# bitserial_logic_ctrl

**bitserial_logic_ctrl: routed clock nets over the placement**

(4 px per µm)
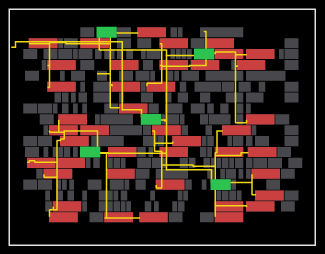

$ cat src/rtl/lu_pkg.sv
// Shared definitions for the bit-serial logic controller and the 1-bit logic slice.
package lu_pkg;

    typedef enum logic [2:0] {
        LU_AND = 3'b000,
        LU_OR  = 3'b001,
        LU_XOR = 3'b010,
        LU_NOT = 3'b011,
        LU_SHL = 3'b100
    } op_t;

    typedef enum logic [1:0] {
        S_IDLE = 2'd0,
        S_RUN  = 2'd1,
        S_DONE = 2'd2
    } state_t;

    // Codes above LU_SHL have no slice operation behind them.
    function automatic logic op_legal(input op_t op);
        return 3'(op) <= 3'(LU_SHL);
    endfunction

endpackage

$ cat src/rtl/lu_bitcnt.sv
// Bit-index counter with synchronous clear/enable and a terminal-count flag.
module lu_bitcnt #(
    parameter int unsigned WIDTH = 8
) (
    input  logic                     clk,
    input  logic                     reset,
    input  logic                     clr,
    input  logic                     en,
    output logic [$clog2(WIDTH)-1:0] count,
    output logic                     last
);

    localparam int unsigned CNTW = $clog2(WIDTH);

    always_ff @(posedge clk) begin
        if (reset) begin
            count <= '0;
        end else if (clr) begin
            count <= '0;
        end else if (en) begin
            count <= count + CNTW'(1);
        end
    end

    assign last = (count == CNTW'(WIDTH - 1));

endmodule

$ cat src/rtl/bitserial_logic_ctrl.sv
// Sequences WIDTH-bit logic ops through an external 1-bit slice, LSB first,
// with valid/ready handshakes on the command and result sides.
module bitserial_logic_ctrl
    import lu_pkg::*;
#(
    parameter int unsigned WIDTH = 8
) (
    input  logic             clk,
    input  logic             reset,
    input  logic             in_valid,
    output logic             in_ready,
    input  logic [2:0]       in_op,
    input  logic [WIDTH-1:0] in_a,
    input  logic [WIDTH-1:0] in_b,
    output logic             slice_a,
    output logic             slice_b,
    output logic [2:0]       slice_opsel,
    output logic             slice_cin,
    input  logic             slice_out,
    output logic             res_valid,
    input  logic             res_ready,
    output logic [WIDTH-1:0] res_data,
    output logic             res_err,
    output logic             busy
);

    localparam int unsigned CNTW = $clog2(WIDTH);

    state_t            state_q;
    state_t            state_d;
    logic [WIDTH-1:0]  a_q;
    logic [WIDTH-1:0]  b_q;
    op_t               op_q;
    logic [CNTW-1:0]   cnt;
    logic [CNTW-1:0]   cnt_nxt;
    logic              cnt_last;
    logic              cnt_clr;
    logic              cnt_en;
    logic              accept;
    logic              in_legal;
    logic              slice_a_d;
    logic              slice_b_d;
    logic [2:0]        slice_opsel_d;
    logic              slice_cin_d;

    lu_bitcnt #(.WIDTH(WIDTH)) u_bitcnt (
        .clk   (clk),
        .reset (reset),
        .clr   (cnt_clr),
        .en    (cnt_en),
        .count (cnt),
        .last  (cnt_last)
    );

    assign accept   = in_valid && in_ready;
    assign in_legal = op_legal(op_t'(in_op));
    assign cnt_nxt  = cnt + CNTW'(1);

    always_ff @(posedge clk) begin
        if (reset) begin
            state_q <= S_IDLE;
        end else begin
            state_q <= state_d;
        end
    end

    // Next state plus the slice drive for the cycle after this edge.
    always_comb begin
        state_d       = state_q;
        cnt_clr       = 1'b0;
        cnt_en        = 1'b0;
        slice_a_d     = 1'b0;
        slice_b_d     = 1'b0;
        slice_opsel_d = 3'b000;
        slice_cin_d   = 1'b0;
        case (state_q)
            S_IDLE: begin
                if (accept) begin
                    cnt_clr = 1'b1;
                    if (in_legal) begin
                        state_d       = S_RUN;
                        slice_a_d     = in_a[0];
                        slice_b_d     = in_b[0];
                        slice_opsel_d = in_op;
                    end else begin
                        state_d = S_DONE;
                    end
                end
            end
            S_RUN: begin
                if (cnt_last) begin
                    state_d = S_DONE;
                end else begin
                    cnt_en        = 1'b1;
                    slice_a_d     = a_q[cnt_nxt];
                    slice_b_d     = b_q[cnt_nxt];
                    slice_opsel_d = 3'(op_q);
                    // SHL feeds the previous a bit through the slice's carry path.
                    slice_cin_d   = (op_q == LU_SHL) ? a_q[cnt] : 1'b0;
                end
            end
            S_DONE: begin
                if (res_valid && res_ready) begin
                    state_d = S_IDLE;
                end
            end
            default: state_d = S_IDLE;
        endcase
    end

    always_ff @(posedge clk) begin
        if (reset) begin
            in_ready    <= 1'b1;
            busy        <= 1'b0;
            res_valid   <= 1'b0;
            res_data    <= '0;
            res_err     <= 1'b0;
            a_q         <= '0;
            b_q         <= '0;
            op_q        <= LU_AND;
            slice_a     <= 1'b0;
            slice_b     <= 1'b0;
            slice_opsel <= 3'b000;
            slice_cin   <= 1'b0;
        end else begin
            in_ready    <= (state_d == S_IDLE);
            busy        <= (state_d == S_RUN);
            res_valid   <= (state_d == S_DONE);
            slice_a     <= slice_a_d;
            slice_b     <= slice_b_d;
            slice_opsel <= slice_opsel_d;
            slice_cin   <= slice_cin_d;
            if (state_q == S_IDLE && accept) begin
                a_q      <= in_a;
                b_q      <= in_b;
                op_q     <= op_t'(in_op);
                res_data <= '0;
                res_err  <= !in_legal;
            end else if (state_q == S_RUN) begin
                res_data[cnt] <= slice_out;
            end
        end
    end

endmodule

$ cat config.mk
export PLATFORM = sky130hd
export DESIGN_NAME = bitserial_logic_ctrl
export DESIGN_NICKNAME = d
export VERILOG_FILES = /design/src/rtl/lu_pkg.sv /design/src/rtl/lu_bitcnt.sv /design/src/rtl/bitserial_logic_ctrl.sv
export SDC_FILE = /design/constraint.sdc
export NUM_CORES = 1
export LEC_CHECK = 0
export ABC_CLOCK_PERIOD_IN_PS = 4800
export CAP_MARGIN = 40
export CORE_ASPECT_RATIO = 0.75
export CORE_MARGIN = 3
export CORE_UTILIZATION = 50
export DETAILED_ROUTE_END_ITERATION = 16
export GPL_ROUTABILITY_DRIVEN = 0
export PLACE_DENSITY_LB_ADDON = 0.12
export SYNTH_ARGS = -nofsm -noshare
export SYNTH_HDL_FRONTEND = slang
export SYNTH_SLANG_ARGS = --single-unit
$ cat constraint.sdc
create_clock -name clk -period 4.8 [get_ports clk]
set_input_delay 0.72 -clock clk [delete_from_list [all_inputs] [get_ports clk]]
set_output_delay 0.72 -clock clk [all_outputs]
set_load 0.02 [all_outputs]
# uart_rx_ovs

**src/rtl/uart_pkg.sv**
```systemverilog
// Shared types and helpers for the oversampling UART receiver.
// Holds the FSM state encoding, oversample constants and the bit voter.
package uart_pkg;

  localparam int OS_RATE = 16;
  localparam int OS_MID  = 8;

  typedef enum logic [2:0] {
    S_IDLE,
    S_START,
    S_DATA,
    S_PARITY,
    S_STOP,
    S_BRK_WAIT
  } rx_state_t;

  function automatic logic maj3(
    input logic a,
    input logic b,
    input logic c
  );
    return (a & b) | (a & c) | (b & c);
  endfunction

endpackage

```
**src/rtl/uart_rx_baud_gen.sv**
```systemverilog
// Oversample tick generator: one-clock tick every div+1 clocks.
// A synchronous clear restarts the count so the first tick is a full period away.
module uart_rx_baud_gen #(
  parameter int DIV_W = 16
) (
  input  logic             clk,
  input  logic             resetn,
  input  logic             clr,
  input  logic [DIV_W-1:0] div,
  output logic             tick
);

  logic [DIV_W-1:0] cnt;

  assign tick = !clr && (cnt == div);

  always_ff @(posedge clk or negedge resetn) begin
    if (!resetn) begin
      cnt <= '0;
    end else if (clr || tick) begin
      cnt <= '0;
    end else begin
      cnt <= cnt + DIV_W'(1);
    end
  end

endmodule

```
**src/rtl/uart_rx_ovs.sv**
```systemverilog
// 16x oversampling UART receiver with majority vote and valid/ready output.
// Define UART_RX_PARITY_EN to expect one parity bit before the stop bits.
module uart_rx_ovs
  import uart_pkg::*;
#(
  parameter int PAYLOAD_BITS = 8,
  parameter int STOP_BITS    = 1,
  parameter int PARITY_ODD   = 0,
  parameter int DIV_W        = 16
) (
  input  logic                    clk,
  input  logic                    resetn,
  input  logic                    uart_rxd,
  input  logic                    uart_rx_en,
  input  logic [DIV_W-1:0]        clk_div,
  input  logic                    rx_ready,
  output logic                    rx_valid,
  output logic [PAYLOAD_BITS-1:0] rx_data,
  output logic                    rx_frame_err,
  output logic                    rx_parity_err,
  output logic                    rx_break,
  output logic                    rx_overrun,
  output logic                    rx_busy
);

  localparam logic [3:0] OS_S7     = 4'(OS_MID - 1);
  localparam logic [3:0] OS_S8     = 4'(OS_MID);
  localparam logic [3:0] OS_DEC    = 4'(OS_MID + 1);
  localparam logic [3:0] OS_END    = 4'(OS_RATE - 1);
  localparam logic [3:0] LAST_BIT  = 4'(PAYLOAD_BITS - 1);
  localparam logic       LAST_STOP = 1'(STOP_BITS - 1);

  rx_state_t state, state_nx;

  logic                    rxd_m, rxd_s;
  logic [DIV_W-1:0]        div_q;
  logic                    tick, clr;
  logic [3:0]              os;
  logic                    s7, s8;
  logic [3:0]              bit_cnt;
  logic                    stop_cnt;
  logic [PAYLOAD_BITS-1:0] shift;
  logic                    stop_any0, stop_all0;
  logic                    par_err;
  logic                    done_q, fe_q, pe_q, brk_q;

  logic bit_v, decide, edge_b;
  logic any0_now, all0_now;
  logic frame_done, is_break;

  assign bit_v      = maj3(s7, s8, rxd_s);
  assign decide     = tick && (os == OS_DEC);
  assign edge_b     = tick && (os == OS_END);
  assign any0_now   = stop_any0 | ~bit_v;
  assign all0_now   = stop_all0 & ~bit_v;
  assign frame_done = (state == S_STOP) && decide
                   && (stop_cnt == LAST_STOP);
  assign rx_busy    = (state != S_IDLE);

`ifdef UART_RX_PARITY_EN
  logic par_bit;

  assign is_break = frame_done && (shift == '0)
                 && all0_now && !par_bit;

  always_ff @(posedge clk or negedge resetn) begin
    if (!resetn) begin
      par_bit <= 1'b0;
      par_err <= 1'b0;
    end else if (state == S_PARITY && decide) begin
      par_bit <= bit_v;
      par_err <= (^shift) ^ bit_v ^ 1'(PARITY_ODD);
    end
  end
`else
  assign is_break = frame_done && (shift == '0) && all0_now;
  assign par_err  = 1'b0;
`endif

  uart_rx_baud_gen #(
    .DIV_W(DIV_W)
  ) u_baud (
    .clk   (clk),
    .resetn(resetn),
    .clr   (clr),
    .div   (div_q),
    .tick  (tick)
  );

  always_comb begin
    state_nx = state;
    clr      = 1'b0;
    unique case (state)
      S_IDLE: begin
        if (uart_rx_en && !rxd_s) begin
          state_nx = S_START;
          clr      = 1'b1;
        end
      end
      S_START: begin
        if (decide && bit_v) state_nx = S_IDLE;
        else if (edge_b)     state_nx = S_DATA;
      end
      S_DATA: begin
        if (edge_b && bit_cnt == LAST_BIT) begin
`ifdef UART_RX_PARITY_EN
          state_nx = S_PARITY;
`else
          state_nx = S_STOP;
`endif
        end
      end
      S_PARITY: begin
        if (edge_b) state_nx = S_STOP;
      end
      S_STOP: begin
        if (frame_done)
          state_nx = is_break ? S_BRK_WAIT : S_IDLE;
      end
      S_BRK_WAIT: begin
        if (rxd_s) state_nx = S_IDLE;
      end
      default: state_nx = S_IDLE;
    endcase
    // disabling the receiver abandons any frame in flight
    if (state != S_IDLE && !uart_rx_en) state_nx = S_IDLE;
  end

  always_ff @(posedge clk or negedge resetn) begin
    if (!resetn) begin
      rxd_m     <= 1'b1;
      rxd_s     <= 1'b1;
      state     <= S_IDLE;
      div_q     <= '0;
      os        <= '0;
      s7        <= 1'b0;
      s8        <= 1'b0;
      bit_cnt   <= '0;
      stop_cnt  <= 1'b0;
      shift     <= '0;
      stop_any0 <= 1'b0;
      stop_all0 <= 1'b1;
      done_q    <= 1'b0;
      fe_q      <= 1'b0;
      pe_q      <= 1'b0;
      brk_q     <= 1'b0;
    end else begin
      rxd_m  <= uart_rxd;
      rxd_s  <= rxd_m;
      state  <= state_nx;
      done_q <= frame_done && uart_rx_en;
      fe_q   <= any0_now;
      pe_q   <= par_err;
      brk_q  <= is_break;
      if (clr) begin
        div_q     <= clk_div;
        os        <= '0;
        bit_cnt   <= '0;
        stop_cnt  <= 1'b0;
        stop_any0 <= 1'b0;
        stop_all0 <= 1'b1;
      end else begin
        if (tick) os <= os + 4'd1;
        if (tick && os == OS_S7) s7 <= rxd_s;
        if (tick && os == OS_S8) s8 <= rxd_s;
        if (state == S_DATA && decide)
          shift <= {bit_v, shift[PAYLOAD_BITS-1:1]};
        if (state == S_DATA && edge_b)
          bit_cnt <= bit_cnt + 4'd1;
        if (state == S_STOP && edge_b)
          stop_cnt <= 1'b1;
        if (state == S_STOP && decide) begin
          stop_any0 <= any0_now;
          stop_all0 <= all0_now;
        end
      end
    end
  end

  always_ff @(posedge clk or negedge resetn) begin
    if (!resetn) begin
      rx_valid      <= 1'b0;
      rx_data       <= '0;
      rx_frame_err  <= 1'b0;
      rx_parity_err <= 1'b0;
      rx_break      <= 1'b0;
      rx_overrun    <= 1'b0;
    end else begin
      rx_overrun <= 1'b0;
      if (done_q) begin
        if (!rx_valid || rx_ready) begin
          rx_valid      <= 1'b1;
          rx_data       <= shift;
          rx_frame_err  <= fe_q;
          rx_parity_err <= pe_q;
          rx_break      <= brk_q;
        end else begin
          rx_overrun <= 1'b1;
        end
      end else if (rx_valid && rx_ready) begin
        rx_valid <= 1'b0;
      end
    end
  end

endmodule
```
**config.mk**
```make
export PLATFORM = sky130hd
export DESIGN_NAME = uart_rx_ovs
export DESIGN_NICKNAME = d
export VERILOG_FILES = /design/src/rtl/uart_pkg.sv /design/src/rtl/uart_rx_baud_gen.sv /design/src/rtl/uart_rx_ovs.sv
export SDC_FILE = /design/constraint.sdc
export NUM_CORES = 1
export LEC_CHECK = 0
export CORE_MARGIN = 2
export CORE_UTILIZATION = 55
export DETAILED_ROUTE_END_ITERATION = 12
export GPL_TIMING_DRIVEN = 1
export HOLD_SLACK_MARGIN = 0.15
export PLACE_DENSITY = 0.82
export SYNTH_ARGS = -nofsm -noshare
export SYNTH_HDL_FRONTEND = slang
export SYNTH_SLANG_ARGS = --single-unit
```
**constraint.sdc**
```tcl
create_clock -name clk -period 3.25 [get_ports clk]
set_input_delay 0.4875 -clock clk [delete_from_list [all_inputs] [get_ports clk]]
set_output_delay 0.4875 -clock clk [all_outputs]
set_load 0.1 [all_outputs]
```

## Gallery

A small window of the routed layout.
shot_01.png
Window x 47 to 67, y 5 to 25 µm. Cells in gray, sequential cells in the stronger gray; small squares are vias.
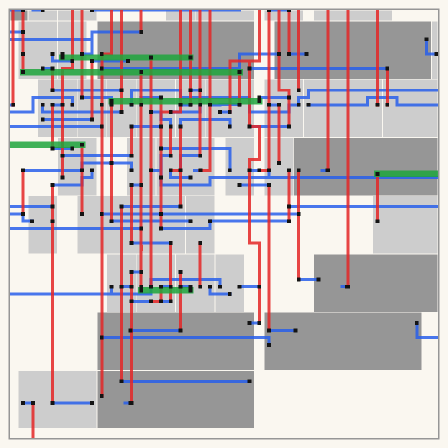
shot_02.png
Window x 52 to 72, y 11 to 31 µm. Cells in gray, sequential cells in the stronger gray; small squares are vias.
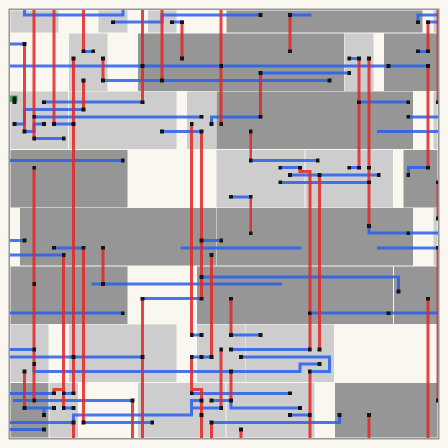
uart_rx_ovs: shot_02.png
bitserial_logic_ctrl: shot_01.png

Key to shot_02.png:
| color | layer |
|---|---|
| green | met3 |
| red | met2 |
| blue | met1 |
most frequent: dfrtp_1 (7), mux2_2 (5)
netlist names of flops here include: `shift` (5)
sequential cells in the window: 8
cells with their middle in the window: 21

**bitserial_logic_ctrl: where the registers sit**

(6 px per µm) Other sequential cells in the stronger gray, the rest of the logic in the fainter gray.
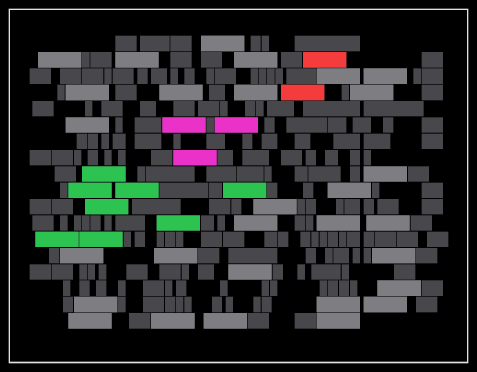
| color | signal | flops |
|---|---|---|
| green | `a_q` | 8 |
| magenta | `u_bitcnt.count` | 3 |
| red | `state_q` | 2 |
not colored: 29

## Picture notes: 'routed clock nets over the placement' of bitserial_logic_ctrl
[red] flip-flops | count: 42
[yellow] clock wires | length: 464 µm
[green] cells driving clock nets | count: 5
flops lie: all over the die
routed clock nets: 6

==> results.txt, bitserial_logic_ctrl <==
fresh numbers from the pnr run: CLK BUF 6, Most common reg cell dfxtp_1, crit path max fanout 23, CTS sink cnt 42, HP Start b_q[4], setup_tns 0 ns, worst reg2reg startpoint u_bitcnt.count[1], largest net degree at the start of global routing 24, Worst setup EP type flip-flop, most frequent cell after synthesis nand2_1, Resize count post-CTS 0, Int Pwr 0.599 mW, register area share after synthesis between 40% and 50%, Clock Skews about 0.0088 ns, setup bufs post-CTS 0, first-pass GRT wire length 6610 µm, I/O Buffers between 40 and 50, met1 Use GR between 20% and 30%, OpenROAD warning count 26, yosys stat area between 0.0015 and 0.002 mm², Post-synth area hogs dfxtp_1 (46%), nand2_1 (9.2%), a21oi_1 (7.3%), Final Cycle Share 43.7%, Clk pwr share 33.6%, hpwl dp 2800 µm, via count 1530, Area leader share 45.6%, flop-to-flop setup slack ~2.9 ns, outcome complete, no violations, fraction of registers with async set/reset 0%, met3 Track Usage GR 6.42%, Period minus WS final 2.10 ns, adder-cell share of the synthesized area 1.36%, Fin. Hold Viols 0
[bitserial_logic_ctrl: per-stage QoR]
step | hold slack, ns | utilization (%) | cell area (µm²) | setup WS (ns)
6_report | 0.461 | 69.3 | 2370 | 2.70
5_1_grt | 0.471 | 69.3 | 2370 | 2.62
4_1_cts | 0.464 | 69.3 | 2370 | 2.69
3_5_place_dp | 0.452 | 66.1 | 2260 | 2.38
3_3_place_gp | 0.442 | 65.6 | 2250 | 2.32
2_1_floorplan | 0.433 | - | 1850 | 3.19
[bitserial_logic_ctrl: power by group through the flow]
stage / combinational, mW / sequential (mW) / clock [mW]
CTS: 0.147 / 0.396 / 0.280
floorplan: 0.0984 / 0.401 / 0
detailed placement: 0.146 / 0.404 / 0
finish: 0.147 / 0.396 / 0.274
global route: 0.161 / 0.399 / 0.293
global placement: 0.139 / 0.402 / 0
[bitserial_logic_ctrl: critical path, cell delays in order]
cell             delay [ns]
clkdlybuf4s50_1        0.53
nand4bb_4              0.33
or2_1                  0.39
a221oi_4               0.24
nor2_1                 0.07
**uart_rx_ovs: routed metal, one color a layer**

(4 px per µm)
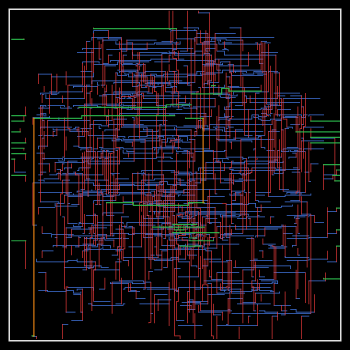
| color | layer | wire length |
|---|---|---|
| green | met3 | 256 µm |
| blue | met1 | 3100 µm |
| orange | met4 | 75.5 µm |
| red | met2 | 3100 µm |

==> results.txt, uart_rx_ovs <==
fresh numbers from the pnr run: outcome complete, no violations, die area 0.00681 mm², Clk pwr share around 37%, # diodes 0, via count 2445, Area leader share 51.7%, Core Rows 28, Worst Tran Pin Value 0.971 ns, Hold Buf Count CTS 0, FMAX between 400 and 500 MHz, layout cells sized above 1 13.4%, adder-cell share of the synthesized area 2.14%, RSZ-0062 raised after global routing no, mi-comb count 236, DIE WIDTH approximately 83 µm, Final Total Pwr 1.99 mW, met1 Use GR 29.2%, count of non-CTS buffers in the layout 38, Final non-clock buffer share 9.01%, # H-tree levels 3, Root Buffer clkbuf_8, Critical Path Stages 6, area fraction in xor and xnor cells 8.01%, Ys Warns 0, fin. max-slew vios 0, NetSw between 0.5 and 0.6 mW, core area just under 0.006 mm², Met1 Routed Length 3100 µm, vias in the first global route 2417, Slew headroom 35.1%, clk ins delay skew pair 0.34 ns, CTS sink cnt 73, Boundary Pins 35, setup bufs post-CTS 0, Via density between 5 and 6, largest non-sequential cell family by area simple AND/OR/NAND/NOR gates, Leakage 1.85 nW, Resize count post-CTS 0, yosys cell count 329, DRC Markers 0, starting DRC count in detailed routing about 130, CLK BUF 10
-- uart_rx_ovs: registers in the layout, summed over array words and instances, names as in the netlist, 3 cells and up --
name,flops
state,3
os,4
shift,8
u_baud.cnt,16
rx_data,8
div_q,16
bit_cnt,4
-- uart_rx_ovs: power groups by stage --
| stage | clock, mW | sequential (mW) | combinational (mW) |
|---|---|---|---|
| floorplan | 0 | 1.03 | 0.167 |
| global placement | 0 | 1.04 | 0.232 |
| detailed placement | 0 | 1.04 | 0.237 |
| CTS | 0.740 | 1.02 | 0.242 |
| global route | 0.789 | 1.03 | 0.271 |
| finish | 0.727 | 1.02 | 0.240 |
-- uart_rx_ovs: kinds of logic after synthesis --
logic type                 after synthesis
AOI/OAI and AO/OA                       28
xor gates and xnor gates                31
adders and majority gates                6
buffers and inverters                   20
DFF                                     73
muxes                                   23
other                                    1
and+or+nand+nor                        147
-- uart_rx_ovs: through the flow --
stage | util (%) | setup slack [ns] | instances
2_1_floorplan | - | 1.14 | 329
3_3_place_gp | 63.7 | 0.673 | 431
4_1_cts | 67.2 | 0.876 | 447
3_5_place_dp | 63.7 | 0.530 | 431
6_report | 67.2 | 0.847 | 447
5_1_grt | 67.2 | 0.723 | 447

# pkt_route_ctrl_flat

**pkt_route_ctrl_flat: routed clock nets over the placement**

(3 px per µm)
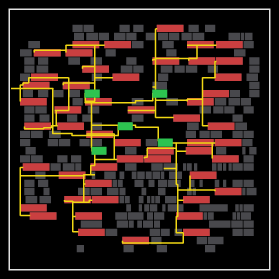

<file path="src/rtl/pkt_route_ctrl_if.sv">
// pkt_route_ctrl_if - flit handshake bundle for the route controller.
//   fin_*  : flit input from the upstream input datapath (valid/ready, vc id, flit)
//   fout_* : flit output towards the five router ports, one-hot valid per port
//            (0 LOCAL, 1 NORTH, 2 SOUTH, 3 EAST, 4 WEST), per-port ready
// master : the side that feeds flits in and consumes the routed output
// slave  : the route controller itself
interface pkt_route_ctrl_if #(
  parameter int FLIT_WIDTH = 34,
  parameter int N_VIRT_CHN = 3
);
  localparam int VC_WIDTH = (N_VIRT_CHN > 2) ? $clog2(N_VIRT_CHN) : 1;

  logic                  fin_valid_i;
  logic                  fin_ready_o;
  logic [VC_WIDTH-1:0]   fin_vc_id_i;
  logic [FLIT_WIDTH-1:0] fin_data_i;

  logic [4:0]            fout_valid_o;
  logic [4:0]            fout_ready_i;
  logic [VC_WIDTH-1:0]   fout_vc_id_o;
  logic [FLIT_WIDTH-1:0] fout_data_o;

  modport master (
    output fin_valid_i, fin_vc_id_i, fin_data_i, fout_ready_i,
    input  fin_ready_o, fout_valid_o, fout_vc_id_o, fout_data_o
  );

  modport slave (
    input  fin_valid_i, fin_vc_id_i, fin_data_i, fout_ready_i,
    output fin_ready_o, fout_valid_o, fout_vc_id_o, fout_data_o
  );
endinterface

</file>
<file path="src/rtl/pkt_route_ctrl.sv">
// pkt_route_ctrl - per-VC wormhole route controller with XY routing and a
// single output register stage.
//   clk       : clock
//   arst      : asynchronous active-low reset
//   bus       : pkt_route_ctrl_if.slave (flit in / routed flit out)
//   err_o     : sticky protocol error flag
//   err_clr_i : synchronous clear of err_o (a same-cycle new error wins)
// Build option: define RAVENOC_ROUTE_CHECK_EN to compile in the protocol
// checker (orphan BODY/TAIL dropped, heads on locked VCs flagged). Without
// it err_o is tied 0, orphans go to LOCAL and heads silently relock.
module pkt_route_ctrl #(
  parameter int FLIT_WIDTH = 34,
  parameter int N_VIRT_CHN = 3,
  parameter int X_WIDTH    = 2,
  parameter int Y_WIDTH    = 2,
  parameter int ROUTER_X   = 0,
  parameter int ROUTER_Y   = 0
) (
  input  logic                   clk,
  input  logic                   arst,
  pkt_route_ctrl_if.slave        bus,
  output logic                   err_o,
  input  logic                   err_clr_i
);
  localparam int VC_WIDTH = (N_VIRT_CHN > 2) ? $clog2(N_VIRT_CHN) : 1;
  localparam int VC_DEPTH = 1 << VC_WIDTH;

  localparam logic [0:0] ST_IDLE   = 1'b0;
  localparam logic [0:0] ST_LOCKED = 1'b1;

  localparam logic [1:0] FT_HEAD      = 2'b00;
  localparam logic [1:0] FT_BODY      = 2'b01;
  localparam logic [1:0] FT_TAIL      = 2'b10;
  localparam logic [1:0] FT_HEAD_TAIL = 2'b11;

  localparam logic [2:0] PORT_LOCAL = 3'd0;
  localparam logic [2:0] PORT_NORTH = 3'd1;
  localparam logic [2:0] PORT_SOUTH = 3'd2;
  localparam logic [2:0] PORT_EAST  = 3'd3;
  localparam logic [2:0] PORT_WEST  = 3'd4;

  // Per-VC lock state and stored output port
  logic [0:0]            vc_state [VC_DEPTH];
  logic [2:0]            vc_port  [VC_DEPTH];

  // Output register stage
  logic                  out_full;
  logic [FLIT_WIDTH-1:0] out_data;
  logic [VC_WIDTH-1:0]   out_vc;
  logic [2:0]            out_port;

  logic [1:0]            flit_type;
  logic [X_WIDTH-1:0]    dest_x;
  logic [Y_WIDTH-1:0]    dest_y;
  logic [2:0]            route_port;
  logic [0:0]            cur_state;
  logic [2:0]            cur_port;
  logic [0:0]            nxt_state;
  logic [2:0]            sel_port;
  logic                  store_port;
  logic                  orphan;
  logic                  proto_err;
  logic                  fwd;
  logic                  accept;
  logic                  drain;

  assign flit_type = bus.fin_data_i[FLIT_WIDTH-1 -: 2];
  assign dest_x    = bus.fin_data_i[FLIT_WIDTH-3 -: X_WIDTH];
  assign dest_y    = bus.fin_data_i[FLIT_WIDTH-3-X_WIDTH -: Y_WIDTH];
  assign cur_state = vc_state[bus.fin_vc_id_i];
  assign cur_port  = vc_port[bus.fin_vc_id_i];

  // XY dimension-order routing: resolve X first, then Y
  always_comb begin
    route_port = PORT_LOCAL;
    if (dest_x > X_WIDTH'(ROUTER_X))      route_port = PORT_EAST;
    else if (dest_x < X_WIDTH'(ROUTER_X)) route_port = PORT_WEST;
    else if (dest_y > Y_WIDTH'(ROUTER_Y)) route_port = PORT_NORTH;
    else if (dest_y < Y_WIDTH'(ROUTER_Y)) route_port = PORT_SOUTH;
  end

  always_comb begin
    sel_port   = route_port;
    nxt_state  = cur_state;
    store_port = 1'b0;
    orphan     = 1'b0;
    proto_err  = 1'b0;
    case (flit_type)
      FT_HEAD: begin
        nxt_state  = ST_LOCKED;
        store_port = 1'b1;
        proto_err  = (cur_state == ST_LOCKED);
      end
      FT_HEAD_TAIL: begin
        nxt_state = ST_IDLE;
        proto_err = (cur_state == ST_LOCKED);
      end
      FT_BODY: begin
        if (cur_state == ST_LOCKED) begin
          sel_port = cur_port;
        end else begin
          sel_port  = PORT_LOCAL;
          orphan    = 1'b1;
          proto_err = 1'b1;
        end
      end
      default: begin // FT_TAIL
        if (cur_state == ST_LOCKED) begin
          sel_port  = cur_port;
          nxt_state = ST_IDLE;
        end else begin
          sel_port  = PORT_LOCAL;
          orphan    = 1'b1;
          proto_err = 1'b1;
        end
      end
    endcase
  end

`ifdef RAVENOC_ROUTE_CHECK_EN
  // Orphan BODY/TAIL are consumed but never reach the output register
  assign fwd = ~orphan;

  logic err_q;
  always_ff @(posedge clk or negedge arst) begin
    if (!arst)                       err_q <= 1'b0;
    else if (accept && proto_err)    err_q <= 1'b1;
    else if (err_clr_i)              err_q <= 1'b0;
  end
  assign err_o = err_q;
`else
  assign fwd   = 1'b1;
  assign err_o = 1'b0;
  logic unused_chk;
  assign unused_chk = err_clr_i | orphan | proto_err;
`endif

  // Register may drain and refill in the same cycle
  assign drain           = out_full & bus.fout_ready_i[out_port];
  assign bus.fin_ready_o = ~out_full | bus.fout_ready_i[out_port];
  assign accept          = bus.fin_valid_i & bus.fin_ready_o;

  always_ff @(posedge clk or negedge arst) begin
    if (!arst) begin
      for (int unsigned i = 0; i < VC_DEPTH; i++) begin
        vc_state[i] <= ST_IDLE;
        vc_port[i]  <= '0;
      end
    end else if (accept) begin
      vc_state[bus.fin_vc_id_i] <= nxt_state;
      if (store_port) vc_port[bus.fin_vc_id_i] <= route_port;
    end
  end

  always_ff @(posedge clk or negedge arst) begin
    if (!arst) begin
      out_full <= 1'b0;
      out_data <= '0;
      out_vc   <= '0;
      out_port <= '0;
    end else if (accept && fwd) begin
      out_full <= 1'b1;
      out_data <= bus.fin_data_i;
      out_vc   <= bus.fin_vc_id_i;
      out_port <= sel_port;
    end else if (drain) begin
      out_full <= 1'b0;
    end
  end

  assign bus.fout_valid_o = out_full ? (5'b00001 << out_port) : '0;
  assign bus.fout_data_o  = out_data;
  assign bus.fout_vc_id_o = out_vc;
endmodule

</file>
<file path="src/flat_wrapper.sv">
// flat-port wrapper written by rule: the top's interface ports become plain ports
module pkt_route_ctrl_flat 
#(
  parameter int FLIT_WIDTH = 34,
  parameter int N_VIRT_CHN = 3,
  parameter int X_WIDTH    = 2,
  parameter int Y_WIDTH    = 2,
  parameter int ROUTER_X   = 0,
  parameter int ROUTER_Y   = 0
)
  (clk, arst, err_o, err_clr_i, bus_fin_valid_i, bus_fin_vc_id_i, bus_fin_data_i, bus_fout_ready_i, bus_fin_ready_o, bus_fout_valid_o, bus_fout_vc_id_o, bus_fout_data_o);
  pkt_route_ctrl_if #(.FLIT_WIDTH(FLIT_WIDTH), .N_VIRT_CHN(N_VIRT_CHN)) bus_i ();
  input  logic clk;
  input  logic arst;
  output logic err_o;
  input  logic err_clr_i;
  input wire logic [$bits(bus_i.fin_valid_i)-1:0] bus_fin_valid_i;
  input wire logic [$bits(bus_i.fin_vc_id_i)-1:0] bus_fin_vc_id_i;
  input wire logic [$bits(bus_i.fin_data_i)-1:0] bus_fin_data_i;
  input wire logic [$bits(bus_i.fout_ready_i)-1:0] bus_fout_ready_i;
  output wire logic [$bits(bus_i.fin_ready_o)-1:0] bus_fin_ready_o;
  output wire logic [$bits(bus_i.fout_valid_o)-1:0] bus_fout_valid_o;
  output wire logic [$bits(bus_i.fout_vc_id_o)-1:0] bus_fout_vc_id_o;
  output wire logic [$bits(bus_i.fout_data_o)-1:0] bus_fout_data_o;
  assign bus_i.fin_valid_i = bus_fin_valid_i;
  assign bus_i.fin_vc_id_i = bus_fin_vc_id_i;
  assign bus_i.fin_data_i = bus_fin_data_i;
  assign bus_i.fout_ready_i = bus_fout_ready_i;
  assign bus_fin_ready_o = bus_i.fin_ready_o;
  assign bus_fout_valid_o = bus_i.fout_valid_o;
  assign bus_fout_vc_id_o = bus_i.fout_vc_id_o;
  assign bus_fout_data_o = bus_i.fout_data_o;
  pkt_route_ctrl #(.FLIT_WIDTH(FLIT_WIDTH), .N_VIRT_CHN(N_VIRT_CHN), .X_WIDTH(X_WIDTH), .Y_WIDTH(Y_WIDTH), .ROUTER_X(ROUTER_X), .ROUTER_Y(ROUTER_Y)) u_core (.clk(clk), .arst(arst), .bus(bus_i), .err_o(err_o), .err_clr_i(err_clr_i));
endmodule
</file>
<file path="config.mk">
export PLATFORM = sky130hd
export DESIGN_NAME = pkt_route_ctrl_flat
export DESIGN_NICKNAME = d
export VERILOG_FILES = /design/src/rtl/pkt_route_ctrl_if.sv /design/src/rtl/pkt_route_ctrl.sv /design/src/flat_wrapper.sv
export SDC_FILE = /design/constraint.sdc
export NUM_CORES = 1
export LEC_CHECK = 0
export CAP_MARGIN = 20
export CORE_MARGIN = 3
export CORE_UTILIZATION = 35
export CTS_CLUSTER_DIAMETER = 200
export DETAILED_ROUTE_END_ITERATION = 8
export GPL_TIMING_DRIVEN = 0
export PLACE_DENSITY = 0.66
export SETUP_SLACK_MARGIN = 0.02
export SLEW_MARGIN = 40
export SYNTH_ARGS = -nofsm -noshare
export SYNTH_HDL_FRONTEND = slang
export SYNTH_SLANG_ARGS = --single-unit
</file>
<file path="constraint.sdc">
create_clock -name clk -period 4.1 [get_ports clk]
set_input_delay 0.82 -clock clk [delete_from_list [all_inputs] [get_ports clk]]
set_output_delay 0.82 -clock clk [all_outputs]
set_load 0.05 [all_outputs]
</file>
# fixed_point_dispatch

## src/rtl/fixed_point_dispatch_pkg.sv

```systemverilog
// Shared op codes, dispatcher state encodings and helpers for fixed_point_dispatch.
package fxp_defs;

  typedef enum logic [1:0] {
    FXP_ADD  = 2'd0,
    FXP_SUB  = 2'd1,
    FXP_MUL  = 2'd2,
    FXP_SQRT = 2'd3
  } fxp_op_e;

  typedef enum logic [1:0] {
    DISP_IDLE  = 2'd0,
    DISP_CLEAR = 2'd1,
    DISP_WAIT  = 2'd2,
    DISP_WB    = 2'd3
  } disp_state_e;

  // Ops whose ready is sticky inside the unit and must be cleared before issue.
  function automatic logic is_multi_cycle(input fxp_op_e op);
    return (op == FXP_MUL) || (op == FXP_SQRT);
  endfunction

endpackage

```

## src/rtl/fixed_point_dispatch_watchdog.sv

```systemverilog
// WAIT-state cycle counter for fixed_point_dispatch; only built with FXP_DISPATCH_TIMEOUT_EN.
module fxp_watchdog #(
  parameter int unsigned TIMEOUT = 64
) (
  input  logic clk,
  input  logic reset,
  input  logic start_i,
  input  logic clear_i,
  output logic expired_o
);

  localparam int unsigned CntW = $clog2(TIMEOUT + 1);

  logic [CntW-1:0] cnt_q, cnt_d;

  // Fires during the TIMEOUT-th counted cycle so the abort lands on that cycle's closing edge.
  assign expired_o = start_i && (cnt_q == CntW'(TIMEOUT - 1));

  always_comb begin
    cnt_d = cnt_q;
    if (clear_i) begin
      cnt_d = '0;
    end else if (start_i && !expired_o) begin
      cnt_d = cnt_q + CntW'(1);
    end
  end

  always_ff @(posedge clk or posedge reset) begin
    if (reset) begin
      cnt_q <= '0;
    end else begin
      cnt_q <= cnt_d;
    end
  end

endmodule

```

## src/rtl/fixed_point_dispatch.sv

```systemverilog
// Issue/writeback sequencer for the fixed-point unit; FXP_DISPATCH_TIMEOUT_EN adds a WAIT watchdog.
module fixed_point_dispatch
  import fxp_defs::*;
#(
  parameter int unsigned WIDTH   = 32,
  parameter int unsigned FBITS   = 10,
  parameter int unsigned TIMEOUT = 64,
  parameter int unsigned RD_W    = 5
) (
  input  logic             clk,
  input  logic             reset,
  input  logic             req_valid_i,
  output logic             req_ready_o,
  input  logic [1:0]       req_op_i,
  input  logic [WIDTH-1:0] req_a_i,
  input  logic [WIDTH-1:0] req_b_i,
  input  logic [RD_W-1:0]  req_rd_i,
  output logic [WIDTH-1:0] fpu_operand_1_o,
  output logic [WIDTH-1:0] fpu_operand_2_o,
  output logic [1:0]       fpu_operation_o,
  output logic             fpu_clear_o,
  input  logic [WIDTH-1:0] fpu_result_i,
  input  logic             fpu_ready_i,
  output logic             wb_valid_o,
  input  logic             wb_ready_i,
  output logic [WIDTH-1:0] wb_data_o,
  output logic [RD_W-1:0]  wb_rd_o,
  output logic             wb_err_o,
  output logic             busy_o
);

  disp_state_e      state_q, state_d;
  fxp_op_e          op_q, op_d;
  logic [WIDTH-1:0] a_q, a_d, b_q, b_d;
  logic [RD_W-1:0]  rd_q, rd_d;
  logic             clear_q, clear_d;
  logic [WIDTH-1:0] wb_data_q, wb_data_d;
  logic [RD_W-1:0]  wb_rd_q, wb_rd_d;
  logic             wb_err_q, wb_err_d;
  logic             wd_expired;

  logic unused_fbits;
  assign unused_fbits = (FBITS != 0);

`ifdef FXP_DISPATCH_TIMEOUT_EN
  fxp_watchdog #(
    .TIMEOUT(TIMEOUT)
  ) u_watchdog (
    .clk      (clk),
    .reset    (reset),
    .start_i  (state_q == DISP_WAIT),
    .clear_i  (state_q != DISP_WAIT),
    .expired_o(wd_expired)
  );
  assign wb_err_o = wb_err_q;
`else
  logic unused_wd;
  assign unused_wd  = wb_err_q ^ (TIMEOUT != 0);
  assign wd_expired = 1'b0;
  assign wb_err_o   = 1'b0;
`endif

  always_comb begin
    state_d   = state_q;
    op_d      = op_q;
    a_d       = a_q;
    b_d       = b_q;
    rd_d      = rd_q;
    clear_d   = 1'b0;
    wb_data_d = wb_data_q;
    wb_rd_d   = wb_rd_q;
    wb_err_d  = wb_err_q;
    case (state_q)
      DISP_IDLE: begin
        if (req_valid_i) begin
          a_d  = req_a_i;
          b_d  = req_b_i;
          op_d = fxp_op_e'(req_op_i);
          rd_d = req_rd_i;
          if (is_multi_cycle(fxp_op_e'(req_op_i))) begin
            state_d = DISP_CLEAR;
            clear_d = 1'b1;
          end else begin
            state_d = DISP_WAIT;
          end
        end
      end
      // Ready seen here is the stale flag from the previous op; the clear pulse drops it.
      DISP_CLEAR: state_d = DISP_WAIT;
      DISP_WAIT: begin
        if (fpu_ready_i) begin
          wb_data_d = fpu_result_i;
          wb_rd_d   = rd_q;
          wb_err_d  = 1'b0;
          op_d      = FXP_ADD;
          state_d   = DISP_WB;
        end else if (wd_expired) begin
          wb_data_d = '0;
          wb_rd_d   = rd_q;
          wb_err_d  = 1'b1;
          op_d      = FXP_ADD;
          clear_d   = 1'b1;
          state_d   = DISP_WB;
        end
      end
      DISP_WB: begin
        if (wb_ready_i) state_d = DISP_IDLE;
      end
      default: state_d = DISP_IDLE;
    endcase
  end

  always_ff @(posedge clk or posedge reset) begin
    if (reset) begin
      state_q   <= DISP_IDLE;
      op_q      <= FXP_ADD;
      a_q       <= '0;
      b_q       <= '0;
      rd_q      <= '0;
      clear_q   <= 1'b0;
      wb_data_q <= '0;
      wb_rd_q   <= '0;
      wb_err_q  <= 1'b0;
    end else begin
      state_q   <= state_d;
      op_q      <= op_d;
      a_q       <= a_d;
      b_q       <= b_d;
      rd_q      <= rd_d;
      clear_q   <= clear_d;
      wb_data_q <= wb_data_d;
      wb_rd_q   <= wb_rd_d;
      wb_err_q  <= wb_err_d;
    end
  end

  assign req_ready_o     = (state_q == DISP_IDLE);
  assign busy_o          = (state_q != DISP_IDLE);
  assign wb_valid_o      = (state_q == DISP_WB);
  assign fpu_operand_1_o = a_q;
  assign fpu_operand_2_o = b_q;
  assign fpu_operation_o = op_q;
  assign fpu_clear_o     = clear_q;
  assign wb_data_o       = wb_data_q;
  assign wb_rd_o         = wb_rd_q;

endmodule

```

## config.mk

```make
export PLATFORM = sky130hd
export DESIGN_NAME = fixed_point_dispatch
export DESIGN_NICKNAME = d
export VERILOG_FILES = /design/src/rtl/fixed_point_dispatch_pkg.sv /design/src/rtl/fixed_point_dispatch_watchdog.sv /design/src/rtl/fixed_point_dispatch.sv
export SDC_FILE = /design/constraint.sdc
export NUM_CORES = 1
export LEC_CHECK = 0
export ABC_AREA = 1
export CAP_MARGIN = 20
export CORE_AREA = 2 2 104 106
export CTS_CLUSTER_DIAMETER = 200
export DETAILED_ROUTE_END_ITERATION = 16
export DIE_AREA = 0 0 106 108
export GPL_ROUTABILITY_DRIVEN = 0
export PLACE_DENSITY_LB_ADDON = 0.3
export SKIP_LAST_GASP = 1
export SYNTH_ARGS = -nofsm -noshare
export SYNTH_HDL_FRONTEND = slang
export SYNTH_SLANG_ARGS = --single-unit
export TNS_END_PERCENT = 50
```

## constraint.sdc

```tcl
create_clock -name clk -period 6.25 [get_ports clk]
set_input_delay 1.25 -clock clk [delete_from_list [all_inputs] [get_ports clk]]
set_output_delay 1.25 -clock clk [all_outputs]
set_load 0.005 [all_outputs]
```

# rr_arb_mux

==> src/rtl/rr_arb_mux.sv <==
// rr_arb_mux: arbitrates 2**N valid/ready channels (round-robin or fixed priority) into one registered output beat.
// Optional ARB_MUX_LOCK_EN adds in_last/out_last and holds the grant on a channel until its last beat.
module rr_arb_mux #(
   parameter int WIDTH = 32,
   parameter int N     = 2
) (
   input  logic             clk,
   input  logic             rst_n,
   input  logic [WIDTH-1:0] in_data [2**N],
   input  logic [2**N-1:0]  in_valid,
   output logic [2**N-1:0]  in_ready,
`ifdef ARB_MUX_LOCK_EN
   input  logic [2**N-1:0]  in_last,
   output logic             out_last,
`endif
   input  logic             fixed_prio,
   output logic [WIDTH-1:0] out_data,
   output logic             out_valid,
   input  logic             out_ready,
   output logic [N-1:0]     out_sel
);

   localparam int NCH = 2**N;

   logic [N-1:0] ptr;
   logic [N-1:0] base;
   logic [N-1:0] idx;
   logic [N-1:0] win;
   logic         found;
   logic         load;
   logic         xfer;
   logic         beat_end;

`ifdef ARB_MUX_LOCK_EN
   logic         locked;
   logic [N-1:0] lock_ch;
`endif

   // The output register can take a new beat when it is empty or being drained this cycle.
   assign load = !out_valid || out_ready;

   // NOTE: every always_comb output gets a default first so no path leaves it unassigned (no latch).
   always_comb begin
      found = 1'b0;
      win   = '0;
      idx   = '0;
      base  = fixed_prio ? '0 : ptr;
      for (int k = 0; k < NCH; k++) begin
         idx = base + N'(k);
         if (!found && in_valid[idx]) begin
            found = 1'b1;
            win   = idx;
         end
      end
`ifdef ARB_MUX_LOCK_EN
      // A locked channel is the only candidate, even while it is not requesting.
      if (locked) begin
         found = in_valid[lock_ch];
         win   = lock_ch;
      end
`endif
   end

   always_comb begin
      in_ready = '0;
      if (rst_n && load && found) in_ready[win] = 1'b1;
   end

   assign xfer = |(in_valid & in_ready);

`ifdef ARB_MUX_LOCK_EN
   assign beat_end = in_last[win];
`else
   assign beat_end = 1'b1;
`endif

   // NOTE: sequential state uses non-blocking assignments so all registers update from pre-edge values.
   always_ff @(posedge clk) begin
      if (!rst_n) begin
         // NOTE: the payload register is reset too; it is a single register, not a memory array.
         out_valid <= 1'b0;
         out_data  <= '0;
         out_sel   <= '0;
         ptr       <= '0;
      end else if (load) begin
         out_valid <= xfer;
         if (xfer) begin
            out_data <= in_data[win];
            out_sel  <= win;
            if (!fixed_prio && beat_end) ptr <= win + 1'b1;
         end
      end
   end

`ifdef ARB_MUX_LOCK_EN
   always_ff @(posedge clk) begin
      if (!rst_n) begin
         locked   <= 1'b0;
         lock_ch  <= '0;
         out_last <= 1'b0;
      end else if (xfer) begin
         locked   <= !in_last[win];
         lock_ch  <= win;
         out_last <= in_last[win];
      end
   end
`endif

endmodule
==> config.mk <==
export PLATFORM = sky130hd
export DESIGN_NAME = rr_arb_mux
export DESIGN_NICKNAME = d
export VERILOG_FILES = /design/src/rtl/rr_arb_mux.sv
export SDC_FILE = /design/constraint.sdc
export NUM_CORES = 1
export LEC_CHECK = 0
export CORE_MARGIN = 2
export CORE_UTILIZATION = 34
export DETAILED_ROUTE_END_ITERATION = 12
export PLACE_DENSITY = 0.76
export SLEW_MARGIN = 0
export SYNTH_ARGS = -nofsm -noshare
export SYNTH_HDL_FRONTEND = slang
export SYNTH_SLANG_ARGS = --single-unit
==> constraint.sdc <==
create_clock -name clk -period 2.6 [get_ports clk]
set_clock_uncertainty 0.05 [all_clocks]
set_input_delay 0.26 -clock clk [delete_from_list [all_inputs] [get_ports clk]]
set_output_delay 0.26 -clock clk [all_outputs]
set_load 0.05 [all_outputs]

==> layout pictures side by side <==
A small window of the routed layout.
picture 1
Window x 55 to 75, y 12 to 32 µm. Cells in gray, sequential cells in the stronger gray; small squares are vias.
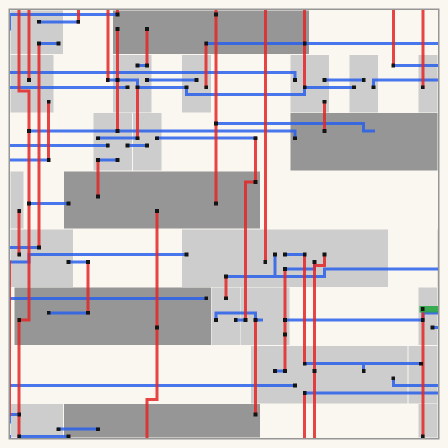
picture 2
Window x 61 to 81, y 14 to 34 µm. Cells in gray, sequential cells in the stronger gray; small squares are vias.
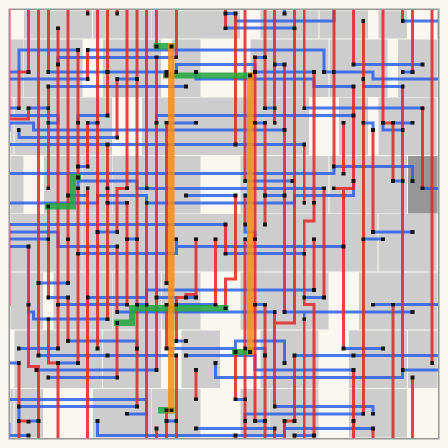
picture 3
Window x 70 to 90, y 17 to 37 µm. Cells in gray, sequential cells in the stronger gray; small squares are vias.
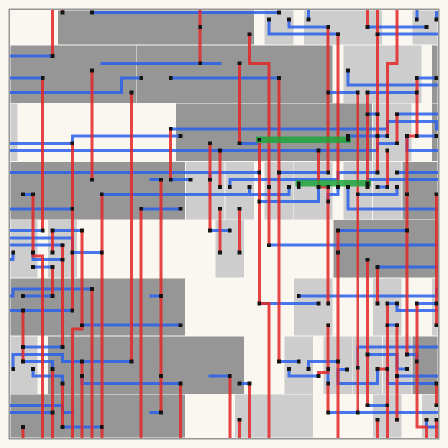
- picture 2 = rr_arb_mux
- picture 1 = pkt_route_ctrl_flat
- picture 3 = fixed_point_dispatch

**fixed_point_dispatch: routing congestion map**

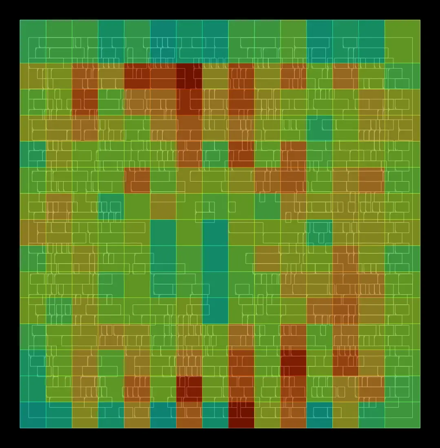
met3 Track Usage GR: 4.76%
total track usage: 20.2%
Core Util, Final: 66.7%
busiest layer in global routing: met2

==> results.txt, fixed_point_dispatch <==
fresh numbers from the pnr run: outcome complete, no violations, most frequent cells in the layout nand2_1 (288), clkdlybuf4s50_1 (214), dfrtp_1 (111), Startpoint Class flip-flop, FMAX between 300 and 400 MHz, Ys Warns 0, FILL cells 851, Slew headroom 53.6%, ao+oa area frac under 10%, nets@finish 813, crit path max-delay cell type clkdlybuf4s50_1, I/O Buffers between 200 and 250, delay-heaviest family, CP buffers and inverters, DRC Markers 0, CP startpoint state_q[0], CP Cell Sequence inv_1 > ha_1 > inv_1 > clkdlybuf4s50_1, Core Rows 37, setup_tns 0 ns, # H-tree levels 3, pre-CTS setup slack a little over 3 ns, Logic area 0.00140 mm², Simple-Gate Fraction of Synth Area 28.9%, hpwl dp around 8400 µm, first-pass iteration count of the detailed router 4, starting density of the core 43.1%, CTS clk-pin slew, worst paths 0.09 ns, Unique cell types 16, met2 routed wirelength 5770 µm
==> fixed_point_dispatch: synth_stat cells <==
library cell  number  area share (%)
buf_2             12             1.4
buf_4              9             1.5
buf_6              4             1.0
clkbuf_1           2            0.17
conb_1             1           0.085
dfrtp_1          111              63
ha_1               5             1.4
inv_1             14             1.2
inv_2              1           0.085
nand2_1          289              25
nand3_1           35             4.0
nand4_1            1            0.14
nor2_1             1           0.085
nor2_2             1            0.14
o21a_1             1            0.17
o21ai_0            9             1.0
==> fixed_point_dispatch: power breakdown <==
group	leakage, nW	internal, mW	total [mW]	switching [mW]
clock	0.101	0.200	0.434	0.233
combinational	1.90	0.801	1.40	0.597
sequential	1.39	1.05	1.24	0.184
==> fixed_point_dispatch: final cells by class <==
cell class,count,share of cell area [%]
flip-flops and latches,111,40.7
repair buffers,220,32.5
multi-input cells,343,20.5
well taps,136,2.49
clock buffers,11,2.07
clock inverters,5,0.935
inverters,15,0.862
==> fixed_point_dispatch: cell families after synthesis <==
group / count (synthesis)
other cells: 1
compound gates: 10
flops: 111
fa+ha+maj: 5
simple gates: 327
buf+inv: 42
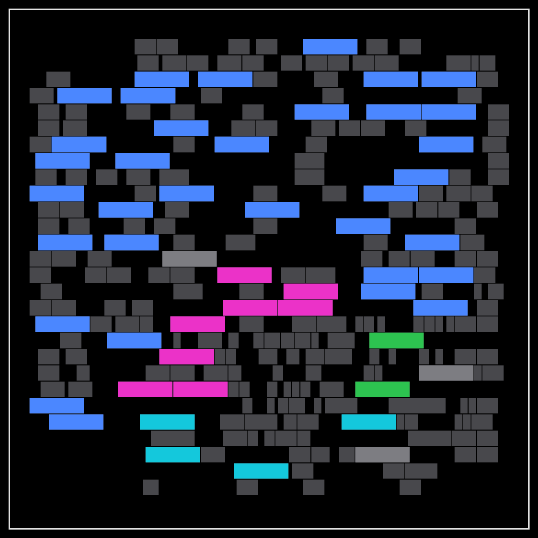
**Above:** pkt_route_ctrl_flat (where the registers sit).
(6 px per µm) Other sequential cells in the stronger gray, the rest of the logic in the fainter gray.
| color | signal | flops |
|---|---|---|
| magenta | `u_core.vc_port` | 8 |
| blue | `u_core.bus.fout_data_o` | 34 |
| cyan | `u_core.vc_state` | 4 |
| green | `u_core.out_port` | 2 |
not colored: 3

**pkt_route_ctrl_flat: routed metal, one color a layer**

(4 px per µm)
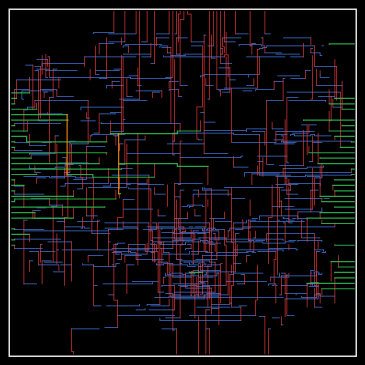
| color | layer | wire length |
|---|---|---|
| red | met2 | 2020 µm |
| green | met3 | 515 µm |
| blue | met1 | 2140 µm |
| orange | met4 | 29.9 µm |

## Picture notes: 'routed clock nets over the placement' of pkt_route_ctrl_flat
[yellow] clock wires | length: 612 µm
[red] flip-flops | count: 51
[green] cells driving clock nets | count: 5
flops lie: all over the die

==> results.txt, pkt_route_ctrl_flat <==
fresh numbers from the pnr run: DIE WIDTH 86.4 µm, Via density between 4 and 5, adder-cell share of the synthesized area 1.11%, nets@finish 304, initial antenna violation count 0, Synth Register Bits 51, Worst Hold Class in -> async, met2 routed wirelength 2020 µm, first-pass GRT wire length 7590 µm, FILL cells between 500 and 600, Leakage about 1.4 nW, RSZ-0062 raised after global routing no, register area share after synthesis 56.5%, busiest layer in global routing met2, pre-CTS setup slack 0.713 ns, outcome complete, no violations, fin. max-slew vios 0
## pkt_route_ctrl_flat: where the power goes
part / total [mW] / internal [mW] / switching [mW]
clock network: 0.310 / 0.154 / 0.156
logic: 1.63 / 0.633 / 0.997
registers: 0.881 / 0.746 / 0.135
total: 2.82 / 1.53 / 1.29
## pkt_route_ctrl_flat: sequential cells by signal, indices dropped and copies added, names as in the netlist
| name | cells |
|---|---|
| u_core.out_full | 1 |
| u_core.vc_state | 4 |
| u_core.out_port | 2 |
| u_core.vc_port | 8 |
| u_core.bus.fout_data_o | 34 |
| u_core.bus.fout_vc_id_o | 2 |
## pkt_route_ctrl_flat: worst max-delay path: stages
cell and delay [ns]:
clkdlybuf4s50_1 0.39, mux2_4 0.30, o22ai_4 0.28, inv_4 0.06
clkdlybuf4s50_1 0.70
## pkt_route_ctrl_flat: final cells by class
class | count | share of cell area, %
Multi-Input combinational cell | 102 | 27.3
Timing Repair Buffer | 84 | 25.7
Tap cell | 75 | 2.84
Inverter | 5 | 0.643
Sequential cell | 51 | 38.6
Buffer | 8 | 1.89
Clock buffer | 8 | 3.03
**rr_arb_mux: routing congestion map**

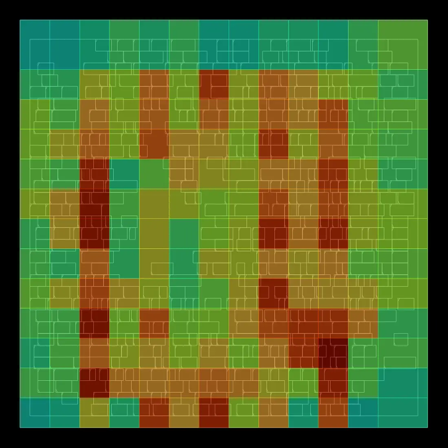
GR Layer Usage met2: 43.4%
met3 Track Usage GR: 5.30%
total track usage: 24.3%

==> results.txt, rr_arb_mux <==
fresh numbers from the pnr run: largest non-sequential cell family by area AND-OR/OR-AND gates, busiest layer in global routing met2, Synth-to-Final Area Change 88.7%, Worst Tran Pin Value 0.529 ns, FILL cells around 660, Seq cells 37, initial antenna violation count 0, floorplan net count 462, most used cell, CP and2_4, CP peak stage delay between 0.5 and 0.6 ns, Flop pwr share 26.3%, Simple-Gate Fraction of Synth Area 19.4%, ao+oa area frac roughly 29%, OpenROAD warning count 29, first-pass GRT wire length 17000 µm, layout cells sized above 1 23.5%, I/O Buffers 174, Synth Register Bits 37, Flop area 748 µm², inverters 0, yosys stat area 0.00277 mm², failing checks negative setup slack, count of non-CTS buffers in the layout 229, Unique cell types 38, DIE WIDTH roughly 94 µm, Fin. Hold Viols 0, TritonCTS clock tree done, met2 routed wirelength 5850 µm, worst setup margin -0.136 ns, setup violators final 10, most frequent cells in the layout clkdlybuf4s50_1 (167), buf_4 (43), nor2_1 (38), FMAX 366 MHz, outcome finished with violations, mean post-synth cell area 8.49 µm², routed wire length 11300 µm, mean routed wirelength per cell 17.9 µm
==> rr_arb_mux: power by group through the flow <==
stage | Clock (mW) | Combinational (mW) | Sequential, mW
floorplan | 0 | 0.616 | 0.916
global placement | 0 | 1.38 | 0.691
detailed placement | 0 | 1.40 | 0.695
CTS | 0.392 | 1.46 | 0.682
global route | 0.418 | 1.62 | 0.694
finish | 0.389 | 1.53 | 0.685
==> rr_arb_mux: path summary, 6_finish.rpt <==
| check | startpoint | to | cells after the start | slack, ns |
|---|---|---|---|---|
| worst max-delay path | ptr[0] | in_ready[1] | 8 | -0.14 |
| worst min-delay path | out_sel[0] | out_sel[0] | 1 | 0.46 |
| worst max register to register | ptr[0] | out_data[24] | 10 | -0.03 |
| worst min register to register | out_sel[0] | out_sel[0] | 1 | 0.46 |
==> rr_arb_mux: stage by stage <==
step	cell area [µm²]	setup TNS [ns]	std cells	setup WS, ns	utilization, %
3_5_place_dp	4850	-11.92	608	-0.391	62.2
4_1_cts	5080	-0.226	621	-0.0783	65.0
6_report	5220	-0.466	630	-0.136	66.9
2_1_floorplan	2780	-0.0420	326	-0.0210	-
3_3_place_gp	4850	-11.74	608	-0.353	62.2
5_1_grt	5220	-3.90	630	-0.234	66.9

# uart_rx_fifo_flat

**uart_rx_fifo_flat: where the registers sit**

(6 px per µm) Other sequential cells in the stronger gray, the rest of the logic in the fainter gray.
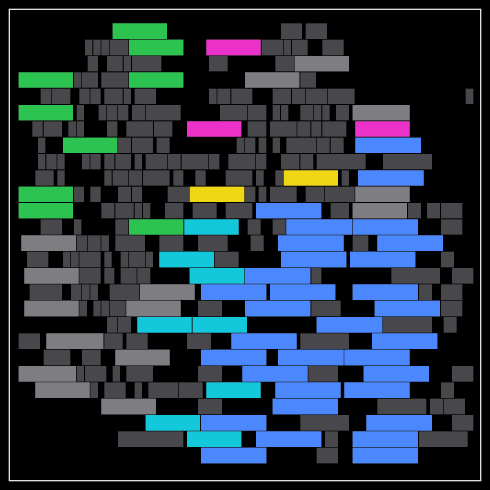

$ cat src/rtl/uart_rx_fifo_if.sv
// Consumer-side read port of the UART receive FIFO.
// slave is the FIFO side; master is the byte consumer.
interface uart_rx_fifo_if;
    logic       rd_en;
    logic [7:0] rd_data;
    logic       empty;
    logic       full;

    modport master (output rd_en, input rd_data, empty, full);
    modport slave  (input rd_en, output rd_data, empty, full);
endinterface

$ cat src/rtl/uart_rx_fifo.sv
// UART receiver (8N1, or 8E1 when UART_RX_PARITY_EN is defined) feeding a
// first-word-fall-through FIFO of 2^FIFO_DEPTH_LOG2 bytes.
module uart_rx_fifo #(
    parameter int CLKS_PER_BIT    = 434,
    parameter int FIFO_DEPTH_LOG2 = 2
) (
    input  logic           clk,
    input  logic           reset,
    input  logic           rx,
    uart_rx_fifo_if.slave  bus,
    output logic           busy,
    output logic           frame_err,
    output logic           overrun,
    output logic           parity_err
);
    localparam int CB    = $clog2(CLKS_PER_BIT);
    localparam int CNT_W = FIFO_DEPTH_LOG2 + 1;
    localparam int DEPTH = 1 << FIFO_DEPTH_LOG2;

    localparam logic [CB-1:0]              BIT_LAST  = CB'(CLKS_PER_BIT - 1);
    localparam logic [CB-1:0]              HALF_LAST = CB'(CLKS_PER_BIT / 2 - 1);
    localparam logic [CB-1:0]              CNT_ONE   = CB'(1);
    localparam logic [CNT_W-1:0]           OCC_ONE   = CNT_W'(1);
    localparam logic [CNT_W-1:0]           OCC_FULL  = CNT_W'(DEPTH);
    localparam logic [FIFO_DEPTH_LOG2-1:0] PTR_ONE   = FIFO_DEPTH_LOG2'(1);

`ifdef UART_RX_PARITY_EN
    typedef enum logic [2:0] {IDLE, START, DATA, PARITY, STOP, BREAK} state_t;
`else
    typedef enum logic [2:0] {IDLE, START, DATA, STOP, BREAK} state_t;
`endif

    state_t      state;
    logic [CB-1:0] cnt;
    logic [2:0]  idx;
    logic [7:0]  shreg;
    logic        rx_meta;
    logic        rxs;
    logic        par_bad;

    logic [7:0]                 mem [DEPTH];
    logic [FIFO_DEPTH_LOG2-1:0] wr_ptr;
    logic [FIFO_DEPTH_LOG2-1:0] rd_ptr;
    logic [CNT_W-1:0]           count;
    logic [CNT_W-1:0]           count_next;
    logic                       empty_q;
    logic                       full_q;
    logic                       push_req;
    logic                       push_ok;
    logic                       pop;

    always_ff @(posedge clk or posedge reset) begin
        if (reset) begin
            rx_meta <= 1'b1;
            rxs     <= 1'b1;
        end else begin
            rx_meta <= rx;
            rxs     <= rx_meta;
        end
    end

    // A byte is offered on the stop-sample cycle itself so that IDLE is
    // re-entered in time to catch a back-to-back start bit.
    assign push_req = (state == STOP) && (cnt == BIT_LAST) && rxs && !par_bad;
    assign pop      = bus.rd_en && !empty_q;
    assign push_ok  = push_req && (!full_q || pop);

    always_ff @(posedge clk or posedge reset) begin
        if (reset) begin
            state      <= IDLE;
            cnt        <= '0;
            idx        <= '0;
            shreg      <= '0;
            busy       <= 1'b0;
            frame_err  <= 1'b0;
`ifdef UART_RX_PARITY_EN
            par_bad    <= 1'b0;
            parity_err <= 1'b0;
`endif
        end else begin
            frame_err  <= 1'b0;
`ifdef UART_RX_PARITY_EN
            parity_err <= 1'b0;
`endif
            case (state)
                IDLE: begin
                    if (!rxs) begin
                        state <= START;
                        cnt   <= '0;
                        busy  <= 1'b1;
                    end
                end
                START: begin
                    if (cnt == HALF_LAST) begin
                        if (rxs) begin
                            state <= IDLE;
                            busy  <= 1'b0;
                        end else begin
                            state <= DATA;
                            cnt   <= '0;
                            idx   <= '0;
                        end
                    end else begin
                        cnt <= cnt + CNT_ONE;
                    end
                end
                DATA: begin
                    if (cnt == BIT_LAST) begin
                        cnt   <= '0;
                        shreg <= {rxs, shreg[7:1]};
                        idx   <= idx + 3'd1;
                        if (idx == 3'd7) begin
`ifdef UART_RX_PARITY_EN
                            state <= PARITY;
`else
                            state <= STOP;
`endif
                        end
                    end else begin
                        cnt <= cnt + CNT_ONE;
                    end
                end
`ifdef UART_RX_PARITY_EN
                PARITY: begin
                    if (cnt == BIT_LAST) begin
                        cnt        <= '0;
                        par_bad    <= (rxs != ^shreg);
                        parity_err <= (rxs != ^shreg);
                        state      <= STOP;
                    end else begin
                        cnt <= cnt + CNT_ONE;
                    end
                end
`endif
                STOP: begin
                    if (cnt == BIT_LAST) begin
                        cnt <= '0;
`ifdef UART_RX_PARITY_EN
                        par_bad <= 1'b0;
`endif
                        if (rxs) begin
                            state <= IDLE;
                            busy  <= 1'b0;
                        end else begin
                            frame_err <= 1'b1;
                            state     <= BREAK;
                        end
                    end else begin
                        cnt <= cnt + CNT_ONE;
                    end
                end
                BREAK: begin
                    if (rxs) begin
                        state <= IDLE;
                        busy  <= 1'b0;
                    end
                end
                default: begin
                    state <= IDLE;
                    busy  <= 1'b0;
                end
            endcase
        end
    end

`ifndef UART_RX_PARITY_EN
    assign par_bad    = 1'b0;
    assign parity_err = 1'b0;
`endif

    always_comb begin
        count_next = count;
        if (push_ok && !pop) begin
            count_next = count + OCC_ONE;
        end else if (!push_ok && pop) begin
            count_next = count - OCC_ONE;
        end
    end

    // Storage is deliberately left out of reset; rd_data is masked while empty.
    always_ff @(posedge clk) begin
        if (push_ok) begin
            mem[wr_ptr] <= shreg;
        end
    end

    always_ff @(posedge clk or posedge reset) begin
        if (reset) begin
            wr_ptr  <= '0;
            rd_ptr  <= '0;
            count   <= '0;
            empty_q <= 1'b1;
            full_q  <= 1'b0;
            overrun <= 1'b0;
        end else begin
            if (push_ok) begin
                wr_ptr <= wr_ptr + PTR_ONE;
            end
            if (pop) begin
                rd_ptr <= rd_ptr + PTR_ONE;
            end
            count   <= count_next;
            empty_q <= (count_next == '0);
            full_q  <= (count_next == OCC_FULL);
            overrun <= push_req && full_q && !pop;
        end
    end

    assign bus.empty   = empty_q;
    assign bus.full    = full_q;
    assign bus.rd_data = empty_q ? 8'h00 : mem[rd_ptr];

endmodule

$ cat src/flat_wrapper.sv
// flat-port wrapper written by rule: the top's interface ports become plain ports
module uart_rx_fifo_flat 
#(
    parameter int CLKS_PER_BIT    = 434,
    parameter int FIFO_DEPTH_LOG2 = 2
)
  (clk, reset, rx, busy, frame_err, overrun, parity_err, bus_rd_en, bus_rd_data, bus_empty, bus_full);
  uart_rx_fifo_if bus_i ();
  input  logic clk;
  input  logic reset;
  input  logic rx;
  output logic busy;
  output logic frame_err;
  output logic overrun;
  output logic parity_err;
  input wire logic [$bits(bus_i.rd_en)-1:0] bus_rd_en;
  output wire logic [$bits(bus_i.rd_data)-1:0] bus_rd_data;
  output wire logic [$bits(bus_i.empty)-1:0] bus_empty;
  output wire logic [$bits(bus_i.full)-1:0] bus_full;
  assign bus_i.rd_en = bus_rd_en;
  assign bus_rd_data = bus_i.rd_data;
  assign bus_empty = bus_i.empty;
  assign bus_full = bus_i.full;
  uart_rx_fifo #(.CLKS_PER_BIT(CLKS_PER_BIT), .FIFO_DEPTH_LOG2(FIFO_DEPTH_LOG2)) u_core (.clk(clk), .reset(reset), .rx(rx), .bus(bus_i), .busy(busy), .frame_err(frame_err), .overrun(overrun), .parity_err(parity_err));
endmodule
$ cat config.mk
export PLATFORM = sky130hd
export DESIGN_NAME = uart_rx_fifo_flat
export DESIGN_NICKNAME = d
export VERILOG_FILES = /design/src/rtl/uart_rx_fifo_if.sv /design/src/rtl/uart_rx_fifo.sv /design/src/flat_wrapper.sv
export SDC_FILE = /design/constraint.sdc
export NUM_CORES = 1
export LEC_CHECK = 0
export CAP_MARGIN = 0
export CORE_MARGIN = 1
export CORE_UTILIZATION = 55
export CTS_CLUSTER_SIZE = 20
export DETAILED_ROUTE_END_ITERATION = 10
export PLACE_DENSITY = 0.79
export SLEW_MARGIN = 20
export SYNTH_ARGS = -nofsm -noshare
export SYNTH_HDL_FRONTEND = slang
export SYNTH_SLANG_ARGS = --single-unit
$ cat constraint.sdc
create_clock -name clk -period 2.8 [get_ports clk]
set_input_delay 0.42 -clock clk [delete_from_list [all_inputs] [get_ports clk]]
set_output_delay 0.42 -clock clk [all_outputs]
set_load 0.005 [all_outputs]
# des_decrypt_iter

`src/rtl/des_pkg.sv`:
```
// des_pkg: DES permutation and S-box tables, key shift schedule, FSM state
// enum, and the helper functions that apply the tables.
// Table entries use DES numbering: 1-based, where bit 1 is the MSB.
package des_pkg;

  typedef enum logic [1:0] {
    IDLE = 2'd0,
    RUN  = 2'd1,
    DONE = 2'd2
  } state_e;

  localparam int IP_T [64] = '{
    58, 50, 42, 34, 26, 18, 10, 2,  60, 52, 44, 36, 28, 20, 12, 4,
    62, 54, 46, 38, 30, 22, 14, 6,  64, 56, 48, 40, 32, 24, 16, 8,
    57, 49, 41, 33, 25, 17,  9, 1,  59, 51, 43, 35, 27, 19, 11, 3,
    61, 53, 45, 37, 29, 21, 13, 5,  63, 55, 47, 39, 31, 23, 15, 7
  };

  localparam int FP_T [64] = '{
    40, 8, 48, 16, 56, 24, 64, 32,  39, 7, 47, 15, 55, 23, 63, 31,
    38, 6, 46, 14, 54, 22, 62, 30,  37, 5, 45, 13, 53, 21, 61, 29,
    36, 4, 44, 12, 52, 20, 60, 28,  35, 3, 43, 11, 51, 19, 59, 27,
    34, 2, 42, 10, 50, 18, 58, 26,  33, 1, 41,  9, 49, 17, 57, 25
  };

  localparam int E_T [48] = '{
    32,  1,  2,  3,  4,  5,   4,  5,  6,  7,  8,  9,
     8,  9, 10, 11, 12, 13,  12, 13, 14, 15, 16, 17,
    16, 17, 18, 19, 20, 21,  20, 21, 22, 23, 24, 25,
    24, 25, 26, 27, 28, 29,  28, 29, 30, 31, 32,  1
  };

  localparam int P_T [32] = '{
    16,  7, 20, 21, 29, 12, 28, 17,   1, 15, 23, 26,  5, 18, 31, 10,
     2,  8, 24, 14, 32, 27,  3,  9,  19, 13, 30,  6, 22, 11,  4, 25
  };

  // Standard 64-bit-key PC-1; the parity-free key mapping is done in pc1_perm.
  localparam int PC1_T [56] = '{
    57, 49, 41, 33, 25, 17,  9,   1, 58, 50, 42, 34, 26, 18,
    10,  2, 59, 51, 43, 35, 27,  19, 11,  3, 60, 52, 44, 36,
    63, 55, 47, 39, 31, 23, 15,   7, 62, 54, 46, 38, 30, 22,
    14,  6, 61, 53, 45, 37, 29,  21, 13,  5, 28, 20, 12,  4
  };

  localparam int PC2_T [48] = '{
    14, 17, 11, 24,  1,  5,   3, 28, 15,  6, 21, 10,
    23, 19, 12,  4, 26,  8,  16,  7, 27, 20, 13,  2,
    41, 52, 31, 37, 47, 55,  30, 40, 51, 45, 33, 48,
    44, 49, 39, 56, 34, 53,  46, 42, 50, 36, 29, 32
  };

  // Encryption left-shift schedule, rounds 1..16.
  localparam int SHIFT [16] = '{1, 1, 2, 2, 2, 2, 2, 2, 1, 2, 2, 2, 2, 2, 2, 1};

  // S-boxes, each laid out row-major: index = row*16 + col.
  localparam int SBOX [8][64] = '{
    '{14, 4,13, 1, 2,15,11, 8, 3,10, 6,12, 5, 9, 0, 7,
       0,15, 7, 4,14, 2,13, 1,10, 6,12,11, 9, 5, 3, 8,
       4, 1,14, 8,13, 6, 2,11,15,12, 9, 7, 3,10, 5, 0,
      15,12, 8, 2, 4, 9, 1, 7, 5,11, 3,14,10, 0, 6,13},
    '{15, 1, 8,14, 6,11, 3, 4, 9, 7, 2,13,12, 0, 5,10,
       3,13, 4, 7,15, 2, 8,14,12, 0, 1,10, 6, 9,11, 5,
       0,14, 7,11,10, 4,13, 1, 5, 8,12, 6, 9, 3, 2,15,
      13, 8,10, 1, 3,15, 4, 2,11, 6, 7,12, 0, 5,14, 9},
    '{10, 0, 9,14, 6, 3,15, 5, 1,13,12, 7,11, 4, 2, 8,
      13, 7, 0, 9, 3, 4, 6,10, 2, 8, 5,14,12,11,15, 1,
      13, 6, 4, 9, 8,15, 3, 0,11, 1, 2,12, 5,10,14, 7,
       1,10,13, 0, 6, 9, 8, 7, 4,15,14, 3,11, 5, 2,12},
    '{ 7,13,14, 3, 0, 6, 9,10, 1, 2, 8, 5,11,12, 4,15,
      13, 8,11, 5, 6,15, 0, 3, 4, 7, 2,12, 1,10,14, 9,
      10, 6, 9, 0,12,11, 7,13,15, 1, 3,14, 5, 2, 8, 4,
       3,15, 0, 6,10, 1,13, 8, 9, 4, 5,11,12, 7, 2,14},
    '{ 2,12, 4, 1, 7,10,11, 6, 8, 5, 3,15,13, 0,14, 9,
      14,11, 2,12, 4, 7,13, 1, 5, 0,15,10, 3, 9, 8, 6,
       4, 2, 1,11,10,13, 7, 8,15, 9,12, 5, 6, 3, 0,14,
      11, 8,12, 7, 1,14, 2,13, 6,15, 0, 9,10, 4, 5, 3},
    '{12, 1,10,15, 9, 2, 6, 8, 0,13, 3, 4,14, 7, 5,11,
      10,15, 4, 2, 7,12, 9, 5, 6, 1,13,14, 0,11, 3, 8,
       9,14,15, 5, 2, 8,12, 3, 7, 0, 4,10, 1,13,11, 6,
       4, 3, 2,12, 9, 5,15,10,11,14, 1, 7, 6, 0, 8,13},
    '{ 4,11, 2,14,15, 0, 8,13, 3,12, 9, 7, 5,10, 6, 1,
      13, 0,11, 7, 4, 9, 1,10,14, 3, 5,12, 2,15, 8, 6,
       1, 4,11,13,12, 3, 7,14,10,15, 6, 8, 0, 5, 9, 2,
       6,11,13, 8, 1, 4,10, 7, 9, 5, 0,15,14, 2, 3,12},
    '{13, 2, 8, 4, 6,15,11, 1,10, 9, 3,14, 5, 0,12, 7,
       1,15,13, 8,10, 3, 7, 4,12, 5, 6,11, 0,14, 9, 2,
       7,11, 4, 1, 9,12,14, 2, 0, 6,10,13,15, 3, 5, 8,
       2, 1,14, 7, 4,10, 8,13,15,12, 9, 0, 3, 5, 6,11}
  };

  function automatic logic [63:0] ip_perm(input logic [63:0] x);
    logic [63:0] y;
    y = '0;
    for (int i = 0; i < 64; i++) y[63-i] = x[64-IP_T[i]];
    return y;
  endfunction

  function automatic logic [63:0] fp_perm(input logic [63:0] x);
    logic [63:0] y;
    y = '0;
    for (int i = 0; i < 64; i++) y[63-i] = x[64-FP_T[i]];
    return y;
  endfunction

  function automatic logic [47:0] e_expand(input logic [31:0] x);
    logic [47:0] y;
    y = '0;
    for (int i = 0; i < 48; i++) y[47-i] = x[32-E_T[i]];
    return y;
  endfunction

  function automatic logic [31:0] p_perm(input logic [31:0] x);
    logic [31:0] y;
    y = '0;
    for (int i = 0; i < 32; i++) y[31-i] = x[32-P_T[i]];
    return y;
  endfunction

  // The key arrives with its parity bits already stripped, so a 64-bit
  // position p maps to parity-free position p - p/8.
  function automatic logic [55:0] pc1_perm(input logic [55:0] k);
    logic [55:0] y;
    y = '0;
    for (int i = 0; i < 56; i++) y[55-i] = k[56-(PC1_T[i] - PC1_T[i]/8)];
    return y;
  endfunction

  function automatic logic [47:0] pc2_perm(input logic [55:0] cd);
    logic [47:0] y;
    y = '0;
    for (int i = 0; i < 48; i++) y[47-i] = cd[56-PC2_T[i]];
    return y;
  endfunction

  function automatic logic [31:0] s_sub(input logic [47:0] x);
    logic [31:0] y;
    logic [5:0]  c;
    logic [31:0] v;
    y = '0;
    for (int b = 0; b < 8; b++) begin
      c = x[47-6*b -: 6];
      v = SBOX[b][{c[5], c[0], c[4:1]}];
      y[31-4*b -: 4] = v[3:0];
    end
    return y;
  endfunction

  function automatic logic [27:0] ror28(input logic [27:0] x, input logic two);
    return two ? {x[1:0], x[27:2]} : {x[0], x[27:1]};
  endfunction

endpackage

```
`src/rtl/des_feistel_f.sv`:
```
// des_feistel_f: combinational DES round function f(R, K) = P(S(E(R) ^ K)).
module des_feistel_f
  import des_pkg::*;
(
  input  logic [31:0] r_i,
  input  logic [47:0] k_i,
  output logic [31:0] f_o
);

  logic [47:0] x_s;

  // Expand and key-mix R, then substitute and permute.
  always_comb begin
    x_s = e_expand(r_i) ^ k_i;
    f_o = p_perm(s_sub(x_s));
  end

endmodule

```
`src/rtl/des_decrypt_iter.sv`:
```
// des_decrypt_iter: iterative DES decryptor, ROUNDS_PER_CYCLE rounds per clock.
// Optional CBC chaining is enabled by defining DES_DECRYPT_ITER_CBC_EN.
//
// state | meaning
// IDLE  | waiting for ct/key; in_ready high
// RUN   | Feistel rounds in progress
// DONE  | pt valid, held until out_ready
module des_decrypt_iter
  import des_pkg::*;
#(
  parameter int ROUNDS_PER_CYCLE = 1
) (
  input  logic        clk,
  input  logic        rst_n,
  input  logic        in_valid,
  output logic        in_ready,
  input  logic [55:0] key,
  input  logic [63:0] ct,
  output logic        out_valid,
  input  logic        out_ready,
  output logic [63:0] pt,
  output logic        busy
`ifdef DES_DECRYPT_ITER_CBC_EN
  ,
  input  logic        iv_load,
  input  logic [63:0] iv
`endif
);

  if (!(ROUNDS_PER_CYCLE == 1 || ROUNDS_PER_CYCLE == 2 || ROUNDS_PER_CYCLE == 4)) begin : g_bad_rpc
    $error("des_decrypt_iter: ROUNDS_PER_CYCLE must be 1, 2 or 4");
  end

  state_e      state_q, state_d;
  logic [3:0]  cnt_q, cnt_d;
  logic [31:0] l_q, r_q, l_d, r_d;
  logic [27:0] c_q, d_q, c_d, d_d;
  logic [63:0] pt_q, pt_d;
  logic [63:0] mask;
  logic        iv_blk;
  logic        accept;
  logic        last;

  assign accept = in_valid && in_ready;
  assign last   = (cnt_q == 4'(16 - ROUNDS_PER_CYCLE));

  // Unrolled decryption rounds; subkeys run K16..K1 by rotating C/D right.
  for (genvar j = 0; j < ROUNDS_PER_CYCLE; j++) begin : g_round
    logic [31:0] l_in, r_in, l_out, r_out, f_val;
    logic [27:0] c_in, d_in, c_out, d_out;
    logic [3:0]  rnd;
    logic        two;

    if (j == 0) begin : g_src
      assign l_in = l_q;
      assign r_in = r_q;
      assign c_in = c_q;
      assign d_in = d_q;
    end else begin : g_src
      assign l_in = g_round[j-1].l_out;
      assign r_in = g_round[j-1].r_out;
      assign c_in = g_round[j-1].c_out;
      assign d_in = g_round[j-1].d_out;
    end

    des_feistel_f u_f (
      .r_i (r_in),
      .k_i (pc2_perm({c_in, d_in})),
      .f_o (f_val)
    );

    // 0-based decrypt round rnd undoes encryption round 16-rnd's shift.
    assign rnd   = cnt_q + 4'(j);
    assign two   = (SHIFT[15 - int'(rnd)] == 2);
    assign l_out = r_in;
    assign r_out = l_in ^ f_val;
    assign c_out = ror28(c_in, two);
    assign d_out = ror28(d_in, two);
  end

  assign l_d   = g_round[ROUNDS_PER_CYCLE-1].l_out;
  assign r_d   = g_round[ROUNDS_PER_CYCLE-1].r_out;
  assign c_d   = g_round[ROUNDS_PER_CYCLE-1].c_out;
  assign d_d   = g_round[ROUNDS_PER_CYCLE-1].d_out;
  assign cnt_d = cnt_q + 4'(ROUNDS_PER_CYCLE);
  assign pt_d  = fp_perm({r_d, l_d}) ^ mask;

`ifdef DES_DECRYPT_ITER_CBC_EN
  logic [63:0] chain_q;
  logic [63:0] mask_q;

  // chain holds the previous ct (or loaded IV); mask freezes it for the block in flight.
  always_ff @(posedge clk) begin
    if (!rst_n) begin
      chain_q <= '0;
      mask_q  <= '0;
    end else if (accept) begin
      chain_q <= ct;
      mask_q  <= chain_q;
    end else if (state_q == IDLE && iv_load) begin
      chain_q <= iv;
    end
  end

  assign mask   = mask_q;
  assign iv_blk = iv_load;
`else
  assign mask   = '0;
  assign iv_blk = 1'b0;
`endif

  // State register.
  always_ff @(posedge clk) begin
    if (!rst_n) state_q <= IDLE;
    else        state_q <= state_d;
  end

  // Next-state and handshake outputs.
  always_comb begin
    state_d   = state_q;
    in_ready  = 1'b0;
    out_valid = 1'b0;
    busy      = 1'b0;
    case (state_q)
      IDLE: begin
        in_ready = !iv_blk;
        if (in_valid && !iv_blk) state_d = RUN;
      end
      RUN: begin
        busy = 1'b1;
        if (last) state_d = DONE;
      end
      DONE: begin
        busy      = 1'b1;
        out_valid = 1'b1;
        if (out_ready) state_d = IDLE;
      end
      default: state_d = IDLE;
    endcase
  end

  // Datapath: load on accept, iterate in RUN, capture pt on the final round.
  always_ff @(posedge clk) begin
    if (!rst_n) begin
      l_q   <= '0;
      r_q   <= '0;
      c_q   <= '0;
      d_q   <= '0;
      cnt_q <= '0;
      pt_q  <= '0;
    end else if (accept) begin
      {l_q, r_q} <= ip_perm(ct);
      {c_q, d_q} <= pc1_perm(key);
      cnt_q      <= '0;
    end else if (state_q == RUN) begin
      l_q   <= l_d;
      r_q   <= r_d;
      c_q   <= c_d;
      d_q   <= d_d;
      cnt_q <= cnt_d;
      if (last) pt_q <= pt_d;
    end
  end

  assign pt = pt_q;

endmodule

```
`config.mk`:
```
export PLATFORM = sky130hd
export DESIGN_NAME = des_decrypt_iter
export DESIGN_NICKNAME = d
export VERILOG_FILES = /design/src/rtl/des_pkg.sv /design/src/rtl/des_feistel_f.sv /design/src/rtl/des_decrypt_iter.sv
export SDC_FILE = /design/constraint.sdc
export NUM_CORES = 1
export LEC_CHECK = 0
export ABC_CLOCK_PERIOD_IN_PS = 3300
export CORE_MARGIN = 2
export CORE_UTILIZATION = 40
export CTS_CLUSTER_DIAMETER = 150
export DETAILED_ROUTE_END_ITERATION = 7
export PLACE_DENSITY_LB_ADDON = 0.1
export SKIP_CTS_REPAIR_TIMING = 1
export SYNTH_ARGS = -nofsm -noshare
export SYNTH_HDL_FRONTEND = slang
export SYNTH_HIERARCHICAL = 1
export SYNTH_SLANG_ARGS = --single-unit
```
`constraint.sdc`:
```
create_clock -name clk -period 3.3 [get_ports clk]
set_input_delay 0.33 -clock clk [delete_from_list [all_inputs] [get_ports clk]]
set_output_delay 0.33 -clock clk [all_outputs]
set_load 0.01 [all_outputs]
```
# mem_arbiter

$ cat src/rtl/fgba_pkg.sv
// Shared encodings for the memory-port arbiter slice.
package fgba_pkg;

  localparam logic [1:0] GRANT_NONE = 2'd0;
  localparam logic [1:0] GRANT_RPG  = 2'd1;
  localparam logic [1:0] GRANT_DMA  = 2'd2;
  localparam logic [1:0] GRANT_CPU  = 2'd3;

  localparam logic [1:0] WIDTH_BYTE = 2'd0;
  localparam logic [1:0] WIDTH_HALF = 2'd1;
  localparam logic [1:0] WIDTH_WORD = 2'd2;

  typedef enum logic {
    IDLE = 1'b0,
    BUSY = 1'b1
  } arb_state_e;

endpackage

$ cat src/rtl/arb_prio_pick.sv
// Combinational winner selection: RPG first, then a forced CPU slot, then DMA, then CPU.
module arb_prio_pick
  import fgba_pkg::*;
(
  input  logic       rpg_req,
  input  logic       dma_req,
  input  logic       cpu_req,
  input  logic       cpu_force,
  output logic [1:0] pick_c
);

  // Fixed priority with the fairness override slotted between RPG and DMA
  always_comb begin
    pick_c = GRANT_NONE;
    if (rpg_req) begin
      pick_c = GRANT_RPG;
    end else if (cpu_req && cpu_force) begin
      pick_c = GRANT_CPU;
    end else if (dma_req) begin
      pick_c = GRANT_DMA;
    end else if (cpu_req) begin
      pick_c = GRANT_CPU;
    end
  end

endmodule

$ cat src/rtl/mem_arbiter.sv
// Shares one memory port between the RPG uploader, DMA and CPU with a CPU fairness slot
// and a watchdog that releases the port when memory never acknowledges.
module mem_arbiter
  import fgba_pkg::*;
#(
  parameter int unsigned CPU_SLOT = 4,
  parameter int unsigned TIMEOUT  = 255
) (
  input  logic        clk,
  input  logic        rstn,
  input  logic [31:0] rpg_addr,
  input  logic [31:0] rpg_wdata,
  input  logic [1:0]  rpg_width,
  input  logic        rpg_read,
  input  logic        rpg_write,
  output logic [31:0] rpg_rdata,
  output logic        rpg_ok,
  input  logic [31:0] dma_addr,
  input  logic [31:0] dma_wdata,
  input  logic [1:0]  dma_width,
  input  logic        dma_read,
  input  logic        dma_write,
  output logic [31:0] dma_rdata,
  output logic        dma_ok,
  input  logic [31:0] cpu_addr,
  input  logic [31:0] cpu_wdata,
  input  logic [1:0]  cpu_width,
  input  logic        cpu_read,
  input  logic        cpu_write,
  output logic [31:0] cpu_rdata,
  output logic        cpu_ok,
  output logic [31:0] m_addr,
  output logic [31:0] m_wdata,
  output logic [1:0]  m_width,
  output logic        m_read,
  output logic        m_write,
  input  logic [31:0] m_rdata,
  input  logic        m_ok,
  output logic [1:0]  grant,
  output logic        timeout_flag
);

  localparam int unsigned RUN_W = $clog2(CPU_SLOT + 1);
  localparam int unsigned WD_W  = 8;

  arb_state_e        state;
  arb_state_e        state_nxt;
  logic [RUN_W-1:0]  dma_run;
  logic [WD_W-1:0]   wd_cnt;
  logic              rpg_req;
  logic              dma_req;
  logic              cpu_req;
  logic              cpu_force;
  logic [1:0]        pick_c;
  logic              done_c;
  logic              abort_c;
  logic [31:0]       done_data_c;
  logic [31:0]       sel_addr;
  logic [31:0]       sel_wdata;
  logic [1:0]        sel_width;
  logic              sel_read;
  logic              sel_write;
  logic [31:0]       rpg_rdata_q;
  logic [31:0]       dma_rdata_q;
  logic [31:0]       cpu_rdata_q;

  assign rpg_req   = rpg_read | rpg_write;
  assign dma_req   = dma_read | dma_write;
  assign cpu_req   = cpu_read | cpu_write;
  assign cpu_force = (dma_run == RUN_W'(CPU_SLOT));

  arb_prio_pick u_pick (
    .rpg_req   (rpg_req),
    .dma_req   (dma_req),
    .cpu_req   (cpu_req),
    .cpu_force (cpu_force),
    .pick_c    (pick_c)
  );

  // Route the winning requester's transaction fields toward the memory port
  always_comb begin
    sel_addr  = '0;
    sel_wdata = '0;
    sel_width = WIDTH_BYTE;
    sel_read  = 1'b0;
    sel_write = 1'b0;
    case (pick_c)
      GRANT_RPG: begin
        sel_addr = rpg_addr; sel_wdata = rpg_wdata; sel_width = rpg_width;
        sel_read = rpg_read; sel_write = rpg_write;
      end
      GRANT_DMA: begin
        sel_addr = dma_addr; sel_wdata = dma_wdata; sel_width = dma_width;
        sel_read = dma_read; sel_write = dma_write;
      end
      GRANT_CPU: begin
        sel_addr = cpu_addr; sel_wdata = cpu_wdata; sel_width = cpu_width;
        sel_read = cpu_read; sel_write = cpu_write;
      end
      default: ;
    endcase
  end

  // State register
  always_ff @(posedge clk or negedge rstn) begin
    if (!rstn) state <= IDLE;
    else       state <= state_nxt;
  end

  // Next state plus completion/abort detection; m_ok outside BUSY is ignored
  always_comb begin
    state_nxt = state;
    done_c    = 1'b0;
    abort_c   = 1'b0;
    case (state)
      IDLE: begin
        if (pick_c != GRANT_NONE) state_nxt = BUSY;
      end
      BUSY: begin
        if (m_ok) begin
          done_c    = 1'b1;
          state_nxt = IDLE;
        end else if (wd_cnt == WD_W'(TIMEOUT)) begin
          done_c    = 1'b1;
          abort_c   = 1'b1;
          state_nxt = IDLE;
        end
      end
      default: state_nxt = IDLE;
    endcase
  end

  assign done_data_c = abort_c ? 32'd0 : m_rdata;

  // Completion pulse goes only to the granted requester; others show their held data
  assign rpg_ok    = done_c && (grant == GRANT_RPG);
  assign dma_ok    = done_c && (grant == GRANT_DMA);
  assign cpu_ok    = done_c && (grant == GRANT_CPU);
  assign rpg_rdata = rpg_ok ? done_data_c : rpg_rdata_q;
  assign dma_rdata = dma_ok ? done_data_c : dma_rdata_q;
  assign cpu_rdata = cpu_ok ? done_data_c : cpu_rdata_q;

  // Memory port, grant, watchdog, held read data and sticky abort flag
  always_ff @(posedge clk or negedge rstn) begin
    if (!rstn) begin
      m_addr       <= '0;
      m_wdata      <= '0;
      m_width      <= '0;
      m_read       <= 1'b0;
      m_write      <= 1'b0;
      grant        <= GRANT_NONE;
      wd_cnt       <= '0;
      rpg_rdata_q  <= '0;
      dma_rdata_q  <= '0;
      cpu_rdata_q  <= '0;
      timeout_flag <= 1'b0;
    end else begin
      case (state)
        IDLE: begin
          wd_cnt <= '0;
          if (pick_c != GRANT_NONE) begin
            grant   <= pick_c;
            m_addr  <= sel_addr;
            m_wdata <= sel_wdata;
            m_width <= sel_width;
            m_read  <= sel_read & ~sel_write;
            m_write <= sel_write;
          end
        end
        BUSY: begin
          if (done_c) begin
            m_read  <= 1'b0;
            m_write <= 1'b0;
            grant   <= GRANT_NONE;
            case (grant)
              GRANT_RPG: rpg_rdata_q <= done_data_c;
              GRANT_DMA: dma_rdata_q <= done_data_c;
              GRANT_CPU: cpu_rdata_q <= done_data_c;
              default: ;
            endcase
          end else begin
            wd_cnt <= wd_cnt + WD_W'(1);
          end
          if (abort_c) timeout_flag <= 1'b1;
        end
        default: ;
      endcase
    end
  end

  // Count DMA completions while the CPU waits; any CPU completion or idle CPU clears it
  always_ff @(posedge clk or negedge rstn) begin
    if (!rstn) begin
      dma_run <= '0;
    end else if (!cpu_req) begin
      dma_run <= '0;
    end else if (done_c && (grant == GRANT_CPU)) begin
      dma_run <= '0;
    end else if (done_c && (grant == GRANT_DMA) && !cpu_force) begin
      dma_run <= dma_run + RUN_W'(1);
    end
  end

endmodule
$ cat config.mk
export PLATFORM = sky130hd
export DESIGN_NAME = mem_arbiter
export DESIGN_NICKNAME = d
export VERILOG_FILES = /design/src/rtl/fgba_pkg.sv /design/src/rtl/arb_prio_pick.sv /design/src/rtl/mem_arbiter.sv
export SDC_FILE = /design/constraint.sdc
export NUM_CORES = 1
export LEC_CHECK = 0
export CAP_MARGIN = 5
export CORE_MARGIN = 2
export CORE_UTILIZATION = 30
export CTS_BUF_LIST = sky130_fd_sc_hd__clkbuf_8
export DETAILED_ROUTE_END_ITERATION = 8
export SYNTH_ARGS = -nofsm -noshare
export SYNTH_HDL_FRONTEND = slang
export SYNTH_SLANG_ARGS = --single-unit
export TNS_END_PERCENT = 100
$ cat constraint.sdc
create_clock -name clk -period 2.93 [get_ports clk]
set_clock_uncertainty 0.2 [all_clocks]
set_input_delay 0.293 -clock clk [delete_from_list [all_inputs] [get_ports clk]]
set_output_delay 0.293 -clock clk [all_outputs]
set_load 0.01 [all_outputs]
**uart_rx_fifo_flat: routed clock nets over the placement**

(4 px per µm)
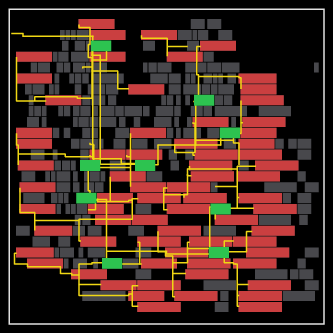
[red] flip-flops | count: 69
[yellow] clock wires | length: 750 µm
[green] cells driving clock nets | count: 9
flops lie: all over the die
routed clock nets: 10

About 'where the registers sit' of uart_rx_fifo_flat:
| color | signal | flops |
|---|---|---|
| cyan | `u_core.shreg` | 8 |
| magenta | `u_core.count` | 3 |
| green | `u_core.cnt` | 9 |
| yellow | `u_core.wr_ptr` | 2 |
| blue | `u_core.mem` | 32 |
not colored: 15

==> results.txt, uart_rx_fifo_flat <==
fresh numbers from the pnr run: outcome complete, no violations, Int Pwr 1.69 mW, Comb power frac 11.7%, first-pass GRT wire length roughly 9100 µm, largest non-sequential cell family by area simple AND/OR/NAND/NOR gates, largest area contributor in the synthesized netlist edfxtp_1, starting DRC count in detailed routing 87, DIE WIDTH 78.3 µm, Root Buffer clkbuf_8, Synth Register Bits 69, NetSw 0.601 mW, Resize count post-CTS 0, OpenROAD warning count 32, Flop pwr share 53.7%, clk ins delay skew pair 0.34 ns, RePlAce Congestion 0.936, area fraction in mux cells under 10%, Core Util, Final 64.8%, crit path max fanout 10, FILL cells 415, vias in the first global route ~1900, CP arrival roughly 2.2 ns, most frequent cells in the layout dfrtp_1 (34), edfxtp_1 (32), nand2_1 (20), Leading power group registers, Final Cycle Share 93.5%, synth cell count leaders dfrtp_1 (34), edfxtp_1 (32), nand2_1 (20), Buf+Inv Stages, Crit Path 1
[uart_rx_fifo_flat: flip-flops by register name, summed over array words and instances, names as in the netlist]
name and cells:
u_core.bus.full 1, u_core.state 3, u_core.frame_err 1, u_core.rd_ptr 2, u_core.bus.empty 1, u_core.mem 32, u_core.busy 1, u_core.overrun 1
u_core.wr_ptr 2, u_core.idx 3, u_core.cnt 9, u_core.rx_meta 1, u_core.rxs 1, u_core.shreg 8, u_core.count 3
[uart_rx_fifo_flat: worst paths after layout]
kind	from	end	slack, ns	cells after the start
hold reg to reg	u_core.rx_meta	u_core.rxs	0.36	0
min in group asynchronous	reset	u_core.cnt[3]	0.48	3
setup reg to reg	u_core.cnt[1]	u_core.mem[1][7]	0.51	6
setup / recovery	u_core.rd_ptr[0]	bus_rd_data[3]	0.18	3
hold / removal	u_core.rx_meta	u_core.rxs	0.36	0
max in group asynchronous	reset	u_core.rxs	1.96	3
[uart_rx_fifo_flat: layer usage]
metal	wire length (µm)	GRT usage [%]
met3	168	3.95
met2	2500	30.4
met4	90	11.9
met5	0	0
met1	2500	26.9
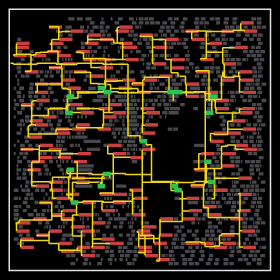
**Above:** mem_arbiter (routed clock nets over the placement).
(1.5 px per µm)
[green] cells driving clock nets | count: 17
[yellow] clock wires | length: 2630 µm
[red] flip-flops | count: 179
flops lie: all over the die
routed clock nets: 18

==> results.txt, mem_arbiter <==
fresh numbers from the pnr run: failing checks negative setup slack, area fraction in mux cells 0%, Int Pwr ~5.4 mW, outcome finished with violations, Startpoint Class flip-flop, Pwr Density 579 mW/mm², starting density of the core 30.7%, GR Layer Usage met2 37.9%, Leakage 6.00 nW, vias in the first global route 8669, comb pwr about 3.0 mW, Synth-to-Final Area Change 61.6%, Crit Path Class reg -> out, nets@finish 1453, synth cell count leaders dfrtp_1 (179), a22o_1 (128), nand2_1 (107), Area leader share 52.1%, setup violators final 5, adder-cell share of the synthesized area 0.437%, Root Buffer clkbuf_8, WP data required approximately 2.4 ns, I/O Buffers ~410, Period minus WS final a little under 3 ns, Fin. Hold Viols 0, first-pass GRT wire length 53800 µm, maximum VDD drop 0.286 mV, mean post-synth cell area 10.6 µm², worst setup margin -0.0256 ns, Buf+Inv Stages, Crit Path 3, Final Total Pwr roughly 8.0 mW
mem_arbiter: worst register-to-register path, cell delays in order (launching register included):
cell and delay [ns]:
dfrtp_1 0.38, ha_2 0.19, and3_4 0.21, a21oi_4 0.07
or3_4 0.49, buf_4 0.19, clkbuf_16 0.15, buf_4 0.17
buf_4 0.18, a22o_1 0.24
mem_arbiter: layout make-up:
type / instances / area (µm²) / share of cell area [%]
Antenna cell: 7 / 17.5 / 0.126
Clock buffer: 17 / 234 / 1.69
Clock inverter: 14 / 146 / 1.05
Inverter: 9 / 33.8 / 0.243
Multi-Input combinational cell: 538 / 3750 / 27.0
Sequential cell: 179 / 4480 / 32.3
Tap cell: 378 / 473 / 3.41
Timing Repair Buffer: 466 / 4740 / 34.2
mem_arbiter: cells in the final DEF, fill, tap and decap left out, types with 14 or more instances in the layout:
cell / instances
nand2_1: 106
o21ai_0: 100
dlygate4sd2_1: 53
dfrtp_1: 176
clkbuf_8: 18
a221oi_1: 66
a2bb2oi_1: 67
a22o_1: 128
buf_4: 27
buf_2: 18
clkbuf_2: 14
clkdlybuf4s50_1: 310
buf_12: 17
**des_decrypt_iter: a small window of the routed layout**

Window x 135 to 155, y 38 to 58 µm. Cells in gray, sequential cells in the stronger gray; small squares are vias.
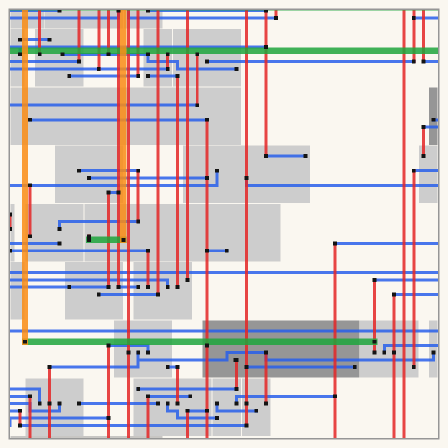
| color | layer |
|---|---|
| orange | met4 |
| red | met2 |
| green | met3 |
| blue | met1 |
sequential cells in the window: 1
netlist names of flops here include: `c_q` (1)
most frequent: nand3b_1 (3), nor2_1 (3), buf_4 (2)
cells with their middle in the window: 18

==> results.txt, des_decrypt_iter <==
fresh numbers from the pnr run: Most common reg cell dfxtp_1, setup violators final 0, starting density of the core between 40% and 50%, RePlAce Congestion 0.930, Seq power around 3.7 mW, RSZ-0062 raised after global routing no, Cells after Synth about 1700, Post-synth area hogs dfxtp_1 (27%), ha_1 (6.2%), nand3b_1 (5.9%), met2 routed wirelength between 20000 and 25000 µm, maximum VDD drop 0.655 mV, most frequent cells in the layout nor2_1 (211), dfxtp_1 (190), clkdlybuf4s50_1 (189), routed wire length 50000 µm, Worst setup EP type flip-flop, OpenROAD warning count about 85, first-pass GRT wire length just under 80000 µm, fin. max-slew vios 0, Num CTS Buffers 17, total track usage 26.5%, CP arrival between 3 and 4 ns, Via density 5.69, Root Buffer clkbuf_16, fraction of registers with async set/reset 0%, mean routed wirelength per cell 21.3 µm, TritonCTS clock tree done, core area 0.0354 mm², largest net degree at the start of global routing 97, Simple-Gate Fraction of Synth Area between 20% and 30%, EDFF count, synth 0, synth cell count leaders nor2_1 (211), dfxtp_1 (190), nand2_1 (184), busiest layer in global routing met2, outcome complete, no violations, register area share after synthesis 26.5%, # H-tree levels 4, Leakage between 7 and 8 nW, via count between 10000 and 15000
des_decrypt_iter: final cells by class:
cell class,count,area (µm²),share of cell area [%]
Multi-Input combinational cell,1329,9760,55.3
Clock buffer,19,443,2.51
Inverter,45,169,0.956
Clock inverter,12,136,0.772
Timing Repair Buffer,295,2780,15.7
Sequential cell,190,3800,21.5
Tap cell,461,577,3.26
des_decrypt_iter: path summary, 6_finish.rpt:
| check | cells past startpoint | endpoint | start |
|---|---|---|---|
| worst max register to register | 9 | g_round[0].l_out[31] | c_q[15] |
| worst min register to register | 2 | pt[31] | pt[31] |
| worst max-delay path | 9 | g_round[0].l_out[31] | c_q[15] |
| worst min-delay path | 2 | pt[54] | rst_n |
des_decrypt_iter: through the flow:
step	area (µm²)	total power, mW	hold slack (ns)	std cells
3_3_place_gp	17100	20.1	0.443	2320
3_5_place_dp	17100	20.2	0.447	2320
2_1_floorplan	14300	15.3	0.456	1701
5_1_grt	17700	24.4	0.194	2351
4_1_cts	17700	22.5	0.199	2351
6_report	17700	22.6	0.213	2351
des_decrypt_iter: state kept, by name (all words and copies together) (netlist names):
signal / count
g_round.l_out: 32
cnt_q: 4
pt: 64
d_q: 28
g_round.l_in: 32
c_q: 28
state_q: 2


## Gallery

Routing congestion map.
panel A
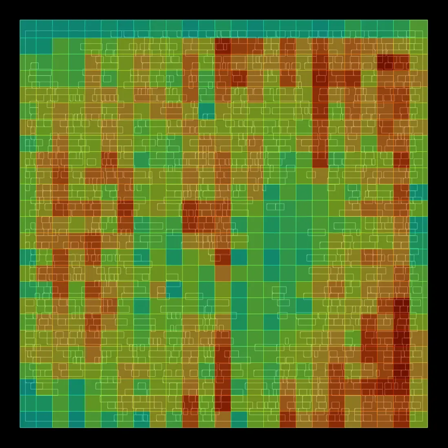
panel B
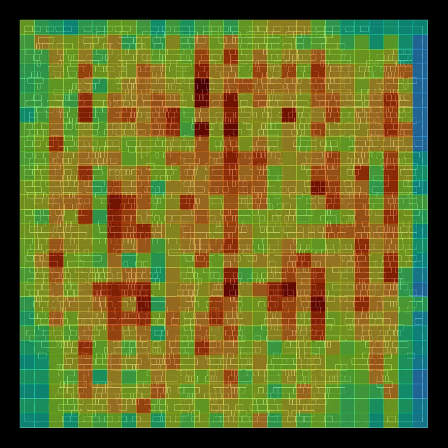
panel C
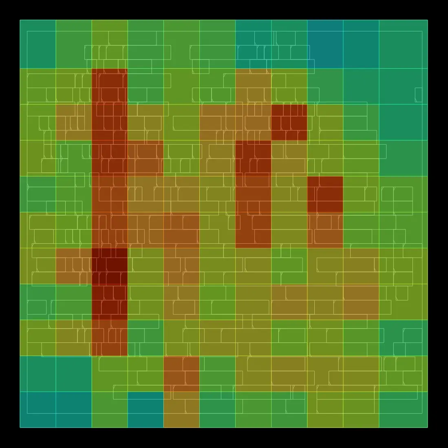
panel D
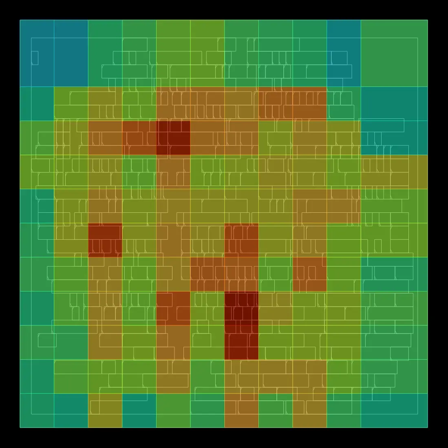
panel E
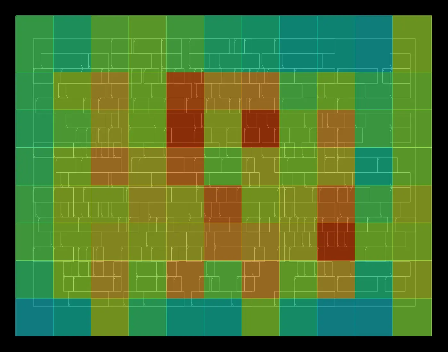
panel F
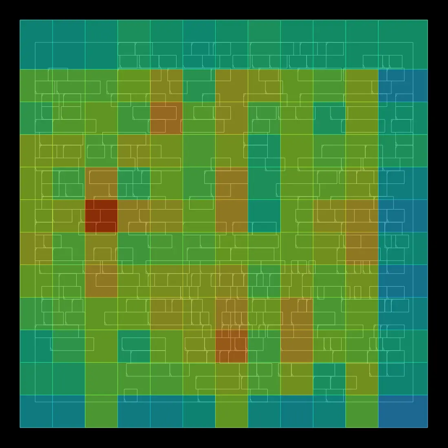
Panel B is des_decrypt_iter.
Panel C is uart_rx_fifo_flat.
Panel F is pkt_route_ctrl_flat.
Panel D is uart_rx_ovs.
Panel A is mem_arbiter.
Panel E is bitserial_logic_ctrl.
Of these, highest track usage: panel B
Of these, lowest track usage: panel F


==> gallery <==
Routed metal, one color a layer.
(a)
(4 px per µm)
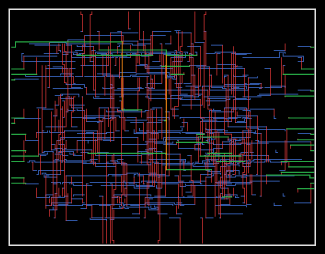
(b)
(3 px per µm)
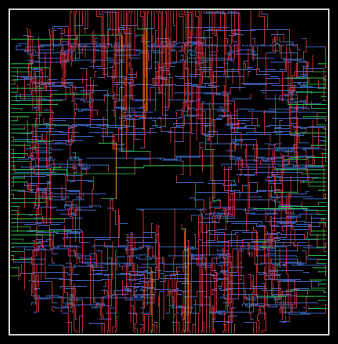
(c)
(4 px per µm)
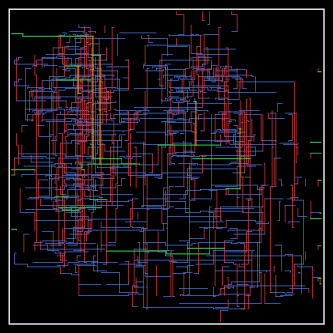
(d)
(2 px per µm)
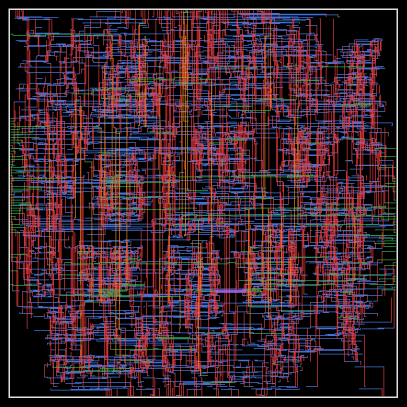
(e)
(2 px per µm)
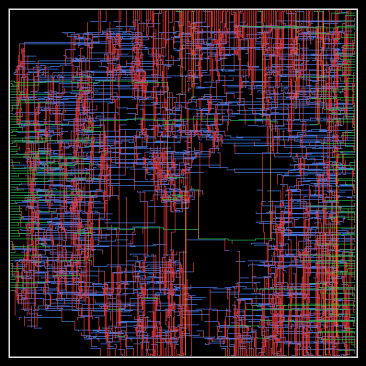
(f)
(4 px per µm)
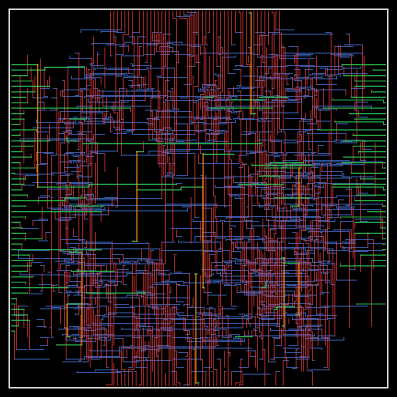
Of these, most wire: (d)
(f) is rr_arb_mux.
(a) is bitserial_logic_ctrl.
(b) is fixed_point_dispatch.
(d) is des_decrypt_iter.
(e) is mem_arbiter.
(c) is uart_rx_fifo_flat.

No activity file was given, so power comes from the tool's default toggle rates.
